# block 1

--- src/rtl/dma_channel_arbiter_if.sv ---
// Command, DMA-controller and interrupt signals of the DMA channel arbiter.
// master = CPU/DMA-controller side, slave = arbiter.
interface dma_channel_arbiter_if #(
    parameter int NUM_CH    = 4,
    parameter int CH_W      = 2,
    parameter int WORD_SIZE = 16
);
    logic                 cmd_valid;
    logic                 cmd_ready;
    logic [CH_W-1:0]      cmd_ch;
    logic [WORD_SIZE-1:0] cmd_addr;
    logic [WORD_SIZE-1:0] cmd_len;
    logic                 cpu_mem_busy;
    logic                 br;
    logic                 bg;
    logic                 begin_dma;
    logic [WORD_SIZE-1:0] target_address;
    logic [WORD_SIZE-1:0] length;
    logic [CH_W-1:0]      dma_ch;
    logic                 dma_done;
    logic [NUM_CH-1:0]    irq_ack;
    logic [NUM_CH-1:0]    irq_status;
    logic                 irq;
    logic                 busy;

    modport master (
        output cmd_valid, cmd_ch, cmd_addr, cmd_len, cpu_mem_busy, br, dma_done, irq_ack,
        input  cmd_ready, bg, begin_dma, target_address, length, dma_ch, irq_status, irq, busy
    );

    modport slave (
        input  cmd_valid, cmd_ch, cmd_addr, cmd_len, cpu_mem_busy, br, dma_done, irq_ack,
        output cmd_ready, bg, begin_dma, target_address, length, dma_ch, irq_status, irq, busy
    );
endinterface

--- src/rtl/dma_channel_arbiter.sv ---
// Multi-channel DMA front end: round-robin issue of posted commands, br/bg
// ownership with bounded-grant cycle stealing, write-1-clear completion flags.
module dma_channel_arbiter #(
    parameter int NUM_CH    = 4,
    parameter int CH_W      = 2,
    parameter int WORD_SIZE = 16,
    parameter int MAX_GRANT = 8
) (
    input  logic                  clk,
    input  logic                  reset,
    dma_channel_arbiter_if.slave  bus
);
    localparam int CNT_W = $clog2(MAX_GRANT + 2);

    typedef enum logic [1:0] {IDLE, ISSUE, XFER, DONE} state_t;

    state_t                             state, state_nx;
    logic [NUM_CH-1:0]                  pending, pending_nx;
    logic [NUM_CH-1:0]                  irq_status, irq_nx;
    logic                               irq_q;
    logic [NUM_CH-1:0][WORD_SIZE-1:0]   ch_addr, ch_len;
    logic [CH_W-1:0]                    rr, sel_ch, dma_ch_q;
    logic                               sel_valid;
    logic [WORD_SIZE-1:0]               addr_q, len_q;
    logic                               bg_q, bg_nx, steal_q, steal_nx;
    logic [CNT_W-1:0]                   grant_cnt, grant_cnt_nx;
    logic                               accept;

    assign accept = bus.cmd_valid && !pending[bus.cmd_ch];

    // Walk downwards so the channel closest to rr is the one that sticks.
    always_comb begin
        sel_valid = 1'b0;
        sel_ch    = rr;
        for (int i = NUM_CH - 1; i >= 0; i--) begin
            if (pending[rr + CH_W'(i)]) begin
                sel_valid = 1'b1;
                sel_ch    = rr + CH_W'(i);
            end
        end
    end

    always_comb begin
        state_nx = state;
        case (state)
            IDLE:    if (sel_valid) state_nx = ISSUE;
            ISSUE:   state_nx = XFER;
            XFER:    if (bus.dma_done) state_nx = DONE;
            DONE:    state_nx = IDLE;
            default: state_nx = IDLE;
        endcase
    end

    // After a forced one-cycle drop the CPU has had its slot, so the regrant
    // does not wait for cpu_mem_busy to fall.
    always_comb begin
        bg_nx        = 1'b0;
        steal_nx     = 1'b0;
        grant_cnt_nx = '0;
        if (state == XFER && !bus.dma_done) begin
            if (bg_q) begin
                if (!bus.br) begin
                    bg_nx = 1'b0;
                end else if (MAX_GRANT != 0 && grant_cnt == CNT_W'(MAX_GRANT) && bus.cpu_mem_busy) begin
                    steal_nx = 1'b1;
                end else begin
                    bg_nx        = 1'b1;
                    grant_cnt_nx = (grant_cnt == CNT_W'(MAX_GRANT)) ? grant_cnt : grant_cnt + 1'b1;
                end
            end else if (bus.br && (!bus.cpu_mem_busy || steal_q)) begin
                bg_nx        = 1'b1;
                grant_cnt_nx = CNT_W'(1);
            end
        end
    end

    always_comb begin
        pending_nx = pending;
        irq_nx     = irq_status & ~bus.irq_ack;
        if (accept) begin
            if (bus.cmd_len == '0) irq_nx[bus.cmd_ch]     = 1'b1;
            else                   pending_nx[bus.cmd_ch] = 1'b1;
        end
        if (state == DONE) begin
            pending_nx[dma_ch_q] = 1'b0;
            irq_nx[dma_ch_q]     = 1'b1;
        end
    end

    always_ff @(posedge clk or posedge reset) begin
        if (reset) begin
            state      <= IDLE;
            pending    <= '0;
            irq_status <= '0;
            irq_q      <= 1'b0;
            ch_addr    <= '0;
            ch_len     <= '0;
            rr         <= '0;
            dma_ch_q   <= '0;
            addr_q     <= '0;
            len_q      <= '0;
            bg_q       <= 1'b0;
            steal_q    <= 1'b0;
            grant_cnt  <= '0;
        end else begin
            state      <= state_nx;
            pending    <= pending_nx;
            irq_status <= irq_nx;
            irq_q      <= |irq_nx;
            bg_q       <= bg_nx;
            steal_q    <= steal_nx;
            grant_cnt  <= grant_cnt_nx;
            if (accept) begin
                ch_addr[bus.cmd_ch] <= bus.cmd_addr;
                ch_len[bus.cmd_ch]  <= bus.cmd_len;
            end
            if (state == IDLE && sel_valid) begin
                dma_ch_q <= sel_ch;
                addr_q   <= ch_addr[sel_ch];
                len_q    <= ch_len[sel_ch];
                rr       <= sel_ch + CH_W'(1);
            end
        end
    end

    assign bus.cmd_ready      = !pending[bus.cmd_ch];
    assign bus.bg             = bg_q;
    assign bus.begin_dma      = (state == ISSUE);
    assign bus.target_address = addr_q;
    assign bus.length         = len_q;
    assign bus.dma_ch         = dma_ch_q;
    assign bus.irq_status     = irq_status;
    assign bus.irq            = irq_q;
    assign bus.busy           = (state != IDLE);
endmodule

--- src/flat_wrapper.sv ---
// flat-port wrapper written by rule: the top's interface ports become plain ports
module dma_channel_arbiter_flat 
#(
    parameter int NUM_CH    = 4,
    parameter int CH_W      = 2,
    parameter int WORD_SIZE = 16,
    parameter int MAX_GRANT = 8
)
  (clk, reset, bus_cmd_valid, bus_cmd_ch, bus_cmd_addr, bus_cmd_len, bus_cpu_mem_busy, bus_br, bus_dma_done, bus_irq_ack, bus_cmd_ready, bus_bg, bus_begin_dma, bus_target_address, bus_length, bus_dma_ch, bus_irq_status, bus_irq, bus_busy);
  dma_channel_arbiter_if #(.NUM_CH(NUM_CH), .CH_W(CH_W), .WORD_SIZE(WORD_SIZE)) bus_i ();
  input  logic clk;
  input  logic reset;
  input wire logic [$bits(bus_i.cmd_valid)-1:0] bus_cmd_valid;
  input wire logic [$bits(bus_i.cmd_ch)-1:0] bus_cmd_ch;
  input wire logic [$bits(bus_i.cmd_addr)-1:0] bus_cmd_addr;
  input wire logic [$bits(bus_i.cmd_len)-1:0] bus_cmd_len;
  input wire logic [$bits(bus_i.cpu_mem_busy)-1:0] bus_cpu_mem_busy;
  input wire logic [$bits(bus_i.br)-1:0] bus_br;
  input wire logic [$bits(bus_i.dma_done)-1:0] bus_dma_done;
  input wire logic [$bits(bus_i.irq_ack)-1:0] bus_irq_ack;
  output wire logic [$bits(bus_i.cmd_ready)-1:0] bus_cmd_ready;
  output wire logic [$bits(bus_i.bg)-1:0] bus_bg;
  output wire logic [$bits(bus_i.begin_dma)-1:0] bus_begin_dma;
  output wire logic [$bits(bus_i.target_address)-1:0] bus_target_address;
  output wire logic [$bits(bus_i.length)-1:0] bus_length;
  output wire logic [$bits(bus_i.dma_ch)-1:0] bus_dma_ch;
  output wire logic [$bits(bus_i.irq_status)-1:0] bus_irq_status;
  output wire logic [$bits(bus_i.irq)-1:0] bus_irq;
  output wire logic [$bits(bus_i.busy)-1:0] bus_busy;
  assign bus_i.cmd_valid = bus_cmd_valid;
  assign bus_i.cmd_ch = bus_cmd_ch;
  assign bus_i.cmd_addr = bus_cmd_addr;
  assign bus_i.cmd_len = bus_cmd_len;
  assign bus_i.cpu_mem_busy = bus_cpu_mem_busy;
  assign bus_i.br = bus_br;
  assign bus_i.dma_done = bus_dma_done;
  assign bus_i.irq_ack = bus_irq_ack;
  assign bus_cmd_ready = bus_i.cmd_ready;
  assign bus_bg = bus_i.bg;
  assign bus_begin_dma = bus_i.begin_dma;
  assign bus_target_address = bus_i.target_address;
  assign bus_length = bus_i.length;
  assign bus_dma_ch = bus_i.dma_ch;
  assign bus_irq_status = bus_i.irq_status;
  assign bus_irq = bus_i.irq;
  assign bus_busy = bus_i.busy;
  dma_channel_arbiter #(.NUM_CH(NUM_CH), .CH_W(CH_W), .WORD_SIZE(WORD_SIZE), .MAX_GRANT(MAX_GRANT)) u_core (.clk(clk), .reset(reset), .bus(bus_i));
endmodule
--- config.mk ---
export PLATFORM = sky130hd
export DESIGN_NAME = dma_channel_arbiter_flat
export DESIGN_NICKNAME = d
export VERILOG_FILES = /design/src/rtl/dma_channel_arbiter_if.sv /design/src/rtl/dma_channel_arbiter.sv /design/src/flat_wrapper.sv
export SDC_FILE = /design/constraint.sdc
export NUM_CORES = 1
export LEC_CHECK = 0
export CAP_MARGIN = 20
export CORE_UTILIZATION = 30
export DETAILED_ROUTE_END_ITERATION = 6
export SLEW_MARGIN = 20
export SYNTH_ARGS = -nofsm -noshare
export SYNTH_HDL_FRONTEND = slang
export SYNTH_SLANG_ARGS = --single-unit
--- constraint.sdc ---
create_clock -name clk -period 6.4 [get_ports clk]
set_input_delay 1.28 -clock clk [delete_from_list [all_inputs] [get_ports clk]]
set_output_delay 1.28 -clock clk [all_outputs]
set_load 0.02 [all_outputs]
# block 2

--- config.mk ---
export PLATFORM = sky130hd
export DESIGN_NAME = regfile_write_arbiter
export DESIGN_NICKNAME = d
export VERILOG_FILES = /design/src/rtl/regfile_write_arbiter.sv
export SDC_FILE = /design/constraint.sdc
export NUM_CORES = 1
export LEC_CHECK = 0
export CORE_ASPECT_RATIO = 1.25
export CORE_UTILIZATION = 41
export CTS_BUF_LIST = sky130_fd_sc_hd__clkbuf_4
export CTS_CLUSTER_DIAMETER = 80
export CTS_CLUSTER_SIZE = 40
export DETAILED_ROUTE_END_ITERATION = 16
export PLACE_DENSITY = 0.88
export SETUP_SLACK_MARGIN = 0.3
export SLEW_MARGIN = 20
export SYNTH_ARGS = -nofsm -noshare
export SYNTH_HDL_FRONTEND = slang
export SYNTH_SLANG_ARGS = --single-unit
--- constraint.sdc ---
create_clock -name clk -period 2.2 [get_ports clk]
set_input_delay 0.33 -clock clk [delete_from_list [all_inputs] [get_ports clk]]
set_output_delay 0.33 -clock clk [all_outputs]
set_load 0.05 [all_outputs]
--- src/rtl/regfile_write_arbiter.sv ---
// Round-robin arbiter sharing the register-file write port between two writeback requesters,
// with a registered write stage and a pending-write scoreboard for the issue logic.
module regfile_write_arbiter #(
  parameter int DATA_WIDTH = 32
) (
  input  logic                  clk,
  input  logic                  rst_n,

  input  logic                  req0_valid,
  output logic                  req0_ready,
  input  logic [4:0]            req0_addr,
  input  logic [DATA_WIDTH-1:0] req0_data,

  input  logic                  req1_valid,
  output logic                  req1_ready,
  input  logic [4:0]            req1_addr,
  input  logic [DATA_WIDTH-1:0] req1_data,

  input  logic                  claim_valid,
  input  logic [4:0]            claim_addr,
  output logic [31:0]           busy,

  output logic                  rf_we,
  output logic [4:0]            rf_addr,
  output logic [DATA_WIDTH-1:0] rf_wdata
);

  logic        ptr;
  logic        zero0;
  logic        zero1;
  logic        live0;
  logic        live1;
  logic        grant0;
  logic        grant1;
  logic [31:0] busy_next;

  // Writes to x0 are swallowed without touching the grant logic.
  always_comb begin
    zero0  = req0_valid && (req0_addr == 5'd0);
    zero1  = req1_valid && (req1_addr == 5'd0);
    live0  = req0_valid && (req0_addr != 5'd0);
    live1  = req1_valid && (req1_addr != 5'd0);
    grant0 = live0 && (!live1 || !ptr);
    grant1 = live1 && (!live0 ||  ptr);
    req0_ready = zero0 || grant0;
    req1_ready = zero1 || grant1;
  end

  always_ff @(posedge clk or negedge rst_n) begin
    if (!rst_n) begin
      ptr <= 1'b0;
    end else if (grant0) begin
      ptr <= 1'b1;
    end else if (grant1) begin
      ptr <= 1'b0;
    end
  end

  always_ff @(posedge clk or negedge rst_n) begin
    if (!rst_n) begin
      rf_we    <= 1'b0;
      rf_addr  <= 5'd0;
      rf_wdata <= '0;
    end else if (grant0) begin
      rf_we    <= 1'b1;
      rf_addr  <= req0_addr;
      rf_wdata <= req0_data;
    end else if (grant1) begin
      rf_we    <= 1'b1;
      rf_addr  <= req1_addr;
      rf_wdata <= req1_data;
    end else begin
      rf_we    <= 1'b0;
    end
  end

  // Claim is applied after the clear so a same-edge claim keeps the bit set.
  always_comb begin
    busy_next = busy;
    if (rf_we) begin
      busy_next[rf_addr] = 1'b0;
    end
    if (claim_valid && (claim_addr != 5'd0)) begin
      busy_next[claim_addr] = 1'b1;
    end
    busy_next[0] = 1'b0;
  end

  always_ff @(posedge clk or negedge rst_n) begin
    if (!rst_n) begin
      busy <= '0;
    end else begin
      busy <= busy_next;
    end
  end

endmodule

# block 3

$ cat src/rtl/gcd_pkg.sv
// Shared types and helpers for the binary-GCD engine family.
package gcd_pkg;

   typedef enum logic [1:0] {
      GCD_IDLE = 2'd0,
      GCD_CALC = 2'd1,
      GCD_DONE = 2'd2
   } gcd_state_e;

   localparam logic [1:0] ST_IDLE = GCD_IDLE;
   localparam logic [1:0] ST_CALC = GCD_CALC;
   localparam logic [1:0] ST_DONE = GCD_DONE;

   // Operands are extended to MAXW bits before conditioning so that the
   // most-negative value negates without overflow.
   localparam int MAXW = 128;

   function automatic int cycles_bound(input int w);
      return 2 * w + 1;
   endfunction

   function automatic logic [MAXW-1:0] abs_w(input logic [MAXW-1:0] v,
                                             input logic            signed_in);
      if (signed_in && v[MAXW-1]) abs_w = '0 - v;
      else                        abs_w = v;
   endfunction

endpackage

$ cat src/rtl/gcd_stein_step.sv
// One combinational iteration of the binary GCD reduction.
module gcd_stein_step #(
   parameter int WIDTH = 16,
   parameter int KW    = 5
) (
   input  logic [WIDTH-1:0] a_i,
   input  logic [WIDTH-1:0] b_i,
   input  logic [KW-1:0]    k_i,
   output logic [WIDTH-1:0] a_o,
   output logic [WIDTH-1:0] b_o,
   output logic [KW-1:0]    k_o,
   output logic             term_o
);

   always_comb begin
      a_o    = a_i;
      b_o    = b_i;
      k_o    = k_i;
      term_o = 1'b0;
      if (a_i == '0 || b_i == '0) begin
         term_o = 1'b1;
      end else if (!a_i[0] && !b_i[0]) begin
         a_o = a_i >> 1;
         b_o = b_i >> 1;
         k_o = k_i + 1'b1;
      end else if (!a_i[0]) begin
         a_o = a_i >> 1;
      end else if (!b_i[0]) begin
         b_o = b_i >> 1;
      end else if (a_i >= b_i) begin
         // Difference of two odds is even, so the halving is exact.
         a_o = (a_i - b_i) >> 1;
      end else begin
         b_o = (b_i - a_i) >> 1;
      end
   end

endmodule

$ cat src/rtl/gcd_stein_seq.sv
// Multi-cycle binary (Stein) GCD engine, one reduction step per clock.
// Handshake: a transfer happens on a rising edge where valid and ready are both high.
module gcd_stein_seq
   import gcd_pkg::*;
#(
   parameter int  WIDTH     = 16,
   parameter int  SIGNED_IN = 1,
   localparam int CW        = $clog2(cycles_bound(WIDTH) + 1)
) (
   input  logic             clk,
   input  logic             rst,
   input  logic             in_valid,
   output logic             in_ready,
   input  logic [WIDTH-1:0] a_i,
   input  logic [WIDTH-1:0] b_i,
   output logic             out_valid,
   input  logic             out_ready,
   output logic [WIDTH-1:0] gcd_o,
   output logic             zero_o,
   output logic [CW-1:0]    cycles_o,
   output logic [1:0]       state_o
);

   localparam int KW = $clog2(WIDTH + 1);

   logic [1:0]       state_q, state_d;
   logic [WIDTH-1:0] a_q, a_d, b_q, b_d;
   logic [KW-1:0]    k_q, k_d;
   logic [CW-1:0]    cnt_q, cnt_d;
   logic [WIDTH-1:0] gcd_q, gcd_d;
   logic             zero_q, zero_d;
   logic [CW-1:0]    cycles_q, cycles_d;

   logic [MAXW-1:0]  a_ext, b_ext;
   logic [WIDTH-1:0] a_abs, b_abs;
   logic [WIDTH-1:0] step_a, step_b;
   logic [KW-1:0]    step_k;
   logic             step_term;

   if (SIGNED_IN != 0) begin : g_sext
      assign a_ext = MAXW'($signed(a_i));
      assign b_ext = MAXW'($signed(b_i));
   end else begin : g_zext
      assign a_ext = MAXW'(a_i);
      assign b_ext = MAXW'(b_i);
   end

   assign a_abs = WIDTH'(abs_w(a_ext, SIGNED_IN != 0));
   assign b_abs = WIDTH'(abs_w(b_ext, SIGNED_IN != 0));

   gcd_stein_step #(
      .WIDTH (WIDTH),
      .KW    (KW)
   ) u_step (
      .a_i    (a_q),
      .b_i    (b_q),
      .k_i    (k_q),
      .a_o    (step_a),
      .b_o    (step_b),
      .k_o    (step_k),
      .term_o (step_term)
   );

   always_comb begin
      state_d  = state_q;
      a_d      = a_q;
      b_d      = b_q;
      k_d      = k_q;
      cnt_d    = cnt_q;
      gcd_d    = gcd_q;
      zero_d   = zero_q;
      cycles_d = cycles_q;
      case (state_q)
         ST_IDLE: begin
            if (in_valid) begin
               a_d     = a_abs;
               b_d     = b_abs;
               k_d     = '0;
               cnt_d   = '0;
               state_d = ST_CALC;
            end
         end
         ST_CALC: begin
            cnt_d = cnt_q + 1'b1;
            a_d   = step_a;
            b_d   = step_b;
            k_d   = step_k;
            if (step_term) begin
               gcd_d    = (a_q | b_q) << k_q;
               zero_d   = (a_q | b_q) == '0;
               cycles_d = cnt_q + 1'b1;
               state_d  = ST_DONE;
            end
         end
         ST_DONE: begin
            if (out_ready) state_d = ST_IDLE;
         end
         default: state_d = ST_IDLE;
      endcase
   end

   always_ff @(posedge clk) begin
      if (rst) begin
         state_q  <= ST_IDLE;
         a_q      <= '0;
         b_q      <= '0;
         k_q      <= '0;
         cnt_q    <= '0;
         gcd_q    <= '0;
         zero_q   <= 1'b0;
         cycles_q <= '0;
      end else begin
         state_q  <= state_d;
         a_q      <= a_d;
         b_q      <= b_d;
         k_q      <= k_d;
         cnt_q    <= cnt_d;
         gcd_q    <= gcd_d;
         zero_q   <= zero_d;
         cycles_q <= cycles_d;
      end
   end

   // Ready is held low for the reset cycle itself, not only afterwards.
   assign in_ready  = (state_q == ST_IDLE) && !rst;
   assign out_valid = (state_q == ST_DONE);
   assign gcd_o     = gcd_q;
   assign zero_o    = zero_q;
   assign cycles_o  = cycles_q;
   assign state_o   = state_q;

   assert property (@(posedge clk) disable iff (rst)
      (state_q == ST_CALC) |-> (cnt_q < CW'(cycles_bound(WIDTH))));

endmodule
$ cat config.mk
export PLATFORM = sky130hd
export DESIGN_NAME = gcd_stein_seq
export DESIGN_NICKNAME = d
export VERILOG_FILES = /design/src/rtl/gcd_pkg.sv /design/src/rtl/gcd_stein_step.sv /design/src/rtl/gcd_stein_seq.sv
export SDC_FILE = /design/constraint.sdc
export NUM_CORES = 1
export LEC_CHECK = 0
export CAP_MARGIN = 20
export CORE_ASPECT_RATIO = 1.25
export CORE_MARGIN = 5
export CORE_UTILIZATION = 55
export CTS_CLUSTER_DIAMETER = 80
export CTS_CLUSTER_SIZE = 28
export DETAILED_ROUTE_END_ITERATION = 10
export HOLD_SLACK_MARGIN = 0.12
export PLACE_DENSITY_LB_ADDON = 0.15
export RECOVER_POWER = 25
export REMOVE_ABC_BUFFERS = 1
export SLEW_MARGIN = 30
export SYNTH_ARGS = -nofsm -noshare
export SYNTH_HDL_FRONTEND = slang
export SYNTH_SLANG_ARGS = --single-unit
$ cat constraint.sdc
create_clock -name clk -period 3.6 [get_ports clk]
set_input_delay 0.54 -clock clk [delete_from_list [all_inputs] [get_ports clk]]
set_output_delay 0.54 -clock clk [all_outputs]
set_load 0.01 [all_outputs]
# block 4

File: src/rtl/led_pkg.sv
// Shared types and widths for the LED brightness path (fade engine and PWM stage).
package led_pkg;

  typedef enum logic [1:0] {
    IDLE = 2'd0,
    UP   = 2'd1,
    DOWN = 2'd2
  } fade_state_t;

  // Duty width shared by the fade engine and the PWM generator.
  localparam int DUTY_W = 8;

endpackage

File: src/rtl/fade_tick_gen.sv
// Step-interval timer: counts enabled cycles and fires a one-cycle tick every
// 'interval' enabled cycles. The count freezes while disabled, so no tick is
// lost or added across a pause.
module fade_tick_gen #(
  parameter int INTERVAL_W = 16
) (
  input  logic                  clk,
  input  logic                  reset_n,
  input  logic                  en,
  input  logic                  clr,
  input  logic [INTERVAL_W-1:0] interval,
  output logic                  tick
);

  localparam logic [INTERVAL_W-1:0] ONE = {{(INTERVAL_W-1){1'b0}}, 1'b1};

  logic [INTERVAL_W-1:0] cnt_q, cnt_d;
  logic                  at_end;

  // Terminal count is interval-1; interval is never 0 here (substituted upstream).
  assign at_end = (cnt_q == (interval - ONE));
  assign tick   = en && at_end;

  // Next count: clear wins, wrap to 0 on tick, otherwise advance only when enabled.
  always_comb begin
    cnt_d = cnt_q;
    if (clr) begin
      cnt_d = '0;
    end else if (tick) begin
      cnt_d = '0;
    end else if (en) begin
      cnt_d = cnt_q + ONE;
    end
  end

  // Counter register.
  always_ff @(posedge clk or negedge reset_n) begin
    if (!reset_n) begin
      cnt_q <= '0;
    end else begin
      cnt_q <= cnt_d;
    end
  end

endmodule

File: src/rtl/led_fade_ctrl.sv
// Brightness fade engine: accepts a target duty over valid/ready and ramps the
// registered duty output toward it in saturating steps, one step per interval.
//
//   state | meaning
//   IDLE  | no fade in progress; ready for a request when not sleeping
//   UP    | stepping duty upward toward the latched level
//   DOWN  | stepping duty downward toward the latched level
module led_fade_ctrl
  import led_pkg::*;
#(
  parameter int WIDTH      = DUTY_W,
  parameter int INTERVAL_W = 16
) (
  input  logic                  clk,
  input  logic                  reset_n,
  input  logic                  sleep,
  input  logic                  tgt_valid,
  output logic                  tgt_ready,
  input  logic [WIDTH-1:0]      tgt_level,
  input  logic [WIDTH-1:0]      tgt_step,
  input  logic [INTERVAL_W-1:0] tgt_interval,
  output logic [WIDTH-1:0]      duty,
  output logic                  busy,
  output logic                  done
);

  localparam logic [WIDTH-1:0]      STEP_ONE = {{(WIDTH-1){1'b0}}, 1'b1};
  localparam logic [INTERVAL_W-1:0] INTV_ONE = {{(INTERVAL_W-1){1'b0}}, 1'b1};

  fade_state_t           state_q, state_d;
  logic [WIDTH-1:0]      duty_q, duty_d;
  logic [WIDTH-1:0]      level_q, level_d;
  logic [WIDTH-1:0]      step_q, step_d;
  logic [INTERVAL_W-1:0] interval_q, interval_d;
  logic                  done_q, done_d;

  logic                  accept;
  logic                  tick;
  logic [WIDTH:0]        sum_w;
  logic [WIDTH:0]        diff_w;

  assign tgt_ready = (state_q == IDLE) && !sleep;
  assign accept    = tgt_valid && tgt_ready;
  assign busy      = (state_q != IDLE);
  assign duty      = duty_q;
  assign done      = done_q;

  // One extra bit exposes overflow on the way up and underflow on the way down.
  assign sum_w  = {1'b0, duty_q} + {1'b0, step_q};
  assign diff_w = {1'b0, duty_q} - {1'b0, step_q};

  fade_tick_gen #(
    .INTERVAL_W (INTERVAL_W)
  ) u_tick (
    .clk      (clk),
    .reset_n  (reset_n),
    .en       (busy && !sleep),
    .clr      (accept),
    .interval (interval_q),
    .tick     (tick)
  );

  // Next-state, request latching and saturating duty steps.
  always_comb begin
    state_d    = state_q;
    duty_d     = duty_q;
    level_d    = level_q;
    step_d     = step_q;
    interval_d = interval_q;
    done_d     = 1'b0;
    case (state_q)
      IDLE: begin
        if (accept) begin
          level_d    = tgt_level;
          step_d     = (tgt_step == '0) ? STEP_ONE : tgt_step;
          interval_d = (tgt_interval == '0) ? INTV_ONE : tgt_interval;
          if (tgt_level > duty_q) begin
            state_d = UP;
          end else if (tgt_level < duty_q) begin
            state_d = DOWN;
          end else begin
            done_d = 1'b1;
          end
        end
      end
      UP: begin
        if (tick) begin
          if (sum_w >= {1'b0, level_q}) begin
            duty_d  = level_q;
            state_d = IDLE;
            done_d  = 1'b1;
          end else begin
            duty_d = sum_w[WIDTH-1:0];
          end
        end
      end
      DOWN: begin
        if (tick) begin
          if (diff_w[WIDTH] || (diff_w[WIDTH-1:0] <= level_q)) begin
            duty_d  = level_q;
            state_d = IDLE;
            done_d  = 1'b1;
          end else begin
            duty_d = diff_w[WIDTH-1:0];
          end
        end
      end
      default: begin
        state_d = IDLE;
      end
    endcase
  end

  // State and datapath registers.
  always_ff @(posedge clk or negedge reset_n) begin
    if (!reset_n) begin
      state_q    <= IDLE;
      duty_q     <= '0;
      level_q    <= '0;
      step_q     <= STEP_ONE;
      interval_q <= INTV_ONE;
      done_q     <= 1'b0;
    end else begin
      state_q    <= state_d;
      duty_q     <= duty_d;
      level_q    <= level_d;
      step_q     <= step_d;
      interval_q <= interval_d;
      done_q     <= done_d;
    end
  end

endmodule

File: config.mk
export PLATFORM = sky130hd
export DESIGN_NAME = led_fade_ctrl
export DESIGN_NICKNAME = d
export VERILOG_FILES = /design/src/rtl/led_pkg.sv /design/src/rtl/fade_tick_gen.sv /design/src/rtl/led_fade_ctrl.sv
export SDC_FILE = /design/constraint.sdc
export NUM_CORES = 1
export LEC_CHECK = 0
export CORE_UTILIZATION = 50
export CTS_CLUSTER_DIAMETER = 60
export DETAILED_ROUTE_END_ITERATION = 8
export DONT_BUFFER_PORTS = 1
export SLEW_MARGIN = 0
export SYNTH_ARGS = -nofsm -noshare
export SYNTH_HDL_FRONTEND = slang
export SYNTH_SLANG_ARGS = --single-unit
export TNS_END_PERCENT = 20
File: constraint.sdc
create_clock -name clk -period 5.6 [get_ports clk]
set_clock_uncertainty 0.2 [all_clocks]
set_input_delay 0.56 -clock clk [delete_from_list [all_inputs] [get_ports clk]]
set_output_delay 0.56 -clock clk [all_outputs]
set_load 0.005 [all_outputs]

==> screenshots <==
Zoomed window.
image #1
Scale bar: 10 microns. Region (25, 35) to (55, 65) microns. Cells in gray, sequential cells in the stronger gray; small squares are vias.
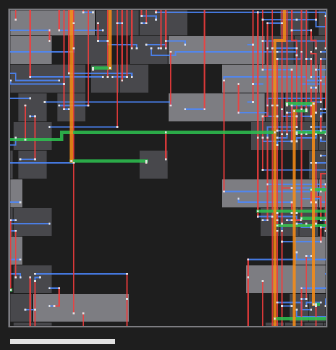
image #2
Scale bar: 10 microns. Region (35, 35) to (65, 65) microns. Cells in gray, sequential cells in the stronger gray; small squares are vias.
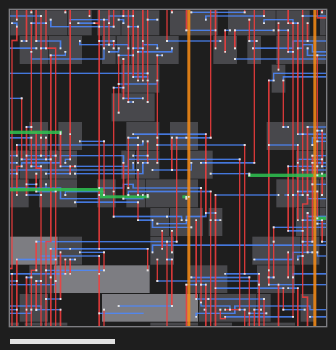
image #3
Scale bar: 10 microns. Region (37, 49) to (67, 79) microns. Cells in gray, sequential cells in the stronger gray; small squares are vias.
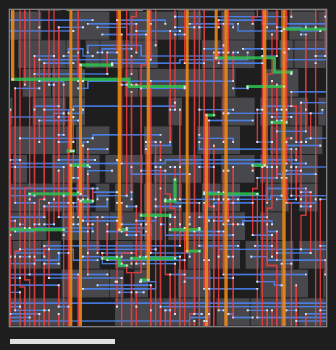
image #4
Scale bar: 10 microns. Region (70, 70) to (100, 100) microns. Cells in gray, sequential cells in the stronger gray; small squares are vias.
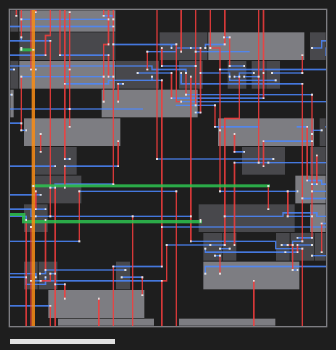
block 1 -> image #4
block 4 -> image #2
block 3 -> image #3
block 2 -> image #1

==> block_4/met4.png <==
Supply wires on this layer in gray.
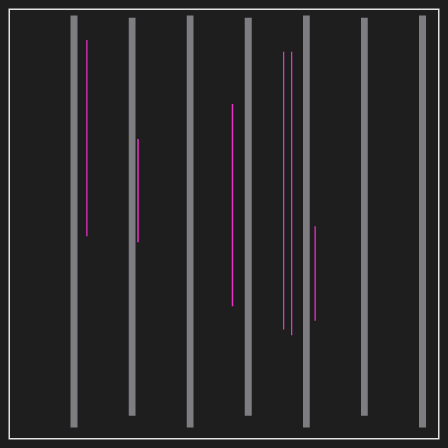
nets with wire on the layer: 6
wire length on this layer: 269 microns
longest straight run: 66.0 microns

==> Slide: Implementation Results, block 4 <==
Flow Results at a Glance

Final layout
  – Share of cells above drive strength 1: between 10% and 20%
  – Flop share of the area: between 20% and 30%
  – Final Cell Area: 0.005100 sq mm
  – Nonclk buf count: 6
  – Seq Cell Count: around 59
  – Post-Layout Cell Count: about 650
  – Fillers: a little under 900
  – Final non-clock buffer share: between 1 and 1.5%
  – Flop area: between 0.001 and 0.0015 sq mm
  – Multi-Input Combinational: 392

Yosys
  – Post-synthesis mux area share: 9.956%
  – Top-count cell post-synth: dfrtp_1
  – Yosys aoi share: between 10% and 20%
  – Post-synthesis simple-gate area fraction: about a fifth
  – Cell Area, Synth: a little under 0.005 sq mm
  – EDFF count, synth: 0
  – Syn nets: ~610
  – Synth Area in XOR/XNOR: 4.561%
  – Synth Flop Type: dfrtp_1
  – Seq share, synth: between 30% and 40%

Run
  – Tool Warnings: 37

Global routing
  – Met2 usage: 41.96%

STA
  – RSZ-0062 raised after global routing: false
  – Min Clock Period, post-route: between 4000 and 5000 ps
  – Final Hold Fails: 0

Setup path
  – CP peak stage delay: approximately 660 ps
  – Critical setup path kind: reg2reg
  – CP Capture Point: duty[6]

Hold path
  – Hold EP: level_q[4]
  – Hold depth: 1

Pwr
  – Power Density: 460.9 mW/mm^2
  – Clock power frac: roughly 15%
  – Internal cell power: ~1.3 mW

Detailed routing
  – Drt initial violations: ~140
  – Vias: between 3000 and 4000

Clocking
  – Latency at later pin: roughly 340 ps
  – Post-CTS setup buffers: 0

Status
  – Status: completed

Floorplan
  – Tapcells: around 130
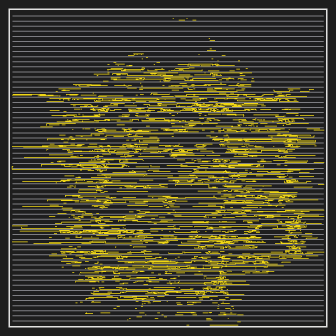
(block_1/met1.png)
Supply wires on this layer in gray.
wire length on this layer: 9480 microns
share of all routed wire: 48%
longest straight run: 46.9 microns
main direction: horizontal

==> Slide: Implementation Results, block 1 <==
Flow Results at a Glance

Status
  – Status: completed

Final layout
  – Share of cells above drive strength 1: about a quarter
  – Nonclk buf count: just under 100
  – Number of non-clock inverters: 44
  – Flop area: approximately 0.0045 sq mm
  – Multi-Input Combinational: 427
  – Logic share of the area: between 30% and 40%
  – Logic area: roughly 0.0035 sq mm
  – Post-Layout Cell Count: 1151

Pwr
  – Seq pwr share: between 30% and 40%
  – Peak supply drop: between 0.2 and 0.25 mV
  – Switching Fraction: around two fifths
  – Power Density: approximately 550 mW/mm^2

Yosys
  – Top logic family: multiplexers
  – # Cells Yosys: between 600 and 700
  – Yosys aoi share: between 15 and 20%
  – Synth Area in XOR/XNOR: less than 1%
  – Syn Area/Cell: roughly 12 sq um
  – Yosys stat chip area: 0.008383 sq mm
  – Fa+ha+maj area frac: less than 1%
  – Synth area leader: dfrtp_1
  – Syn nets: around 750

Detailed routing
  – Top Metal Used: met4

Floorplan
  – Core area: approximately 0.027 sq mm

STA
  – Hold_ws: 486.5 ps
  – Relative slew margins: roughly 33%
  – Fmax: around 230 MHz

Setup path
  – Cell-by-cell trace of the critical path: clkdlybuf4s50_1, nor2b_1, o21ai_0, nand2_1, clkdlybuf4s50_1
  – Most common cell on crit path: clkdlybuf4s50_1

Placed design
  – Gpl congestion: between 0.7 and 0.8
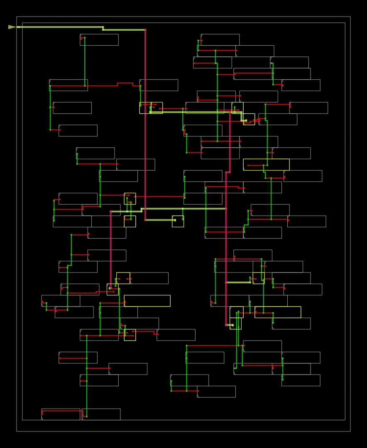
(block_2/final_clocks.png)
CTS buffer count: 9
clock sink count: 70
Latency at later pin: 420 ps
Worst Skew: 12.69 ps

==> Slide: Implementation Results, block 2 <==
Flow Results at a Glance

Placed design
  – Worst slack, placed: -111.4 ps

Final layout
  – Fillers: 589
  – Biggest register: rf_wdata
  – Top cell excl fill/tap: clkdlybuf4s50_1
  – Share of cells above drive strength 1: 12.92%
  – Max reg flops: 32
  – # diodes: 0
  – Final Cell Area: roughly 0.0051 sq mm

Yosys
  – Yosys warning tally: 0
  – Synth Flop Type: dfrtp_1
  – Post-synthesis simple-gate area fraction: around 16%
  – Seq share, synth: 56.29%
  – Post-synthesis mux area share: 0%
  – Top logic family: AND-OR/OR-AND gates

Hold path
  – Hold_sp: req0_addr[0]

STA
  – Worst setup margin: 299.3 ps
  – Setup TNS Final: 0 ps
  – Relative slew margins: 64.16%
  – Hold_ws: 208.8 ps
  – Slew @ Worst Pin: 539.8 ps

Setup path
  – Buf/Inv on CP: 2
  – Top fanout value on the critical path: 2
  – Crit-path leading delay family: simple AND/OR/NAND/NOR gates
  – Critical setup path kind: in2out
  – Required time of the critical path: about 1900 ps

Floorplan
  – Core area: roughly 0.0074 sq mm
  – Die Span Y: about 99 microns
  – Top-level I/O count: roughly 160

Clocking
  – Post-CTS setup buffers: 2
  – Clock root buffer: clkbuf_4

Detailed routing
  – Top Metal Used: met4
  – Vias: around 3100
  – Met2 WL: a little under 5000 microns

Pwr
  – NetSw: around 2.6 mW
  – LEAKAGE: between 2 and 2.5 nW
  – Internal cell power: approximately 3.0 mW
  – Seq group: 1.85 mW

Status
  – Status: completed

Global routing
  – First-pass GRT wire length: between 15000 and 20000 microns
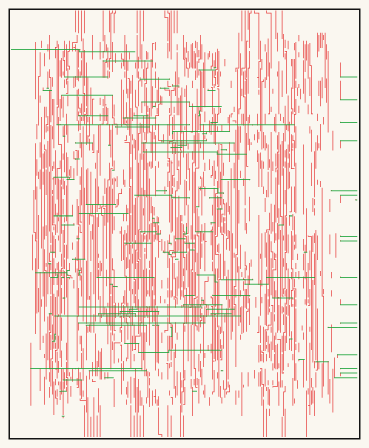
(block_3/metal_stack.png)
Only two layers are drawn.
[red] met2 | wire length: 9200 microns
[green] met3 | wire length: 952 microns

==> Slide: Implementation Results, block 3 <==
Flow Results at a Glance

Status
  – Status: completed

Clocking
  – H-tree Lvls: 3

Yosys
  – Syn Area/Cell: 7.713 sq um
  – Yosys aoi share: ~28%
  – Largest cells by area: dfxtp_1 22%, ha_1 11%, nor2_1 5.4%
  – # Cells Yosys: roughly 790
  – Registers, synthesis: 68

Final layout
  – Logic share of the area: 60.88%
  – Final #Nets: around 920
  – Area fraction of clock buffers and clock inverters: approximately 4.4%

Detailed routing
  – Drt initial violations: just over 400
  – DR pass1 iterations: 5
  – Post-Route M1 WL: ~7200 microns
  – Met2 WL: slightly above 9000 microns

Hold path
  – Hold_sp: cycles_o[3]

Pwr
  – LEAKAGE: between 2 and 3 nW
  – Switching Fraction: 46.46%

STA
  – Worst Skew: approximately 5.3 ps
  – Relative slew margins: around two fifths
  – Cycle use final: around 90%

Setup path
  – Crit end category: flip-flop

Global routing
  – Initial antenna violation count: 0

# block 5

==> block_5/met4.png <==
Supply wires on this layer in gray.
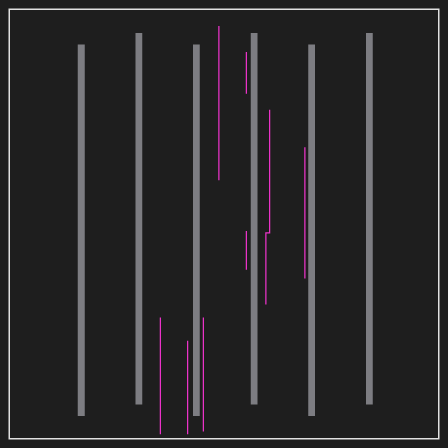

File: src/rtl/pipeline_control.sv
// -----------------------------------------------------------------------------
// pipeline_control
//   Central sequencer for the 5-stage integer pipeline (F, D, X, M, W).
//   It owns the fetch PC and drives every pipeline-register enable and flush.
//   Each cycle it turns the load-use bubble, taken jumps and I/D-cache stalls
//   into a single stall/flush/redirect decision.
//
//   Optional feature macro: PIPE_CTRL_PERF_EN
//     defined   -> three wrapping 32-bit performance counters.
//     undefined -> the counter outputs are tied to 0 and perf_clr is ignored.
//
// Ports
//   clk, rst                          clock, synchronous active-high reset
//   bubble                            Execute load-use hazard
//   do_jump, jump_target[31:0]        Execute resolved a taken jump, and its target
//   icache_stall, dcache_stall        cache miss stalls
//   pc[31:0]                          fetch address (register)
//   fd_we, dx_we, xm_we, mw_we        pipeline-register enables
//   fd_flush, dx_flush, xm_flush      load a NOP (only takes effect with the matching _we)
//   perf_clr                          clear the performance counters
//   cycle_cnt, stall_cnt, flush_cnt   performance counters
// -----------------------------------------------------------------------------
module pipeline_control #(
    parameter logic [31:0] RESET_PC = 32'h4000_0000,
    parameter logic [31:0] PC_STEP  = 32'd4
) (
    input  logic        clk,
    input  logic        rst,
    input  logic        bubble,
    input  logic        do_jump,
    input  logic [31:0] jump_target,
    input  logic        icache_stall,
    input  logic        dcache_stall,
    output logic [31:0] pc,
    output logic        fd_we,
    output logic        dx_we,
    output logic        xm_we,
    output logic        mw_we,
    output logic        fd_flush,
    output logic        dx_flush,
    output logic        xm_flush,
    input  logic        perf_clr,
    output logic [31:0] cycle_cnt,
    output logic [31:0] stall_cnt,
    output logic [31:0] flush_cnt
);

    typedef enum logic [0:0] {
        ST_RUN  = 1'b0,
        ST_PEND = 1'b1
    } state_t;

    state_t      state_r;
    state_t      state_next_s;
    logic [31:0] pc_r;
    logic [31:0] pc_next_s;
    logic [31:0] pend_target_r;
    logic [31:0] pend_target_next_s;
    logic [31:0] jump_tgt_s;
    logic        stall_evt_s;
    logic        flush_evt_s;

    // Jump targets are halfword aligned; bit 0 is always forced to zero.
    assign jump_tgt_s = {jump_target[31:1], 1'b0};
    assign pc         = pc_r;

    // Priority decision: enables, flushes and next-state values.
    always_comb begin
        state_next_s       = state_r;
        pc_next_s          = pc_r;
        pend_target_next_s = pend_target_r;
        fd_we              = 1'b1;
        dx_we              = 1'b1;
        xm_we              = 1'b1;
        mw_we              = 1'b1;
        fd_flush           = 1'b0;
        dx_flush           = 1'b0;
        xm_flush           = 1'b0;
        stall_evt_s        = 1'b0;
        flush_evt_s        = 1'b0;

        if (rst) begin
            // Fill the whole pipeline with NOPs while reset is held.
            fd_flush = 1'b1;
            dx_flush = 1'b1;
            xm_flush = 1'b1;
        end else if (dcache_stall) begin
            // A D-cache miss freezes everything, including a pending redirect.
            fd_we       = 1'b0;
            dx_we       = 1'b0;
            xm_we       = 1'b0;
            mw_we       = 1'b0;
            stall_evt_s = 1'b1;
        end else if (state_r == ST_PEND) begin
            // Whatever the I-cache delivers here is from the wrong path.
            // On the cycle icache_stall falls, that instruction is dropped
            // and the pending target goes out.
            fd_flush = 1'b1;
            if (icache_stall) begin
                stall_evt_s = 1'b1;
            end else begin
                pc_next_s    = pend_target_r;
                state_next_s = ST_RUN;
            end
        end else if (bubble) begin
            // do_jump is ignored here because its operands are stale.
            // Execute re-evaluates it next cycle.
            fd_we       = 1'b0;
            dx_we       = 1'b0;
            xm_flush    = 1'b1;
            stall_evt_s = 1'b1;
        end else if (do_jump) begin
            fd_flush    = 1'b1;
            dx_flush    = 1'b1;
            flush_evt_s = 1'b1;
            if (icache_stall) begin
                pend_target_next_s = jump_tgt_s;
                state_next_s       = ST_PEND;
            end else begin
                pc_next_s = jump_tgt_s;
            end
        end else if (icache_stall) begin
            fd_flush    = 1'b1;
            stall_evt_s = 1'b1;
        end else begin
            pc_next_s = pc_r + PC_STEP;
        end
    end

    // State, PC and pending-redirect registers.
    always_ff @(posedge clk) begin
        if (rst) begin
            state_r       <= ST_RUN;
            pc_r          <= RESET_PC;
            pend_target_r <= 32'd0;
        end else begin
            state_r       <= state_next_s;
            pc_r          <= pc_next_s;
            pend_target_r <= pend_target_next_s;
        end
    end

`ifdef PIPE_CTRL_PERF_EN
    logic [31:0] cycle_cnt_r;
    logic [31:0] stall_cnt_r;
    logic [31:0] flush_cnt_r;

    // Wrapping performance counters. A clear takes priority over an increment.
    always_ff @(posedge clk) begin
        if (rst || perf_clr) begin
            cycle_cnt_r <= 32'd0;
            stall_cnt_r <= 32'd0;
            flush_cnt_r <= 32'd0;
        end else begin
            cycle_cnt_r <= cycle_cnt_r + 32'd1;
            stall_cnt_r <= stall_cnt_r + {31'd0, stall_evt_s};
            flush_cnt_r <= flush_cnt_r + {31'd0, flush_evt_s};
        end
    end

    assign cycle_cnt = cycle_cnt_r;
    assign stall_cnt = stall_cnt_r;
    assign flush_cnt = flush_cnt_r;
`else
    logic unused_perf_s;
    assign unused_perf_s = perf_clr ^ stall_evt_s ^ flush_evt_s;
    assign cycle_cnt     = 32'd0;
    assign stall_cnt     = 32'd0;
    assign flush_cnt     = 32'd0;
`endif

endmodule

File: config.mk
export PLATFORM = sky130hd
export DESIGN_NAME = pipeline_control
export DESIGN_NICKNAME = d
export VERILOG_FILES = /design/src/rtl/pipeline_control.sv
export SDC_FILE = /design/constraint.sdc
export NUM_CORES = 1
export LEC_CHECK = 0
export CAP_MARGIN = 20
export CORE_MARGIN = 3
export CORE_UTILIZATION = 48
export DETAILED_ROUTE_END_ITERATION = 8
export HOLD_SLACK_MARGIN = 0.03
export PLACE_DENSITY = 0.95
export SYNTH_ARGS = -nofsm -noshare
export SYNTH_HDL_FRONTEND = slang
export SYNTH_SLANG_ARGS = --single-unit
File: constraint.sdc
create_clock -name clk -period 5.1 [get_ports clk]
set_input_delay 1.53 -clock clk [delete_from_list [all_inputs] [get_ports clk]]
set_output_delay 1.53 -clock clk [all_outputs]
set_load 0.03 [all_outputs]
# block 6

$ cat src/rtl/srff_pkg.sv
// rtl/srff_pkg.sv - SR flip-flop encodings and excitation helper shared by the SR-flop counters
package srff_pkg;

  // Bit order is {S,R}
  localparam logic [1:0] SR_HOLD = 2'b00;
  localparam logic [1:0] SR_CLR  = 2'b01;
  localparam logic [1:0] SR_SET  = 2'b10;
  localparam logic [1:0] SR_ILL  = 2'b11;

  function automatic logic [1:0] sr_excite(input logic present, input logic next);
    return {~present & next, present & ~next};
  endfunction

endpackage

$ cat src/rtl/srff_cell.sv
// rtl/srff_cell.sv - 1-bit clocked SR flip-flop; SRFF_DOWN_ILLEGAL_CHK_EN enables the S&R report
module srff_cell
  import srff_pkg::*;
(
  input  logic clk,
  input  logic reset,
  input  logic s,
  input  logic r,
  output logic q,
  output logic ill
);

  always_ff @(posedge clk) begin
    if (reset) begin
      q <= 1'b0;
    end else begin
      case ({s, r})
        SR_SET:  q <= 1'b1;
        SR_CLR:  q <= 1'b0;
        default: q <= q;  // SR_HOLD and SR_ILL both keep the bit
      endcase
    end
  end

`ifdef SRFF_DOWN_ILLEGAL_CHK_EN
  assign ill = s & r;
`else
  assign ill = 1'b0;
`endif

endmodule

$ cat src/rtl/sync_down_srff.sv
// rtl/sync_down_srff.sv - synchronous SR-flop down counter with load, zero, borrow and sr_err
// SRFF_DOWN_ILLEGAL_CHK_EN enables the sticky illegal-excitation monitor.
module sync_down_srff
  import srff_pkg::*;
#(
  parameter int WIDTH = 4
) (
  input  logic             clk,
  input  logic             reset,
  input  logic             en,
  input  logic             load,
  input  logic [WIDTH-1:0] din,
  output logic [WIDTH-1:0] q,
  output logic             zero,
  output logic             borrow,
  output logic             sr_err
);

  logic [WIDTH-1:0] target;
  logic [WIDTH-1:0] s_vec;
  logic [WIDTH-1:0] r_vec;
  logic [WIDTH-1:0] ill_vec;

  // Load is applied through the same S/R cells by exciting toward din.
  always_comb begin
    target = q;
    if (load) begin
      target = din;
    end else if (en) begin
      target = q - {{(WIDTH-1){1'b0}}, 1'b1};
    end
  end

  always_comb begin
    s_vec = '0;
    r_vec = '0;
    for (int i = 0; i < WIDTH; i++) begin
      {s_vec[i], r_vec[i]} = sr_excite(q[i], target[i]);
    end
  end

  for (genvar g = 0; g < WIDTH; g++) begin : g_cell
    srff_cell u_cell (
      .clk   (clk),
      .reset (reset),
      .s     (s_vec[g]),
      .r     (r_vec[g]),
      .q     (q[g]),
      .ill   (ill_vec[g])
    );
  end

  assign zero = (q == '0);

  always_ff @(posedge clk) begin
    if (reset) begin
      borrow <= 1'b0;
    end else begin
      borrow <= en & ~load & zero;
    end
  end

`ifdef SRFF_DOWN_ILLEGAL_CHK_EN
  always_ff @(posedge clk) begin
    if (reset) begin
      sr_err <= 1'b0;
    end else if (|ill_vec) begin
      sr_err <= 1'b1;
    end
  end
`else
  // Cells report constant 0 here, so this is a tie-off.
  assign sr_err = |ill_vec;
`endif

endmodule

$ cat config.mk
export PLATFORM = sky130hd
export DESIGN_NAME = sync_down_srff
export DESIGN_NICKNAME = d
export VERILOG_FILES = /design/src/rtl/srff_pkg.sv /design/src/rtl/srff_cell.sv /design/src/rtl/sync_down_srff.sv
export SDC_FILE = /design/constraint.sdc
export NUM_CORES = 1
export LEC_CHECK = 0
export ABC_AREA = 1
export CAP_MARGIN = 20
export CORE_AREA = 8 8 45 47
export DETAILED_ROUTE_END_ITERATION = 16
export DIE_AREA = 0 0 53 55
export PLACE_DENSITY = 0.64
export SLEW_MARGIN = 0
export SYNTH_ARGS = -nofsm -noshare
export SYNTH_HDL_FRONTEND = slang
export SYNTH_SLANG_ARGS = --single-unit
$ cat constraint.sdc
create_clock -name clk -period 2.5 [get_ports clk]
set_input_delay 0.5 -clock clk [delete_from_list [all_inputs] [get_ports clk]]
set_output_delay 0.5 -clock clk [all_outputs]
set_load 0.05 [all_outputs]
# block 7

$ cat src/rtl/char_motion_ctrl_pkg.sv
// -----------------------------------------------------------------------------
// char_motion_ctrl_pkg
//   Shared types for the character motion/collision engine.
//   - vfsm_e  : vertical motion state (GROUND / JUMP / FALL)
//   - probe_e : neighbour-probe sequencer state
//   - MOV_*   : bit positions inside the {up,down,left,right} keypad vector.
//               The same indices select the matching free flag, so a probe
//               direction and its keypad bit always share one number.
//   - next_probe / probe_dir : probe sequencing helpers
// -----------------------------------------------------------------------------
package char_motion_ctrl_pkg;

    typedef enum logic [1:0] {
        GROUND = 2'd0,
        JUMP   = 2'd1,
        FALL   = 2'd2
    } vfsm_e;

    typedef enum logic [2:0] {
        P_IDLE  = 3'd0,
        P_U     = 3'd1,
        P_D     = 3'd2,
        P_L     = 3'd3,
        P_R     = 3'd4,
        P_APPLY = 3'd5
    } probe_e;

    localparam int MOV_U = 3;
    localparam int MOV_D = 2;
    localparam int MOV_L = 1;
    localparam int MOV_R = 0;

    // Probe order: U, D, L, R, then one apply cycle.
    function automatic probe_e next_probe(input probe_e s);
        case (s)
            P_IDLE:  return P_U;
            P_U:     return P_D;
            P_D:     return P_L;
            P_L:     return P_R;
            P_R:     return P_APPLY;
            default: return P_IDLE;
        endcase
    endfunction

    // Free-flag index probed in a given state (don't-care outside U/D/L/R).
    function automatic logic [1:0] probe_dir(input probe_e s);
        case (s)
            P_U:     return 2'(MOV_U);
            P_D:     return 2'(MOV_D);
            P_L:     return 2'(MOV_L);
            default: return 2'(MOV_R);
        endcase
    endfunction

endpackage

$ cat src/rtl/char_collision_probe.sv
// -----------------------------------------------------------------------------
// char_collision_probe
//   Reads the four neighbour tiles of the character from an external block RAM
//   with 1-cycle read latency and reports which neighbours are free.
//   Each probe phase takes two cycles: cycle 1 presents the address, cycle 2
//   captures the RAM data. Points outside the legal play field are reported as
//   blocked; the RAM is still read there but its data is discarded.
//
// Ports
//   clk_i       in   system clock
//   rst_ni      in   synchronous active-low reset
//   start_i     in   motion tick, starts a probe sequence from P_IDLE
//   x_i, y_i    in   current character position (stable during a probe)
//   blk_addr_o  out  tile RAM address {row, col}
//   blk_data_i  in   tile RAM data, 1 = solid
//   free_o      out  free flags indexed by MOV_U/D/L/R
//   apply_o     out  1-cycle pulse: free_o is complete, apply the motion step
//   state_o     out  probe sequencer state (debug)
// -----------------------------------------------------------------------------
module char_collision_probe
    import char_motion_ctrl_pkg::*;
#(
    parameter int COORD_W    = 10,
    parameter int X_MIN      = 0,
    parameter int X_MAX      = 960,
    parameter int Y_MIN      = 0,
    parameter int Y_MAX      = 400,
    parameter int TILE_SHIFT = 5,
    parameter int COL_BITS   = 5,
    parameter int ROW_BITS   = 5
) (
    input  logic                         clk_i,
    input  logic                         rst_ni,
    input  logic                         start_i,
    input  logic [COORD_W-1:0]           x_i,
    input  logic [COORD_W-1:0]           y_i,
    output logic [ROW_BITS+COL_BITS-1:0] blk_addr_o,
    input  logic                         blk_data_i,
    output logic [3:0]                   free_o,
    output logic                         apply_o,
    output probe_e                       state_o
);

    localparam int AW = ROW_BITS + COL_BITS;

    localparam logic [COORD_W-1:0] ONE    = COORD_W'(1);
    localparam logic [COORD_W-1:0] XMIN_C = COORD_W'(X_MIN);
    localparam logic [COORD_W-1:0] XMAX_C = COORD_W'(X_MAX);
    localparam logic [COORD_W-1:0] YMIN_C = COORD_W'(Y_MIN);
    localparam logic [COORD_W-1:0] YMAX_C = COORD_W'(Y_MAX);

    // Tile address of a pixel; row/col are simply truncated to the RAM size.
    function automatic logic [AW-1:0] tile_addr(input logic [COORD_W-1:0] px,
                                                input logic [COORD_W-1:0] py);
        return {ROW_BITS'(py >> TILE_SHIFT), COL_BITS'(px >> TILE_SHIFT)};
    endfunction

    probe_e          state_q, state_d;
    logic            phase_q, phase_d;     // 0: address cycle, 1: capture cycle
    logic [AW-1:0]   addr_q,  addr_d;
    logic [3:0]      free_q,  free_d;

    logic [AW-1:0]   pt_addr [4];
    logic [3:0]      in_bounds;
    logic [1:0]      cur_dir;
    logic [1:0]      nxt_dir;

    // Neighbour points. The position is always legal, so only the coordinate
    // that moves needs a bounds check, and the strict compares keep the
    // wrapped values (e.g. y-1 at Y_MIN) from ever being treated as free.
    always_comb begin
        pt_addr[MOV_U] = tile_addr(x_i, y_i - ONE);
        pt_addr[MOV_D] = tile_addr(x_i, y_i + ONE);
        pt_addr[MOV_L] = tile_addr(x_i - ONE, y_i);
        pt_addr[MOV_R] = tile_addr(x_i + ONE, y_i);
        in_bounds[MOV_U] = (y_i > YMIN_C);
        in_bounds[MOV_D] = (y_i < YMAX_C);
        in_bounds[MOV_L] = (x_i > XMIN_C);
        in_bounds[MOV_R] = (x_i < XMAX_C);
    end

    assign cur_dir = probe_dir(state_q);
    assign nxt_dir = probe_dir(next_probe(state_q));

    always_comb begin
        state_d = state_q;
        phase_d = phase_q;
        addr_d  = addr_q;
        free_d  = free_q;
        unique case (state_q)
            P_IDLE: begin
                if (start_i) begin
                    state_d = P_U;
                    phase_d = 1'b0;
                    addr_d  = pt_addr[MOV_U];
                end
            end
            P_U, P_D, P_L, P_R: begin
                if (!phase_q) begin
                    phase_d = 1'b1;
                end else begin
                    free_d[cur_dir] = in_bounds[cur_dir] & ~blk_data_i;
                    phase_d         = 1'b0;
                    state_d         = next_probe(state_q);
                    // Load the next neighbour's address while capturing this one.
                    if (state_q != P_R) begin
                        addr_d = pt_addr[nxt_dir];
                    end
                end
            end
            P_APPLY: state_d = P_IDLE;
            default: state_d = P_IDLE;
        endcase
    end

    always_ff @(posedge clk_i) begin
        if (!rst_ni) begin
            state_q <= P_IDLE;
            phase_q <= 1'b0;
            addr_q  <= '0;
            free_q  <= '0;
        end else begin
            state_q <= state_d;
            phase_q <= phase_d;
            addr_q  <= addr_d;
            free_q  <= free_d;
        end
    end

    assign blk_addr_o = addr_q;
    assign free_o     = free_q;
    assign apply_o    = (state_q == P_APPLY);
    assign state_o    = state_q;

endmodule

$ cat src/rtl/char_motion_ctrl.sv
// -----------------------------------------------------------------------------
// char_motion_ctrl
//   Character motion/collision engine. A divider turns sys_clk into a motion
//   tick; each tick the collision probe reads the four neighbour tiles, and in
//   the apply cycle the character walks left/right and the vertical FSM
//   (GROUND/JUMP/FALL) moves it up or down. Both updates use the position that
//   was probed, so they are computed in the same cycle from the same flags.
//
// Ports
//   sys_clk    in   system clock
//   rst_n      in   synchronous active-low reset
//   mov        in   {up,down,left,right} keypad levels (down is reserved)
//   blk_addr   out  tile RAM address {row, col}
//   blk_data   in   tile RAM data, 1 = solid, valid 1 cycle after blk_addr
//   char_x     out  character X
//   char_y     out  character Y
//   on_ground  out  vertical FSM in GROUND
//   jumping    out  vertical FSM in JUMP
//   tick       out  1-cycle pulse at the start of each motion tick
// -----------------------------------------------------------------------------
module char_motion_ctrl
    import char_motion_ctrl_pkg::*;
#(
    parameter int COORD_W    = 10,
    parameter int X_MIN      = 0,
    parameter int X_MAX      = 960,
    parameter int Y_MIN      = 0,
    parameter int Y_MAX      = 400,
    parameter int START_X    = 244,
    parameter int START_Y    = 300,
    parameter int TICK_DIV   = 200000,
    parameter int JUMP_H     = 48,
    parameter int TILE_SHIFT = 5,
    parameter int COL_BITS   = 5,
    parameter int ROW_BITS   = 5
) (
    input  logic                         sys_clk,
    input  logic                         rst_n,
    input  logic [3:0]                   mov,
    output logic [ROW_BITS+COL_BITS-1:0] blk_addr,
    input  logic                         blk_data,
    output logic [COORD_W-1:0]           char_x,
    output logic [COORD_W-1:0]           char_y,
    output logic                         on_ground,
    output logic                         jumping,
    output logic                         tick
);

    localparam int CNT_W  = (TICK_DIV > 1) ? $clog2(TICK_DIV) : 1;
    localparam int JCNT_W = $clog2(JUMP_H + 1);

    localparam logic [CNT_W-1:0]   TICK_LAST = CNT_W'(TICK_DIV - 1);
    localparam logic [JCNT_W-1:0]  JUMP_H_C  = JCNT_W'(JUMP_H);
    localparam logic [COORD_W-1:0] ONE       = COORD_W'(1);
    localparam logic [COORD_W-1:0] START_X_C = COORD_W'(START_X);
    localparam logic [COORD_W-1:0] START_Y_C = COORD_W'(START_Y);

    logic [CNT_W-1:0]   cnt_q,   cnt_d;
    logic               tick_q,  tick_d;
    logic [COORD_W-1:0] x_q,     x_d;
    logic [COORD_W-1:0] y_q,     y_d;
    vfsm_e              vstate_q, vstate_d;
    logic [JCNT_W-1:0]  jcnt_q,  jcnt_d;
    logic               on_ground_q, jumping_q;

    logic [3:0]         free;
    logic               apply;
    probe_e             probe_state;

    // The down key has no function yet; the probe state is a debug tap.
    logic               unused_mov_down;
    probe_e             unused_probe_state;
    assign unused_mov_down    = mov[MOV_D];
    assign unused_probe_state = probe_state;

    char_collision_probe #(
        .COORD_W    (COORD_W),
        .X_MIN      (X_MIN),
        .X_MAX      (X_MAX),
        .Y_MIN      (Y_MIN),
        .Y_MAX      (Y_MAX),
        .TILE_SHIFT (TILE_SHIFT),
        .COL_BITS   (COL_BITS),
        .ROW_BITS   (ROW_BITS)
    ) u_probe (
        .clk_i      (sys_clk),
        .rst_ni     (rst_n),
        .start_i    (tick_q),
        .x_i        (x_q),
        .y_i        (y_q),
        .blk_addr_o (blk_addr),
        .blk_data_i (blk_data),
        .free_o     (free),
        .apply_o    (apply),
        .state_o    (probe_state)
    );

    // Tick divider: tick is high for the cycle in which the counter is back at 0.
    always_comb begin
        cnt_d  = cnt_q + CNT_W'(1);
        tick_d = 1'b0;
        if (cnt_q == TICK_LAST) begin
            cnt_d  = '0;
            tick_d = 1'b1;
        end
    end

    // Motion step. The keypad is only looked at here, in the apply cycle.
    // Free flags already include the field bounds, so no step can wrap.
    always_comb begin
        x_d      = x_q;
        y_d      = y_q;
        vstate_d = vstate_q;
        jcnt_d   = jcnt_q;
        if (apply) begin
            if (mov[MOV_L] && !mov[MOV_R] && free[MOV_L]) begin
                x_d = x_q - ONE;
            end else if (mov[MOV_R] && !mov[MOV_L] && free[MOV_R]) begin
                x_d = x_q + ONE;
            end

            unique case (vstate_q)
                GROUND: begin
                    if (mov[MOV_U] && free[MOV_U]) begin
                        vstate_d = JUMP;
                        y_d      = y_q - ONE;
                        jcnt_d   = JCNT_W'(1);
                    end else if (free[MOV_D]) begin
                        vstate_d = FALL;
                        y_d      = y_q + ONE;
                    end
                end
                JUMP: begin
                    if (free[MOV_U] && (jcnt_q < JUMP_H_C)) begin
                        y_d    = y_q - ONE;
                        jcnt_d = jcnt_q + JCNT_W'(1);
                    end else begin
                        // Apex or ceiling: turn over without moving this tick.
                        vstate_d = FALL;
                        jcnt_d   = '0;
                    end
                end
                FALL: begin
                    if (free[MOV_D]) begin
                        y_d = y_q + ONE;
                    end else begin
                        vstate_d = GROUND;
                    end
                end
                default: vstate_d = FALL;
            endcase
        end
    end

    always_ff @(posedge sys_clk) begin
        if (!rst_n) begin
            cnt_q       <= '0;
            tick_q      <= 1'b0;
            x_q         <= START_X_C;
            y_q         <= START_Y_C;
            vstate_q    <= FALL;
            jcnt_q      <= '0;
            on_ground_q <= 1'b0;
            jumping_q   <= 1'b0;
        end else begin
            cnt_q       <= cnt_d;
            tick_q      <= tick_d;
            x_q         <= x_d;
            y_q         <= y_d;
            vstate_q    <= vstate_d;
            jcnt_q      <= jcnt_d;
            on_ground_q <= (vstate_d == GROUND);
            jumping_q   <= (vstate_d == JUMP);
        end
    end

    assign char_x    = x_q;
    assign char_y    = y_q;
    assign on_ground = on_ground_q;
    assign jumping   = jumping_q;
    assign tick      = tick_q;

endmodule

$ cat config.mk
export PLATFORM = sky130hd
export DESIGN_NAME = char_motion_ctrl
export DESIGN_NICKNAME = d
export VERILOG_FILES = /design/src/rtl/char_motion_ctrl_pkg.sv /design/src/rtl/char_collision_probe.sv /design/src/rtl/char_motion_ctrl.sv
export SDC_FILE = /design/constraint.sdc
export NUM_CORES = 1
export LEC_CHECK = 0
export ABC_AREA = 1
export CORE_UTILIZATION = 51
export DETAILED_ROUTE_END_ITERATION = 10
export PLACE_DENSITY = 0.72
export SLEW_MARGIN = 20
export SYNTH_ARGS = -nofsm -noshare
export SYNTH_HDL_FRONTEND = slang
export SYNTH_SLANG_ARGS = --single-unit
$ cat constraint.sdc
create_clock -name sys_clk -period 2 [get_ports sys_clk]
set_input_delay 0.3 -clock sys_clk [delete_from_list [all_inputs] [get_ports sys_clk]]
set_output_delay 0.3 -clock sys_clk [all_outputs]
set_load 0.01 [all_outputs]

==> layout pictures side by side <==
Signal wires by layer.
Only two layers are drawn.
picture 1
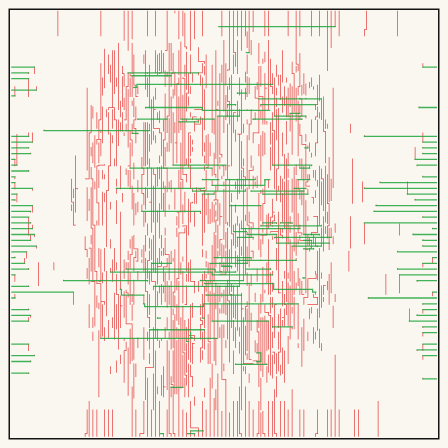
picture 2
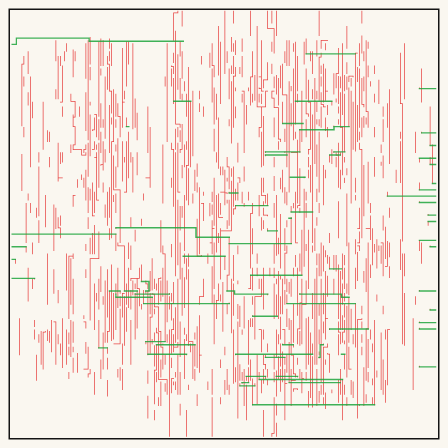
picture 3
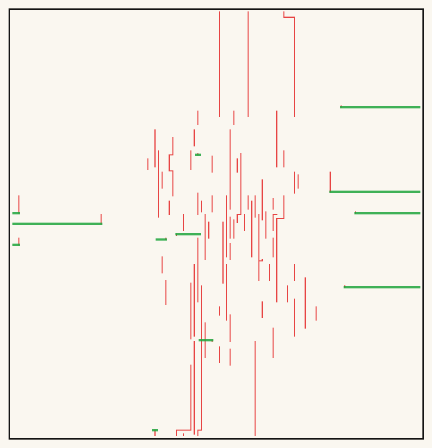
Picture 3 comes from block 6.
Picture 2 comes from block 7.
Picture 1 comes from block 5.
- least wire: picture 3

==> block_5/final_clocks.png <==
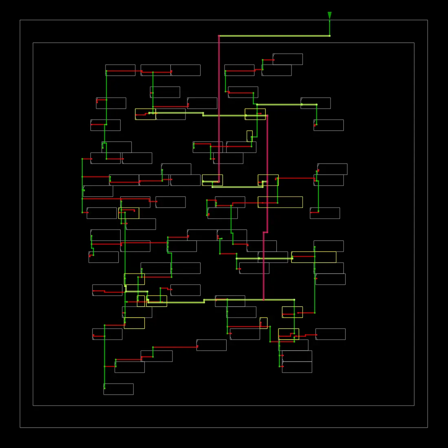
clock buffers: 11
Worst Skew: 6.629 ps
Latency at later pin: 350 ps
CTS buffer count: 9
Seq Cell Count: 63

Notes on block_5/met4.png above:
longest straight run: 36.0 microns
wire length on this layer: 207 microns

==> Slide: Implementation Results, block 5 <==
Flow Results at a Glance

Status
  – Status: completed

Setup path
  – FF-to-FF Start: state_r
  – Cell-by-cell trace of the critical path: clkdlybuf4s50_1, nor2b_1, o21bai_1, clkdlybuf4s50_1
  – Startpoint types: input port

Placed design
  – Placed cell count: 758
  – Post-DP Area: 0.004702 sq mm
  – Gpl congestion: 0.8864
  – Worst slack, placed: between 500 and 600 ps
  – Count of input and output buffers: around 74

Clocking
  – Clock root buffer: clkbuf_8
  – Cts hold-fix bufs: 0
  – Clock sink count: approximately 63

Floorplan
  – Die W: around 100 microns
  – Starting Density: roughly half
  – Top-level I/O count: approximately 170

Detailed routing
  – Met2 WL: ~5300 microns
  – Vias per cell: approximately 5.4
  – DR pass1 iterations: 5
  – Drt initial violations: 471
  – DRC: 0

Pwr
  – Final Power: about 1.3 mW
  – Power Density: approximately 260 mW/mm^2
  – Switching Fraction: approximately a third
  – Comb power: ~0.29 mW
  – Biggest consumer: sequential cells

Global routing
  – Met3 usage in global routing: around 5%
  – Largest net degree at the start of global routing: between 70 and 80
  – First-pass GRT wire length: around 17000 microns
  – Initial antenna violation count: 0
  – Met2 usage: approximately a third

Final layout
  – # diodes: 0
  – Nonclk buf count: about 80
  – Flop share of the area: between 20% and 30%

Hold path
  – Min-Delay Path Class: reg2reg
  – Hold_sp: pend_target_r[20]

Yosys
  – Cell Area, Synth: 0.004317 sq mm
  – Yosys warning tally: 0
  – Synth Area in XOR/XNOR: 0%
  – Yosys stat chip area: approximately 0.0043 sq mm
  – Synth Flop Type: dfxtp_1
  – Fa+ha+maj area frac: less than 1%
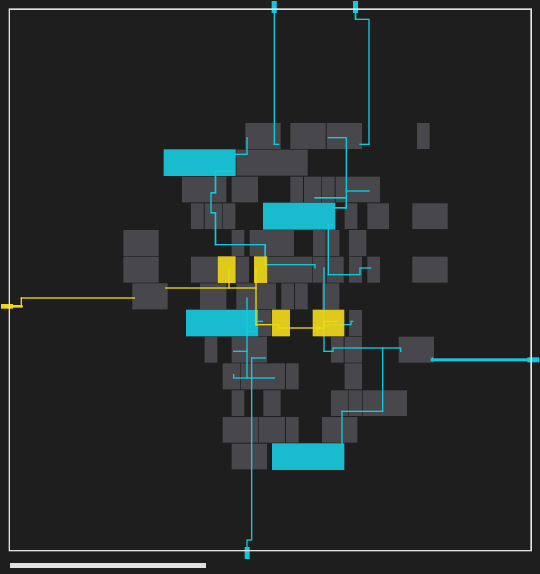
(block_6/port_nets.png)
Scale bar: 20 microns.
[cyan] q | bits: 4 | direction: output | edge: 2 top, 1 bottom, 1 right | end cells: 4 | wire: 164 microns
[yellow] en | bits: 1 | direction: input | edge: left | end cells: 5 | wire: 39.4 microns

==> Slide: Implementation Results, block 6 <==
Flow Results at a Glance

Clocking
  – Latency at later pin: ~250 ps
  – CTS buffer count: 3
  – Cts hold-fix bufs: 0

Yosys
  – Registers, synthesis: 5

Detailed routing
  – DR pass1 iterations: 3
  – DRC: 0

Status
  – Status: completed

Floorplan
  – Die W: approximately 53 microns

Hold path
  – Hold_sp: g_cell[3].u_cell.q
  – Hold EP: g_cell[3].u_cell.q

Global routing
  – Initial antenna violation count: 0
  – Most used routing layer: met2

Pwr
  – NetSw: 0.3459 mW
  – Power Density: between 1000 and 1500 mW/mm^2

Final layout
  – Max reg flops: 4

Placed design
  – Placed cell count: around 80
  – Count of input and output buffers: 13

Setup path
  – Required time of the critical path: roughly 2000 ps

Run
  – Max cap viols: 0
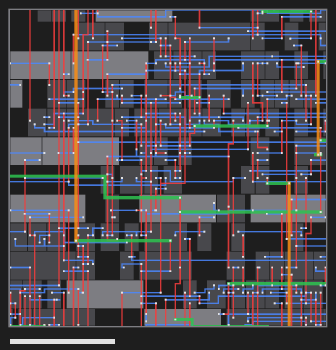
(block_7/zoom.png)
Scale bar: 10 microns. Region (31, 31) to (61, 61) microns. Cells in gray, sequential cells in the stronger gray; small squares are vias.
[blue] met1
[red] met2
[orange] met4
[green] met3
most frequent: nand2_1 (19), nor2_1 (12), inv_1 (11)
sequential cells in the window: 8
netlist names of flops here include: u_probe.free_o (3), u_probe.state_o (3), char_y (2)
cells with their middle in the window: 94

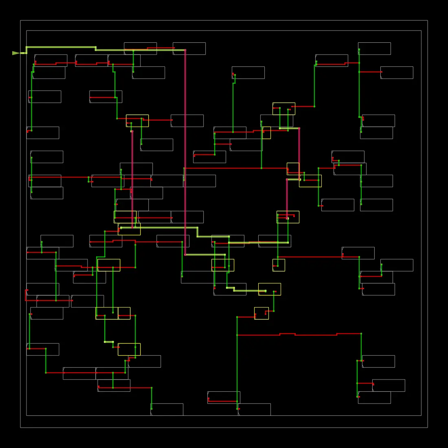
(block_7/final_clocks.png)
Seq Cell Count: 67
Worst Skew: 8.616 ps
clock buffers: 11
clock sink count: 67

==> Slide: Implementation Results, block 7 <==
Flow Results at a Glance

Status
  – Status: completed

Global routing
  – Met3 usage in global routing: 4.063%
  – Initial antenna violation count: 0

Setup path
  – Critical Path Stages: 11
  – Critical path data arrival time: 2040 ps
  – Crit-path leading delay family: buffers and inverters
  – Buf/Inv on CP: 3
  – Worst Setup SP: vstate_q[1]
  – RR Endpoint: char_y[8]

Final layout
  – Area Growth Syn to Fin: 18.15%
  – Multi-Input Combinational: between 400 and 500
  – Top Layout Cells: 132 x nand2_1, 82 x inv_1, 73 x nor2_1

Clocking
  – Post-CTS setup buffers: 0

Pwr
  – Seq pwr share: 42.0%
  – Biggest consumer: sequential cells
  – Clock group: 1.08 mW

Yosys
  – Synth Area in XOR/XNOR: 4.658%
  – Syn nets: 653
  – Syn Area/Cell: about 6.5 sq um
  – Yosys stat chip area: just over 0.004 sq mm

Hold path
  – Hold_sp: cnt_q[0]

Placed design
  – Placed cell count: approximately 770

STA
  – Cycle use final: 90.14%

Floorplan
  – Die Span Y: between 90 and 100 microns

Detailed routing
  – Total Wirelength: 9974 microns

# block 8

==> block_8/final_clocks.png <==
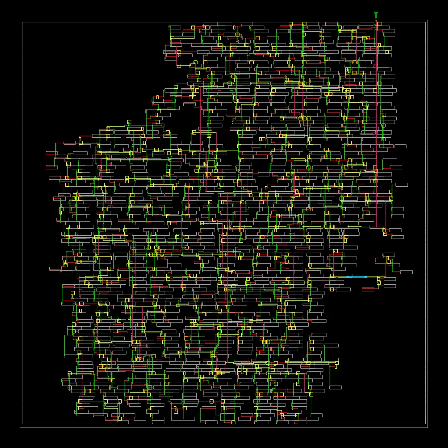

==> config.mk <==
export PLATFORM = sky130hd
export DESIGN_NAME = cnn_result_reader
export DESIGN_NICKNAME = d
export VERILOG_FILES = /design/src/rtl/cnn_accel_pkg.sv /design/src/rtl/result_fifo.sv /design/src/rtl/cnn_result_reader.sv
export SDC_FILE = /design/constraint.sdc
export NUM_CORES = 1
export LEC_CHECK = 0
export CAP_MARGIN = 20
export CORE_MARGIN = 1.5
export CORE_UTILIZATION = 45
export CTS_BUF_LIST = sky130_fd_sc_hd__clkbuf_4
export CTS_CLUSTER_DIAMETER = 80
export DETAILED_ROUTE_END_ITERATION = 7
export GPL_ROUTABILITY_DRIVEN = 0
export HOLD_SLACK_MARGIN = 0.15
export PLACE_DENSITY = 0.7
export SYNTH_ARGS = -nofsm -noshare
export SYNTH_HDL_FRONTEND = slang
export SYNTH_HIERARCHICAL = 1
export SYNTH_SLANG_ARGS = --single-unit
==> constraint.sdc <==
create_clock -name clkIn -period 17.4 [get_ports clkIn]
set_input_delay 2.61 -clock clkIn [delete_from_list [all_inputs] [get_ports clkIn]]
set_output_delay 2.61 -clock clkIn [all_outputs]
set_load 0.02 [all_outputs]
==> src/rtl/cnn_accel_pkg.sv <==
// ---------------------------------------------------------------------------
// cnn_accel_pkg
// Shared constants for the CNN accelerator bus-side blocks: register offsets,
// STATUS register field positions and default widths.
// ---------------------------------------------------------------------------
package cnn_accel_pkg;

    // Default widths
    localparam int DATA_W     = 32;  // one result element (FRAC_WIDTH+EXP_WIDTH)
    localparam int BUS_DATA_W = 64;  // one bus word = two packed elements
    localparam int BUS_ADDR_W = 32;
    localparam int TOTAL_W    = 12;  // total-words counter

    // Register map: only address bit 3 is decoded
    localparam int                  ADDR_SEL_BIT  = 3;
    localparam logic [BUS_ADDR_W-1:0] DATA_OFFSET   = 32'h0000_0000;
    localparam logic [BUS_ADDR_W-1:0] STATUS_OFFSET = 32'h0000_0008;

    typedef enum logic {
        REG_DATA   = 1'b0,
        REG_STATUS = 1'b1
    } regSel_e;

    // STATUS register layout
    localparam int COUNT_LO  = 0;
    localparam int COUNT_HI  = 15;
    localparam int PEND_BIT  = 16;
    localparam int DONE_BIT  = 17;
    localparam int UFLOW_BIT = 18;
    localparam int TOTAL_LO  = 20;
    localparam int TOTAL_HI  = 31;

endpackage : cnn_accel_pkg

==> src/rtl/result_fifo.sv <==
// ---------------------------------------------------------------------------
// result_fifo
// Synchronous first-word-fall-through FIFO for packed result words.
// Ports:
//   clkIn, rstNIn   clock, asynchronous active-low reset
//   clr             synchronous clear, wins over push and pop
//   push, wrData    write request and data (ignored when full unless popping)
//   pop             read request; rdData shows the head combinationally
//   full, empty     occupancy flags
//   count           current word count
//   countNext       word count after this cycle's push/pop/clr
// ---------------------------------------------------------------------------
module result_fifo #(
    parameter int WIDTH = 64,
    parameter int DEPTH = 16,
    parameter int CW    = $clog2(DEPTH) + 1
) (
    input  logic             clkIn,
    input  logic             rstNIn,
    input  logic             clr,
    input  logic             push,
    input  logic [WIDTH-1:0] wrData,
    input  logic             pop,
    output logic [WIDTH-1:0] rdData,
    output logic             full,
    output logic             empty,
    output logic [CW-1:0]    count,
    output logic [CW-1:0]    countNext
);

    localparam int AW = $clog2(DEPTH);

    logic [WIDTH-1:0] mem [DEPTH];
    logic [AW-1:0]    wrPtr;
    logic [AW-1:0]    rdPtr;
    logic             doPush;
    logic             doPop;

    assign full   = (count == CW'(DEPTH));
    assign empty  = (count == '0);
    assign rdData = mem[rdPtr];

    // A full FIFO may still accept a push when the head leaves in the same
    // cycle: the write lands in the slot being vacated.
    assign doPop  = pop & ~empty;
    assign doPush = push & (~full | doPop);

    // NOTE: every combinational output gets a default before any branch so no
    // path leaves it unassigned and no latch is inferred.
    always_comb begin
        countNext = count;
        if (clr) begin
            countNext = '0;
        end else begin
            case ({doPush, doPop})
                2'b10:   countNext = count + CW'(1);
                2'b01:   countNext = count - CW'(1);
                default: countNext = count;
            endcase
        end
    end

    // NOTE: state registers use non-blocking assignments so every flop samples
    // the pre-edge values of the others, matching the hardware.
    always_ff @(posedge clkIn or negedge rstNIn) begin
        if (!rstNIn) begin
            wrPtr <= '0;
            rdPtr <= '0;
            count <= '0;
        end else if (clr) begin
            wrPtr <= '0;
            rdPtr <= '0;
            count <= '0;
        end else begin
            if (doPush) wrPtr <= wrPtr + AW'(1);
            if (doPop)  rdPtr <= rdPtr + AW'(1);
            count <= countNext;
        end
    end

    // NOTE: the storage array has no reset; pointers and count define which
    // entries are valid, and leaving it unreset lets it map onto RAM.
    always_ff @(posedge clkIn) begin
        if (doPush && !clr) begin
            mem[wrPtr] <= wrData;
        end
    end

endmodule : result_fifo

==> src/rtl/cnn_result_reader.sv <==
// ---------------------------------------------------------------------------
// cnn_result_reader
// Drains the accelerator's 32-bit result stream, packs element pairs into
// 64-bit bus words, buffers them and serves them to the core over bus reads.
// Ports:
//   clkIn, rstNIn            clock, asynchronous active-low reset
//   dataIn/validIn/lastIn    result element stream; readyOut is backpressure
//   clrIn                    synchronous soft clear
//   addrIn, rdEnIn           bus read request (bit 3: 0=DATA pop, 1=STATUS)
//   rdDataOut, rdAckOut      read response, one cycle after rdEnIn
//   emptyOut                 FIFO empty
// ---------------------------------------------------------------------------
module cnn_result_reader
    import cnn_accel_pkg::*;
#(
    parameter int BUS_ADDR_WIDTH = 32,
    parameter int BUS_DATA_WIDTH = 64,
    parameter int DATA_WIDTH     = 32,
    parameter int FIFO_DEPTH     = 16,
    parameter int CNT_WIDTH      = 12
) (
    input  logic                      clkIn,
    input  logic                      rstNIn,
    input  logic [DATA_WIDTH-1:0]     dataIn,
    input  logic                      validIn,
    input  logic                      lastIn,
    output logic                      readyOut,
    input  logic                      clrIn,
    input  logic [BUS_ADDR_WIDTH-1:0] addrIn,
    input  logic                      rdEnIn,
    output logic [BUS_DATA_WIDTH-1:0] rdDataOut,
    output logic                      rdAckOut,
    output logic                      emptyOut
);

    localparam int CW = $clog2(FIFO_DEPTH) + 1;

    // Pack stage state
    logic [DATA_WIDTH-1:0]     lowR;
    logic                      pendingR;
    logic                      doneR;
    logic                      underflowR;
    logic [CNT_WIDTH-1:0]      totalR;
    logic                      readyR;

    // Datapath
    logic                      accept;
    logic                      push;
    logic                      pop;
    logic [BUS_DATA_WIDTH-1:0] pushData;
    logic [BUS_DATA_WIDTH-1:0] headData;
    logic [BUS_DATA_WIDTH-1:0] statusWord;
    logic [BUS_DATA_WIDTH-1:0] readData;
    logic                      fifoFull;
    logic                      fifoEmpty;
    logic [CW-1:0]             fifoCount;
    logic [CW-1:0]             fifoCountNext;
    regSel_e                   regSel;

    // Only address bit 3 selects a register; the rest is ignored.
    logic unusedSignals;
    assign unusedSignals = ^{addrIn, fifoFull};

    assign regSel   = regSel_e'(addrIn[ADDR_SEL_BIT]);
    assign readyOut = readyR;
    assign emptyOut = fifoEmpty;

    always_comb begin
        // A clear cycle refuses the element whatever readyOut says.
        accept   = validIn & readyR & ~clrIn;
        push     = accept & (pendingR | lastIn);
        pushData = pendingR ? {dataIn, lowR} : {{DATA_WIDTH{1'b0}}, dataIn};
        pop      = rdEnIn & (regSel == REG_DATA) & ~fifoEmpty & ~clrIn;
    end

    result_fifo #(
        .WIDTH (BUS_DATA_WIDTH),
        .DEPTH (FIFO_DEPTH),
        .CW    (CW)
    ) uFifo (
        .clkIn     (clkIn),
        .rstNIn    (rstNIn),
        .clr       (clrIn),
        .push      (push),
        .wrData    (pushData),
        .pop       (pop),
        .rdData    (headData),
        .full      (fifoFull),
        .empty     (fifoEmpty),
        .count     (fifoCount),
        .countNext (fifoCountNext)
    );

    always_comb begin
        statusWord                     = '0;
        statusWord[COUNT_HI:COUNT_LO]  = 16'(fifoCount);
        statusWord[PEND_BIT]           = pendingR;
        statusWord[DONE_BIT]           = doneR;
        statusWord[UFLOW_BIT]          = underflowR;
        statusWord[TOTAL_HI:TOTAL_LO]  = 12'(totalR);

        readData = '0;
        if (regSel == REG_STATUS) begin
            readData = statusWord;
        end else if (!clrIn && !fifoEmpty) begin
            readData = headData;
        end
    end

    // Pack stage. readyOut looks at next cycle's occupancy so a push can
    // never arrive while the FIFO is full.
    always_ff @(posedge clkIn or negedge rstNIn) begin
        if (!rstNIn) begin
            lowR     <= '0;
            pendingR <= 1'b0;
            doneR    <= 1'b0;
            totalR   <= '0;
            readyR   <= 1'b0;
        end else begin
            readyR <= (fifoCountNext != CW'(FIFO_DEPTH));
            if (clrIn) begin
                pendingR <= 1'b0;
                doneR    <= 1'b0;
                totalR   <= '0;
            end else if (accept) begin
                if (!pendingR && !lastIn) begin
                    lowR     <= dataIn;
                    pendingR <= 1'b1;
                end else begin
                    pendingR <= 1'b0;
                end
                if (lastIn) doneR <= 1'b1;
                if (push && (totalR != '1)) totalR <= totalR + CNT_WIDTH'(1);
            end
        end
    end

    // Bus read side: fixed one-cycle latency, data held between acks.
    always_ff @(posedge clkIn or negedge rstNIn) begin
        if (!rstNIn) begin
            rdDataOut  <= '0;
            rdAckOut   <= 1'b0;
            underflowR <= 1'b0;
        end else begin
            rdAckOut <= rdEnIn;
            if (rdEnIn) rdDataOut <= readData;
            if (clrIn) begin
                underflowR <= 1'b0;
            end else if (rdEnIn && (regSel == REG_DATA) && fifoEmpty) begin
                underflowR <= 1'b1;
            end
        end
    end

endmodule : cnn_result_reader

# block 9

==> src/rtl/cpu_pkg.sv <==
// Shared CPU-side constants and the program loader state type.
// Provides ADDR_W, DATA_W, RAM_DEPTH and ld_state_e.
package cpu_pkg;

    localparam int ADDR_W    = 4;
    localparam int DATA_W    = 8;
    localparam int RAM_DEPTH = 16;

    typedef enum logic [2:0] {
        IDLE,
        LOAD,
        WFIN,
        RST,
        DONE
    } ld_state_e;

endpackage

==> src/rtl/program_loader.sv <==
// Host byte-stream loader feeding the CPU RAM programming port.
// Ports: clk, reset (sync, active-low); load_start/load_base/load_len
//   start a load; host_valid/host_data/host_ready carry bytes; abort
//   cancels; input_mode/input_address/input_program write RAM;
//   cpu_reset holds the CPU; busy/done/aborted/bytes_written report.
module program_loader
    import cpu_pkg::*;
#(
    parameter int ADDR_W     = cpu_pkg::ADDR_W,
    parameter int DATA_W     = cpu_pkg::DATA_W,
    parameter int RST_CYCLES = 2
) (
    input  logic              clk,
    input  logic              reset,
    input  logic              load_start,
    input  logic [ADDR_W-1:0] load_base,
    input  logic [ADDR_W:0]   load_len,
    input  logic              host_valid,
    input  logic [DATA_W-1:0] host_data,
    output logic              host_ready,
    input  logic              abort,
    output logic              input_mode,
    output logic [ADDR_W-1:0] input_address,
    output logic [DATA_W-1:0] input_program,
    output logic              cpu_reset,
    output logic              busy,
    output logic              done,
    output logic              aborted,
    output logic [ADDR_W:0]   bytes_written
);

    localparam int CNT_W = (RST_CYCLES > 1) ? $clog2(RST_CYCLES) : 1;

    localparam logic [ADDR_W:0]  LEN_MAX  = (ADDR_W+1)'(1 << ADDR_W);
    localparam logic [ADDR_W:0]  ONE      = (ADDR_W+1)'(1);
    localparam logic [CNT_W-1:0] CNT_INIT = CNT_W'(RST_CYCLES - 1);
    localparam logic [CNT_W-1:0] CNT_ONE  = CNT_W'(1);

    ld_state_e         state;
    logic [ADDR_W-1:0] base;
    logic [ADDR_W:0]   len;
    logic [CNT_W-1:0]  cnt;

    logic [ADDR_W:0]   len_sat;
    logic [ADDR_W:0]   bw_next;
    logic              beat;

    // Lengths beyond the RAM size would only overwrite the same words.
    assign len_sat = (load_len > LEN_MAX) ? LEN_MAX : load_len;
    assign bw_next = bytes_written + ONE;
    assign beat    = host_valid & host_ready;

    always_ff @(posedge clk) begin
        if (!reset) begin
            state         <= IDLE;
            base          <= '0;
            len           <= '0;
            cnt           <= '0;
            host_ready    <= 1'b0;
            input_mode    <= 1'b0;
            input_address <= '0;
            input_program <= '0;
            cpu_reset     <= 1'b0;
            busy          <= 1'b0;
            done          <= 1'b0;
            aborted       <= 1'b0;
            bytes_written <= '0;
        end else begin
            done       <= 1'b0;
            aborted    <= 1'b0;
            input_mode <= 1'b0;

            unique case (state)
                IDLE: begin
                    cpu_reset <= 1'b1;
                    if (load_start) begin
                        base          <= load_base;
                        len           <= len_sat;
                        bytes_written <= '0;
                        busy          <= 1'b1;
                        cpu_reset     <= 1'b0;
                        if (len_sat == '0) begin
                            state <= RST;
                            cnt   <= CNT_INIT;
                        end else begin
                            state      <= LOAD;
                            host_ready <= 1'b1;
                        end
                    end
                end

                LOAD: begin
                    // Abort wins over a beat offered in the same cycle.
                    if (abort) begin
                        state      <= IDLE;
                        host_ready <= 1'b0;
                        busy       <= 1'b0;
                        cpu_reset  <= 1'b1;
                        aborted    <= 1'b1;
                    end else if (beat) begin
                        input_mode    <= 1'b1;
                        input_address <= base + bytes_written[ADDR_W-1:0];
                        input_program <= host_data;
                        bytes_written <= bw_next;
                        if (bw_next == len) begin
                            state      <= WFIN;
                            host_ready <= 1'b0;
                        end
                    end
                end

                WFIN: begin
                    if (abort) begin
                        state     <= IDLE;
                        busy      <= 1'b0;
                        cpu_reset <= 1'b1;
                        aborted   <= 1'b1;
                    end else begin
                        state <= RST;
                        cnt   <= CNT_INIT;
                    end
                end

                RST: begin
                    if (cnt == '0) begin
                        state     <= DONE;
                        done      <= 1'b1;
                        cpu_reset <= 1'b1;
                    end else begin
                        cnt <= cnt - CNT_ONE;
                    end
                end

                DONE: begin
                    state <= IDLE;
                    busy  <= 1'b0;
                end

                default: begin
                    state <= IDLE;
                end
            endcase
        end
    end

endmodule

==> config.mk <==
export PLATFORM = sky130hd
export DESIGN_NAME = program_loader
export DESIGN_NICKNAME = d
export VERILOG_FILES = /design/src/rtl/cpu_pkg.sv /design/src/rtl/program_loader.sv
export SDC_FILE = /design/constraint.sdc
export NUM_CORES = 1
export LEC_CHECK = 0
export ABC_AREA = 1
export CORE_MARGIN = 1.5
export CORE_UTILIZATION = 51
export DETAILED_ROUTE_END_ITERATION = 10
export PLACE_DENSITY = 0.86
export REMOVE_ABC_BUFFERS = 1
export SLEW_MARGIN = 15
export SYNTH_ARGS = -nofsm -noshare
export SYNTH_HDL_FRONTEND = slang
export SYNTH_SLANG_ARGS = --single-unit
==> constraint.sdc <==
create_clock -name clk -period 2.3 [get_ports clk]
set_input_delay 0.23 -clock clk [delete_from_list [all_inputs] [get_ports clk]]
set_output_delay 0.23 -clock clk [all_outputs]
set_load 0.03 [all_outputs]
# block 10

$ cat config.mk
export PLATFORM = sky130hd
export DESIGN_NAME = count_seq_flat
export DESIGN_NICKNAME = d
export VERILOG_FILES = /design/src/rtl/cnt_seq_pkg.sv /design/src/rtl/count_seq_if.sv /design/src/rtl/cnt_seq_prescaler.sv /design/src/rtl/count_seq.sv /design/src/flat_wrapper.sv
export SDC_FILE = /design/constraint.sdc
export NUM_CORES = 1
export LEC_CHECK = 0
export ABC_AREA = 1
export CORE_MARGIN = 2
export CORE_UTILIZATION = 45
export CTS_CLUSTER_DIAMETER = 30
export DETAILED_ROUTE_END_ITERATION = 12
export PLACE_DENSITY = 0.64
export SYNTH_ARGS = -nofsm -noshare
export SYNTH_HDL_FRONTEND = slang
export SYNTH_SLANG_ARGS = --single-unit
$ cat constraint.sdc
create_clock -name clk -period 4.92 [get_ports clk]
set_clock_uncertainty 0.05 [all_clocks]
set_input_delay 0.984 -clock clk [delete_from_list [all_inputs] [get_ports clk]]
set_output_delay 0.984 -clock clk [all_outputs]
set_load 0.05 [all_outputs]
$ cat src/rtl/cnt_seq_pkg.sv
// Shared types and constants for the count_seq block: the FSM state
// encoding, the prescale divider width and the default counter width.
package cnt_seq_pkg;

  localparam int PRESCALE_W    = 8;
  localparam int DEFAULT_WIDTH = 32;

  typedef enum logic [1:0] {
    IDLE = 2'd0,
    LOAD = 2'd1,
    RUN  = 2'd2,
    DONE = 2'd3
  } state_t;

endpackage

$ cat src/rtl/count_seq_if.sv
// Command channel of count_seq: a valid/ready handshake carrying the start
// value, the terminal count and the direction. When COUNT_SEQ_PRESCALE_EN is
// defined, the channel also carries an 8-bit prescale value.
interface count_seq_if #(
  parameter int WIDTH = cnt_seq_pkg::DEFAULT_WIDTH
);
  import cnt_seq_pkg::*;

  logic             cmd_valid;
  logic             cmd_ready;
  logic [WIDTH-1:0] cmd_start;
  logic [WIDTH-1:0] cmd_end;
  logic             cmd_up;
`ifdef COUNT_SEQ_PRESCALE_EN
  logic [PRESCALE_W-1:0] prescale;

  modport master (
    output cmd_valid, cmd_start, cmd_end, cmd_up, prescale,
    input  cmd_ready
  );

  modport slave (
    input  cmd_valid, cmd_start, cmd_end, cmd_up, prescale,
    output cmd_ready
  );
`else
  modport master (
    output cmd_valid, cmd_start, cmd_end, cmd_up,
    input  cmd_ready
  );

  modport slave (
    input  cmd_valid, cmd_start, cmd_end, cmd_up,
    output cmd_ready
  );
`endif

endinterface

$ cat src/rtl/cnt_seq_prescaler.sv
// Step divider for count_seq, used only when COUNT_SEQ_PRESCALE_EN is
// defined. The divider is cleared while the counter is being loaded. During
// RUN it counts up and raises tick when it equals the latched limit. On a tick
// it wraps back to 0, so each counter step lasts limit+1 cycles.
module cnt_seq_prescaler
  import cnt_seq_pkg::*;
(
  input  logic                  clk,
  input  logic                  reset,
  input  logic                  clear,
  input  logic                  enable,
  input  logic [PRESCALE_W-1:0] limit,
  output logic                  tick
);

  logic [PRESCALE_W-1:0] div;

  // tick is combinational so the counter steps on the same edge the divider wraps
  assign tick = (div == limit);

  // Divider: cleared by reset or during LOAD, advances or wraps during RUN
  always_ff @(posedge clk) begin
    if (reset || clear) begin
      div <= '0;
    end else if (enable) begin
      div <= tick ? '0 : div + 1'b1;
    end
  end

endmodule

$ cat src/rtl/count_seq.sv
// count_seq: a command-driven up/down counter. When a command is accepted in
// IDLE, the block loads the start value, then steps toward the terminal count
// one step at a time, with modulo 2^WIDTH wrap-around. When the counter reaches
// the terminal count, done pulses for one cycle. An abort in LOAD or RUN
// returns the block to IDLE with the count frozen. Reset is synchronous and
// active high.
// Optional feature: define COUNT_SEQ_PRESCALE_EN to add the prescale field.
// With it, the block steps once every prescale+1 RUN cycles.
module count_seq
  import cnt_seq_pkg::*;
#(
  parameter int WIDTH = DEFAULT_WIDTH
) (
  input  logic             clk,
  input  logic             reset,
  count_seq_if.slave       cmd,
  input  logic             abort,
  output logic             busy,
  output logic             done,
  output logic [WIDTH-1:0] count
);

  state_t           state;
  logic [WIDTH-1:0] start_q;
  logic [WIDTH-1:0] end_q;
  logic             up_q;
  logic             ready_q;
  logic             step_en;

`ifdef COUNT_SEQ_PRESCALE_EN
  logic [PRESCALE_W-1:0] prescale_q;
  logic                  tick;

  cnt_seq_prescaler u_prescaler (
    .clk    (clk),
    .reset  (reset),
    .clear  (state == LOAD),
    .enable (state == RUN),
    .limit  (prescale_q),
    .tick   (tick)
  );

  assign step_en = tick;

  // Latch the prescale value together with the rest of the command
  always_ff @(posedge clk) begin
    if (reset) begin
      prescale_q <= '0;
    end else if (state == IDLE && ready_q && cmd.cmd_valid) begin
      prescale_q <= cmd.prescale;
    end
  end
`else
  assign step_en = 1'b1;
`endif

  assign cmd.cmd_ready = ready_q;

  // Sequencer FSM with registered ready/busy/done outputs and the counter register
  always_ff @(posedge clk) begin
    // NOTE: every state register uses <= so all of them update from pre-edge values.
    if (reset) begin
      state   <= IDLE;
      count   <= '0;
      start_q <= '0;
      end_q   <= '0;
      up_q    <= 1'b0;
      ready_q <= 1'b1;
      busy    <= 1'b0;
      done    <= 1'b0;
    end else begin
      done <= 1'b0;
      case (state)
        IDLE: begin
          if (cmd.cmd_valid && ready_q) begin
            start_q <= cmd.cmd_start;
            end_q   <= cmd.cmd_end;
            up_q    <= cmd.cmd_up;
            ready_q <= 1'b0;
            busy    <= 1'b1;
            state   <= LOAD;
          end
        end
        LOAD: begin
          if (abort) begin
            ready_q <= 1'b1;
            busy    <= 1'b0;
            state   <= IDLE;
          end else begin
            count <= start_q;
            state <= RUN;
          end
        end
        RUN: begin
          // abort outranks the terminal-count check
          if (abort) begin
            ready_q <= 1'b1;
            busy    <= 1'b0;
            state   <= IDLE;
          end else if (count == end_q) begin
            busy  <= 1'b0;
            done  <= 1'b1;
            state <= DONE;
          end else if (step_en) begin
            count <= up_q ? count + 1'b1 : count - 1'b1;
          end
        end
        DONE: begin
          ready_q <= 1'b1;
          state   <= IDLE;
        end
        default: begin
          ready_q <= 1'b1;
          busy    <= 1'b0;
          state   <= IDLE;
        end
      endcase
    end
  end

endmodule

$ cat src/flat_wrapper.sv
// flat-port wrapper written by rule: the top's interface ports become plain ports
module count_seq_flat import cnt_seq_pkg::*;
#(
  parameter int WIDTH = DEFAULT_WIDTH
)
  (clk, reset, abort, busy, done, count, cmd_cmd_valid, cmd_cmd_start, cmd_cmd_end, cmd_cmd_up, cmd_cmd_ready);
  count_seq_if #(.WIDTH(WIDTH)) cmd_i ();
  input  logic clk;
  input  logic reset;
  input  logic abort;
  output logic busy;
  output logic done;
  output logic [WIDTH-1:0] count;
  input wire logic [$bits(cmd_i.cmd_valid)-1:0] cmd_cmd_valid;
  input wire logic [$bits(cmd_i.cmd_start)-1:0] cmd_cmd_start;
  input wire logic [$bits(cmd_i.cmd_end)-1:0] cmd_cmd_end;
  input wire logic [$bits(cmd_i.cmd_up)-1:0] cmd_cmd_up;
  output wire logic [$bits(cmd_i.cmd_ready)-1:0] cmd_cmd_ready;
  assign cmd_i.cmd_valid = cmd_cmd_valid;
  assign cmd_i.cmd_start = cmd_cmd_start;
  assign cmd_i.cmd_end = cmd_cmd_end;
  assign cmd_i.cmd_up = cmd_cmd_up;
  assign cmd_cmd_ready = cmd_i.cmd_ready;
  count_seq #(.WIDTH(WIDTH)) u_core (.clk(clk), .reset(reset), .cmd(cmd_i), .abort(abort), .busy(busy), .done(done), .count(count));
endmodule
==> block_9/port_nets.png <==
Scale bar: 20 microns.
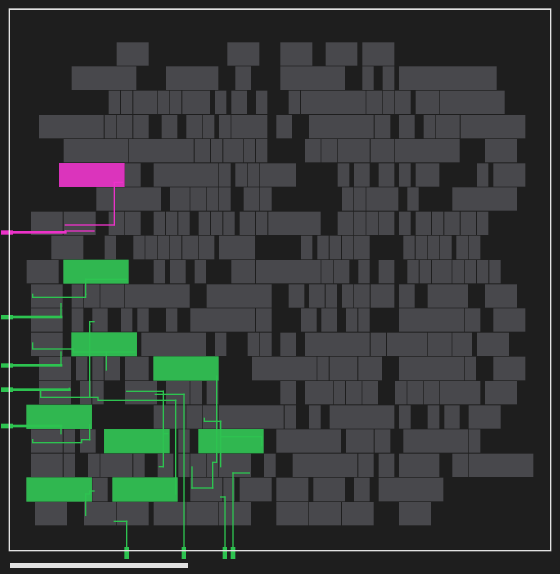
[magenta] cpu_reset | bits: 1 | direction: output | edge: left | end cells: 1 | wire: 20.3 microns
[green] input_program | bits: 8 | direction: output | edge: 4 bottom, 4 left | end cells: 8 | wire: 187 microns

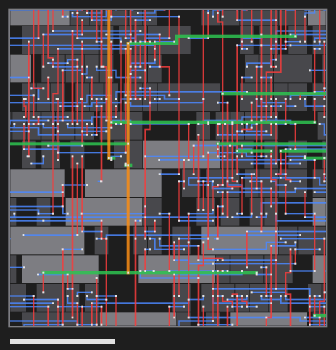
(block_9/zoom.png)
Scale bar: 10 microns. Region (15, 15) to (45, 45) microns. Cells in gray, sequential cells in the stronger gray; small squares are vias.
[orange] met4
[blue] met1
[red] met2
[green] met3
netlist names of flops here include: bytes_written (2), state (2)
sequential cells in the window: 9
most frequent: nand2_1 (20), nor2_1 (16), a21oi_1 (10)
cells with their middle in the window: 101

==> Slide: Implementation Results, block 9 <==
Flow Results at a Glance

Detailed routing
  – Met2 WL: 1906 microns
  – WL/cell: 12.21 microns
  – Top Metal Used: met4

Yosys
  – Synth cell count leaders: 40 x nor2_1, 36 x dfxtp_1, 33 x nand2_1
  – # Cells Yosys: 229
  – Synth Area in XOR/XNOR: between 1 and 1.5%
  – Top-count cell post-synth: nor2_1

Run
  – Max cap viols: 0
  – Tool Warnings: 25

Floorplan
  – FP Rows: 20
  – Die Area: between 0.003 and 0.004 sq mm

Final layout
  – Post-Layout Cell Count: around 320
  – Logic share of the area: between 30% and 40%
  – Fillers: 261
  – Multi-Input Combinational: between 150 and 200
  – Number of non-clock inverters: 30
  – Biggest register: input_program

Setup path
  – CP peak stage delay: between 700 and 800 ps
  – Critical Path Stages: 1
  – Startpoint types: flip-flop
  – Top fanout value on the critical path: 7

Clocking
  – H-tree Lvls: 2

Global routing
  – Met3 usage in global routing: 6.397%
  – First-pass GRT wire length: ~6600 microns

Status
  – Status: completed

STA
  – Slew @ Worst Pin: between 400 and 500 ps
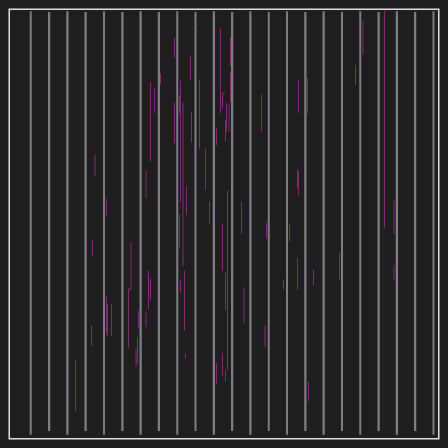
(block_8/met4.png)
Supply wires on this layer in gray.
longest straight run: 161 microns
share of all routed wire: 1.8%
wire length on this layer: 1890 microns
nets with wire on the layer: 51
main direction: vertical

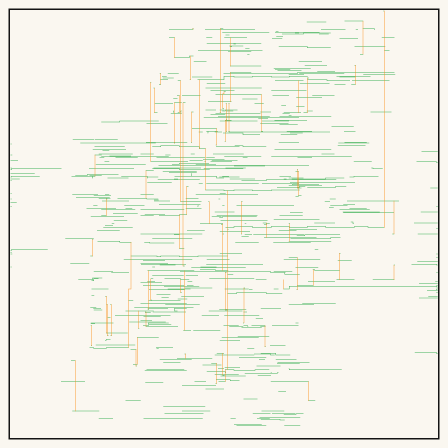
(block_8/metal_stack.png)
Only two layers are drawn.
[green] met3 | wire length: 8760 microns
[orange] met4 | wire length: 1890 microns

About block_8/final_clocks.png:
clock sink count: 1150
Seq Cell Count: 1150
Latency at later pin: 1120 ps

==> Slide: Implementation Results, block 8 <==
Flow Results at a Glance

Detailed routing
  – Antenna Nets Post-Route: 0
  – Met2 WL: a little over 50000 microns

STA
  – Setup TNS Final: 0 ps

Final layout
  – Clock buffers: ~430
  – Number of non-clock inverters: ~53
  – Multi-Input Combinational: 870
  – Max reg flops: about 1000

Setup path
  – Startpoint types: input port
  – FF-to-FF Start: uFifo/count[2]
  – Most common cell on crit path: buf_4

Pwr
  – NetSw: 1.179 mW

Yosys
  – Syn Area/Cell: 20.20 sq um

Global routing
  – Largest net degree at the start of global routing: roughly 130

Clocking
  – CTS buffer count: 298

Hold path
  – Min-Delay Path Class: reg2reg

Status
  – Status: completed
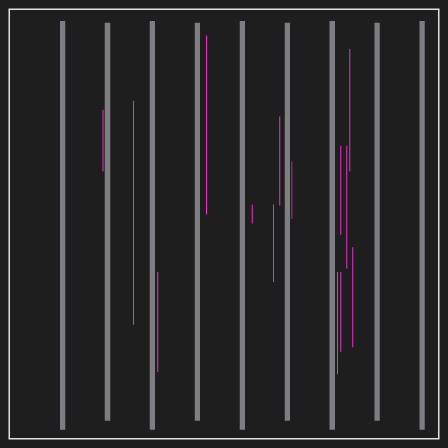
(block_10/met4.png)
Supply wires on this layer in gray.
wire length on this layer: 426 microns
nets with wire on the layer: 11
longest straight run: 67.3 microns
main direction: vertical

==> Slide: Implementation Results, block 10 <==
Flow Results at a Glance

Clocking
  – Cts hold-fix bufs: 0
  – Resize count post-CTS: 0

Placed design
  – Worst slack, placed: between 1500 and 2000 ps

Setup path
  – Crit end category: flip-flop
  – Crit-path leading delay family: buffers and inverters
  – CP Capture Point: u_core.count[16]
  – Top fanout value on the critical path: around 48
  – Cell-by-cell trace of the critical path: inv_1, ha_1, buf_4, inv_2, nor2_1, inv_1, nand2_1, nand2_4, inv_2, nand2_1, nor2_1, nor2_1

Final layout
  – Share of cells above drive strength 1: roughly 4.8%
  – Top Layout Cells: 354 x nand2_1, 219 x inv_1, 105 x nor2_1
  – Final #Nets: 1361
  – Number of non-clock inverters: ~220

Yosys
  – Synth Area in XOR/XNOR: 2.731%
  – Largest cells by area: dfxtp_1 29%, nand2_1 19%, inv_1 12%
  – Asr flop ratio synth: 0%
  – Seq share, synth: 28.94%

Floorplan
  – Die Area: approximately 0.017 sq mm

Status
  – Status: completed

Run
  – Max cap viols: 0

STA
  – Cycle use final: between 60% and 70%

Detailed routing
  – DRC: 0

Pwr
  – Peak supply drop: between 0.2 and 0.25 mV

==> layout pictures side by side <==
The metal 1 layer.
Supply wires on this layer in gray.
panel A
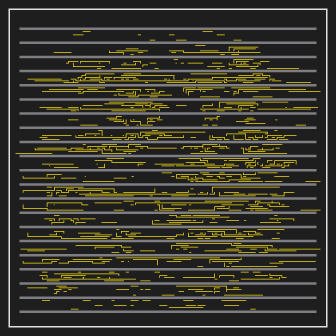
panel B
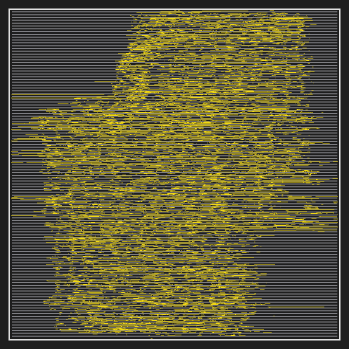
panel C
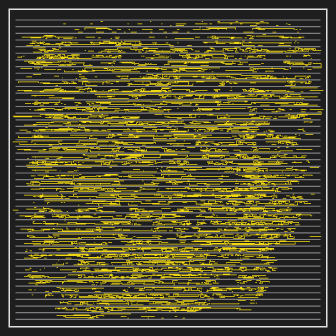
Panel B is block 8.
Panel C is block 10.
Panel A is block 9.


# block 11

**src/rtl/uart_pkg.sv**
```systemverilog
// uart_pkg: parity modes, message FSM state codes and frame sizing helpers shared by the UART transmitter
package uart_pkg;
  localparam int PAR_NONE = 0;
  localparam int PAR_EVEN = 1;
  localparam int PAR_ODD = 2;
  typedef enum logic [1:0] {
    ST_IDLE  = 2'b00,
    ST_LOAD  = 2'b01,
    ST_FRAME = 2'b10,
    ST_DONE  = 2'b11
  } state_t;
  function automatic int calc_div(input int clk_hz, input int baud);
    return clk_hz / baud;
  endfunction
  function automatic int frame_bits(input int data_bits, input int parity, input int stop_bits);
    return 1 + data_bits + ((parity != PAR_NONE) ? 1 : 0) + stop_bits;
  endfunction
endpackage

```
**src/rtl/uart_tx_frame.sv**
```systemverilog
// uart_tx_frame: one UART frame per valid&ready (clk, reset, valid, data in; ready, frame_end pulse, txd out), ready also on the frame_end cycle for back-to-back frames
module uart_tx_frame
  import uart_pkg::*;
#(
  parameter int DIV = 10,
  parameter int DATA_BITS = 8,
  parameter int PARITY = PAR_NONE,
  parameter int STOP_BITS = 1
) (
  input  logic       clk,
  input  logic       reset,
  input  logic       valid,
  input  logic [7:0] data,
  output logic       ready,
  output logic       frame_end,
  output logic       txd
);
  localparam int FB = frame_bits(DATA_BITS, PARITY, STOP_BITS);
  localparam int CW = $clog2(DIV);
  localparam int BW = $clog2(FB);
  logic active, par;
  logic [CW-1:0] cnt;
  logic [BW-1:0] bit_idx;
  logic [FB-1:0] frame, sh;
  always_comb begin
    par = ^(data & 8'((1 << DATA_BITS) - 1)) ^ (PARITY == PAR_ODD);
    frame = '1;
    frame[0] = 1'b0;
    frame[DATA_BITS:1] = data[DATA_BITS-1:0];
    if (PARITY != PAR_NONE) frame[DATA_BITS+1] = par;
  end
  assign frame_end = active && cnt == CW'(DIV - 1) && bit_idx == BW'(FB - 1);
  assign ready = !active || frame_end;
  always_ff @(posedge clk) begin
    if (reset) begin
      active <= 1'b0;
      cnt <= '0;
      bit_idx <= '0;
      sh <= '1;
      txd <= 1'b1;
    end else if (valid && ready) begin
      active <= 1'b1;
      cnt <= '0;
      bit_idx <= '0;
      sh <= {1'b1, frame[FB-1:1]};
      txd <= frame[0];
    end else if (active) begin
      if (cnt == CW'(DIV - 1)) begin
        cnt <= '0;
        bit_idx <= bit_idx + 1'b1;
        sh <= {1'b1, sh[FB-1:1]};
        txd <= frame_end | sh[0];
        active <= !frame_end;
      end else begin
        cnt <= cnt + 1'b1;
      end
    end
  end
endmodule

```
**src/rtl/uart_msg_tx.sv**
```systemverilog
// uart_msg_tx: sends msg (char 0 in top byte, len clamped to N_BYTES) as back-to-back UART frames on txd; start/repeat_en in, busy/done/led status out
module uart_msg_tx
  import uart_pkg::*;
#(
  parameter int CLK_HZ = 100000000,
  parameter int BAUD = 9600,
  parameter int N_BYTES = 16,
  parameter int DATA_BITS = 8,
  parameter int STOP_BITS = 1,
  parameter int PARITY = PAR_NONE
) (
  input  logic                         clk,
  input  logic                         reset,
  input  logic                         start,
  input  logic [8*N_BYTES-1:0]         msg,
  input  logic [$clog2(N_BYTES+1)-1:0] len,
  input  logic                         repeat_en,
  output logic                         txd,
  output logic                         busy,
  output logic                         done,
  output logic [3:0]                   led
);
  localparam int DIV = calc_div(CLK_HZ, BAUD);
  localparam int LW = $clog2(N_BYTES + 1);
  if (DIV < 2) begin : g_div_chk
    $error("uart_msg_tx: CLK_HZ/BAUD must be at least 2");
  end
  state_t state;
  logic [8*N_BYTES-1:0] msg_r;
  logic [LW-1:0] len_r, len_c, idx, idx_n, sel;
  logic [LW+2:0] shamt;
  logic [7:0] ch;
  logic rep_r, valid_r, done_st, ready, frame_end, more, ser_valid;
  always_comb begin
    len_c = (len > LW'(N_BYTES)) ? LW'(N_BYTES) : len;
    idx_n = idx + 1'b1;
    more = idx_n < len_r;
    sel = frame_end ? idx_n : idx;
    shamt = {LW'(N_BYTES - 1) - sel, 3'b000};
    ch = 8'(msg_r >> shamt);
    ser_valid = ready && (valid_r || (state == ST_FRAME && frame_end && more));
  end
  assign led = {state, done_st, busy};
  always_ff @(posedge clk) begin
    if (reset) begin
      state <= ST_IDLE;
      msg_r <= '0;
      len_r <= '0;
      idx <= '0;
      rep_r <= 1'b0;
      valid_r <= 1'b0;
      busy <= 1'b0;
      done <= 1'b0;
      done_st <= 1'b0;
    end else begin
      valid_r <= 1'b0;
      done <= 1'b0;
      case (state)
        ST_IDLE: if (start) begin
          msg_r <= msg;
          len_r <= len_c;
          rep_r <= repeat_en;
          idx <= '0;
          busy <= 1'b1;
          done <= len_c == '0;
          done_st <= len_c == '0;
          state <= (len_c == '0) ? ST_DONE : ST_LOAD;
        end
        ST_LOAD: begin
          valid_r <= 1'b1;
          state <= ST_FRAME;
        end
        ST_FRAME: if (frame_end) begin
          if (more) begin
            idx <= idx_n;
          end else begin
            done <= 1'b1;
            done_st <= 1'b1;
            state <= ST_DONE;
          end
        end
        ST_DONE: begin
          rep_r <= rep_r & repeat_en;
          idx <= '0;
          if (rep_r && repeat_en) begin
            done <= len_r == '0;
            state <= (len_r == '0) ? ST_DONE : ST_LOAD;
          end else begin
            busy <= 1'b0;
            state <= ST_IDLE;
          end
        end
      endcase
    end
  end
  uart_tx_frame #(
    .DIV(DIV),
    .DATA_BITS(DATA_BITS),
    .PARITY(PARITY),
    .STOP_BITS(STOP_BITS)
  ) u_frame (
    .clk(clk),
    .reset(reset),
    .valid(ser_valid),
    .data(ch),
    .ready(ready),
    .frame_end(frame_end),
    .txd(txd)
  );
endmodule
```
**config.mk**
```make
export PLATFORM = sky130hd
export DESIGN_NAME = uart_msg_tx
export DESIGN_NICKNAME = d
export VERILOG_FILES = /design/src/rtl/uart_pkg.sv /design/src/rtl/uart_tx_frame.sv /design/src/rtl/uart_msg_tx.sv
export SDC_FILE = /design/constraint.sdc
export NUM_CORES = 1
export LEC_CHECK = 0
export CORE_MARGIN = 2
export CORE_UTILIZATION = 26
export DETAILED_ROUTE_END_ITERATION = 12
export SYNTH_ARGS = -nofsm -noshare
export SYNTH_HDL_FRONTEND = slang
export SYNTH_HIERARCHICAL = 1
export SYNTH_SLANG_ARGS = --single-unit
```
**constraint.sdc**
```tcl
create_clock -name clk -period 4.4 [get_ports clk]
set_input_delay 0.66 -clock clk [delete_from_list [all_inputs] [get_ports clk]]
set_output_delay 0.66 -clock clk [all_outputs]
set_load 0.005 [all_outputs]
```
# block 12

===== config.mk =====
export PLATFORM = sky130hd
export DESIGN_NAME = alu_uart_sequencer
export DESIGN_NICKNAME = d
export VERILOG_FILES = /design/src/rtl/alu_uart_sequencer.sv
export SDC_FILE = /design/constraint.sdc
export NUM_CORES = 1
export LEC_CHECK = 0
export ABC_AREA = 1
export CORE_MARGIN = 2
export CORE_UTILIZATION = 40
export CTS_CLUSTER_SIZE = 30
export DETAILED_ROUTE_END_ITERATION = 8
export MAX_ROUTING_LAYER = met4
export PLACE_DENSITY = 0.69
export SKIP_CTS_REPAIR_TIMING = 1
export SLEW_MARGIN = 20
export SYNTH_ARGS = -nofsm -noshare
export SYNTH_HDL_FRONTEND = slang
export SYNTH_SLANG_ARGS = --single-unit
export TNS_END_PERCENT = 50

===== constraint.sdc =====
create_clock -name i_clk -period 1.79 [get_ports i_clk]
set_input_delay 0.358 -clock i_clk [delete_from_list [all_inputs] [get_ports i_clk]]
set_output_delay 0.358 -clock i_clk [all_outputs]
set_load 0.02 [all_outputs]

===== src/rtl/alu_uart_sequencer.sv =====
// alu_uart_sequencer: five-byte UART frame (A lo/hi, B lo/hi, opcode)
// drives a combinational ALU, then returns the 16-bit result as two
// transmitted bytes (low byte first) through the start/done handshake.
module alu_uart_sequencer #(
    parameter int BUS_REG  = 16,
    parameter int BUS_OP   = 6,
    parameter int BUS_BYTE = 8
) (
    input  logic                i_clk,
    input  logic                i_reset,
    input  logic [BUS_BYTE-1:0] i_rx_data,
    input  logic                i_rx_done,
    input  logic                i_tx_done,
    input  logic [BUS_REG-1:0]  i_result,
    output logic [BUS_REG-1:0]  o_valA,
    output logic [BUS_REG-1:0]  o_valB,
    output logic [BUS_OP-1:0]   o_opcode,
    output logic [BUS_BYTE-1:0] o_tx_data,
    output logic                o_tx_start,
    output logic                o_busy,
    output logic                o_overrun
);

    typedef enum logic [3:0] {
        A_LO, A_HI, B_LO, B_HI, OP,
        EXEC, TX_LO, WAIT_LO, TX_HI, WAIT_HI
    } state_t;

    state_t              state_q, state_d;
    logic [BUS_REG-1:0]  shA_q, shA_d;
    logic [BUS_REG-1:0]  shB_q, shB_d;
    logic [BUS_REG-1:0]  valA_q, valA_d;
    logic [BUS_REG-1:0]  valB_q, valB_d;
    logic [BUS_OP-1:0]   opcode_q, opcode_d;
    logic [BUS_REG-1:0]  result_q, result_d;
    logic [BUS_BYTE-1:0] tx_data_q, tx_data_d;

    // Opcode byte upper bits and the low result byte (forwarded straight
    // from i_result at capture) have no other reader.
    logic unused_bits;
    assign unused_bits = ^{i_rx_data[BUS_BYTE-1:BUS_OP], result_q[BUS_BYTE-1:0]};

    // State and datapath registers with synchronous reset.
    always_ff @(posedge i_clk) begin
        if (i_reset) begin
            state_q   <= A_LO;
            shA_q     <= '0;
            shB_q     <= '0;
            valA_q    <= '0;
            valB_q    <= '0;
            opcode_q  <= '0;
            result_q  <= '0;
            tx_data_q <= '0;
        end else begin
            state_q   <= state_d;
            shA_q     <= shA_d;
            shB_q     <= shB_d;
            valA_q    <= valA_d;
            valB_q    <= valB_d;
            opcode_q  <= opcode_d;
            result_q  <= result_d;
            tx_data_q <= tx_data_d;
        end
    end

    // Next-state, byte assembly, result capture and handshake outputs.
    always_comb begin
        state_d    = state_q;
        shA_d      = shA_q;
        shB_d      = shB_q;
        valA_d     = valA_q;
        valB_d     = valB_q;
        opcode_d   = opcode_q;
        result_d   = result_q;
        tx_data_d  = tx_data_q;
        o_tx_start = 1'b0;
        o_busy     = 1'b0;
        unique case (state_q)
            A_LO: if (i_rx_done) begin
                shA_d[BUS_BYTE-1:0] = i_rx_data;
                state_d = A_HI;
            end
            A_HI: if (i_rx_done) begin
                shA_d[BUS_REG-1:BUS_BYTE] = i_rx_data;
                state_d = B_LO;
            end
            B_LO: if (i_rx_done) begin
                shB_d[BUS_BYTE-1:0] = i_rx_data;
                state_d = B_HI;
            end
            B_HI: if (i_rx_done) begin
                shB_d[BUS_REG-1:BUS_BYTE] = i_rx_data;
                state_d = OP;
            end
            OP: if (i_rx_done) begin
                valA_d   = shA_q;
                valB_d   = shB_q;
                opcode_d = i_rx_data[BUS_OP-1:0];
                state_d  = EXEC;
            end
            EXEC: begin
                o_busy   = 1'b1;
                result_d = i_result;
                // Low byte preloaded here so it is already on o_tx_data in TX_LO.
                tx_data_d = i_result[BUS_BYTE-1:0];
                state_d  = TX_LO;
            end
            TX_LO: begin
                o_busy     = 1'b1;
                o_tx_start = 1'b1;
                state_d    = WAIT_LO;
            end
            WAIT_LO: begin
                o_busy = 1'b1;
                if (i_tx_done) begin
                    tx_data_d = result_q[BUS_REG-1:BUS_BYTE];
                    state_d   = TX_HI;
                end
            end
            TX_HI: begin
                o_busy     = 1'b1;
                o_tx_start = 1'b1;
                state_d    = WAIT_HI;
            end
            WAIT_HI: begin
                o_busy = 1'b1;
                if (i_tx_done) state_d = A_LO;
            end
            default: state_d = A_LO;
        endcase
        o_overrun = o_busy & i_rx_done;
    end

    assign o_valA    = valA_q;
    assign o_valB    = valB_q;
    assign o_opcode  = opcode_q;
    assign o_tx_data = tx_data_q;

endmodule


==> block_11/zoom.png <==
Scale bar: 10 microns. Region (77, 77) to (107, 107) microns. Cells in gray, sequential cells in the stronger gray; small squares are vias.
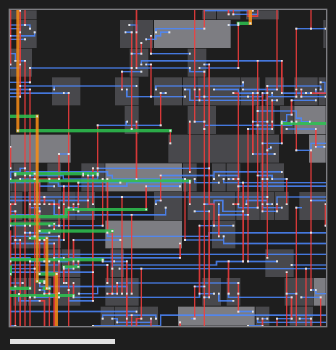
[orange] met4
[red] met2
[green] met3
[blue] met1
most frequent: nor2_1 (8), a21oi_1 (7)
netlist names of flops here include: u_frame/sh (4), u_frame/txd (1)
sequential cells in the window: 5
cells with their middle in the window: 59

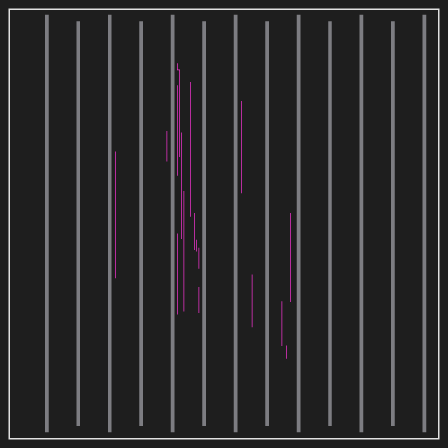
(block_11/met4.png)
Supply wires on this layer in gray.
longest straight run: 57.8 microns
share of all routed wire: 1.9%

==> Slide: Implementation Results, block 11 <==
Flow Results at a Glance

Yosys
  – Top logic family: simple AND/OR/NAND/NOR gates
  – Synth cell count leaders: 295 x nand2_1, 195 x a21oi_1, 173 x dfxtp_1
  – Yosys warning tally: 6
  – Top-count cell post-synth: nand2_1
  – EDFF count, synth: 0

Clocking
  – Clock Pin Slew Worst Setup and Hold Paths: about 80 ps
  – Clock root buffer: clkbuf_16

Floorplan
  – Top-level I/O count: roughly 140
  – FP Rows: ~66
  – Starting Density: a little over a quarter

Setup path
  – Worst r2r path cells: 12
  – Crit-path leading delay family: simple AND/OR/NAND/NOR gates
  – Crit end category: flip-flop
  – FF-to-FF Start: u_frame/cnt[4]

Detailed routing
  – Drt initial violations: around 530

STA
  – Setup TNS Final: 0 ps
  – Min Clock Period, post-route: 4021 ps
  – Cycle use final: about nine tenths

Pwr
  – Internal cell power: ~2.6 mW
  – Final Power: ~3.7 mW

Hold path
  – Hold depth: 2

Global routing
  – First-pass GRT wire length: about 41000 microns
  – Largest net degree at the start of global routing: about 110
  – Met2 usage: about a quarter

Status
  – Status: completed

Final layout
  – Area fraction of clock buffers and clock inverters: under 10%
  – Area Growth Syn to Fin: 27.26%
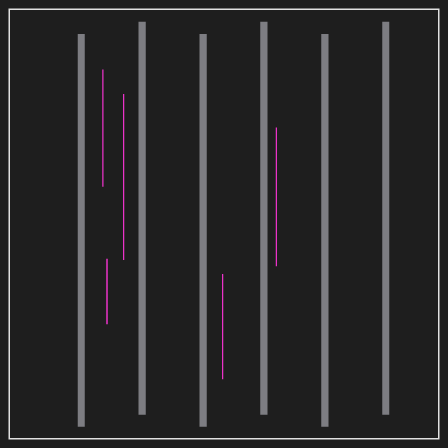
(block_12/met4.png)
Supply wires on this layer in gray.
share of all routed wire: 1.5%
wire length on this layer: 131 microns
longest straight run: 36.7 microns

==> Slide: Implementation Results, block 12 <==
Flow Results at a Glance

Status
  – Status: finished with violations
  – Failing checks: setup timing

Pwr
  – LEAKAGE: 1.970 nW
  – Combinational share of power: around 17%
  – Biggest consumer: sequential cells

Final layout
  – Final Cell Area: around 0.0048 sq mm
  – Final #Nets: ~560
  – Multi-Input Combinational: around 290
  – Number of non-clock inverters: 37
  – # diodes: 0
  – Nonclk buf count: about 110
  – Flop share of the area: 38.13%

Detailed routing
  – Post-Route M1 WL: ~4000 microns
  – DR pass1 iterations: 4

STA
  – Worst Skew: approximately 6.6 ps
  – Final setup viols: 1
  – Worst setup margin: -4.434 ps

Placed design
  – HPWL Detailed: 5556 microns

Run
  – Max cap viols: 0

Clocking
  – CTS tree: built

Global routing
  – Grt met1 use: about a quarter

Setup path
  – CP Capture Point: o_overrun
  – Worst r2r path cells: 9
  – Slowest stage cell, crit path: dfxtp_4
  – Critical Path Stages: 7
  – Crit-path leading delay family: flip-flops

Yosys
  – Synth area leader: dfxtp_1

Floorplan
  – Die W: between 90 and 100 microns
  – Top-level I/O count: a little under 80


==> notes/layouts.md <==
Pictures saved along the way, in no particular order.

M4 wires.
Supply wires on this layer in gray.
shot_01.png
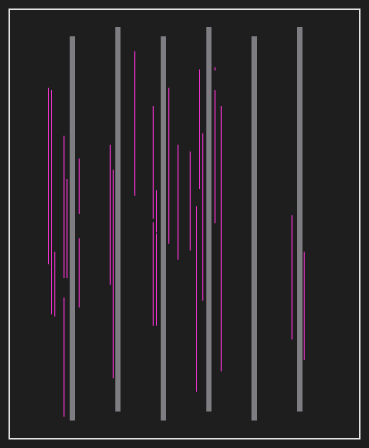
shot_02.png
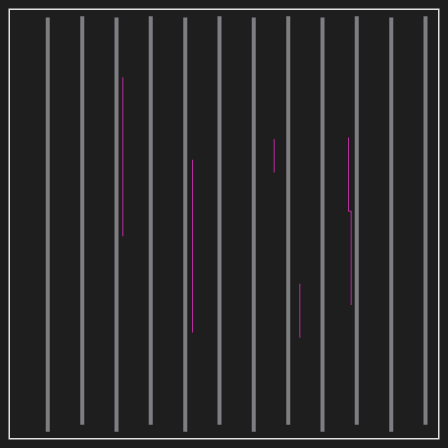
shot_03.png
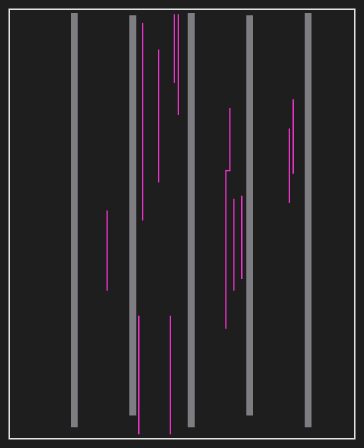
shot_01.png -> block 3
shot_02.png -> block 1
shot_03.png -> block 2

Key to shot_02.png:
main direction: vertical
nets with wire on the layer: 2
share of all routed wire: 1.2%
wire length on this layer: 231 microns


==> gallery <==
Zoomed window.
(a)
Scale bar: 10 microns. Region (12, 12) to (42, 42) microns. Cells in gray, sequential cells in the stronger gray; small squares are vias.
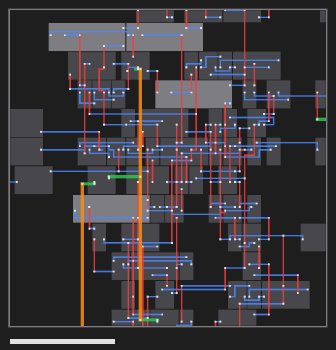
(b)
Scale bar: 10 microns. Region (33, 33) to (63, 63) microns. Cells in gray, sequential cells in the stronger gray; small squares are vias.
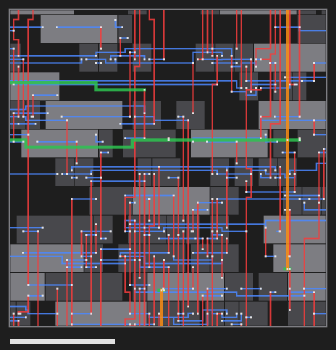
(c)
Scale bar: 10 microns. Region (144, 144) to (174, 174) microns. Cells in gray, sequential cells in the stronger gray; small squares are vias.
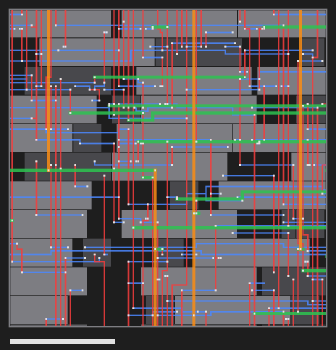
(d)
Scale bar: 10 microns. Region (50, 50) to (80, 80) microns. Cells in gray, sequential cells in the stronger gray; small squares are vias.
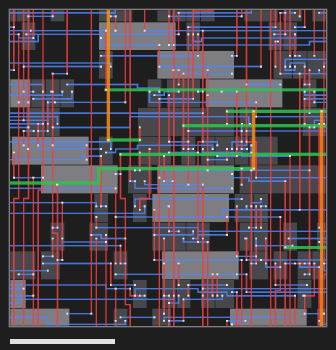
(e)
Scale bar: 10 microns. Region (35, 35) to (65, 65) microns. Cells in gray, sequential cells in the stronger gray; small squares are vias.
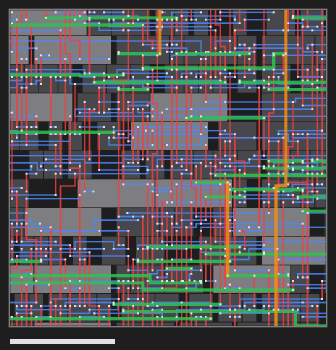
(b) -> block 12
(c) -> block 8
(d) -> block 10
(a) -> block 6
(e) -> block 5

Power is estimated from default activity; no workload was simulated.
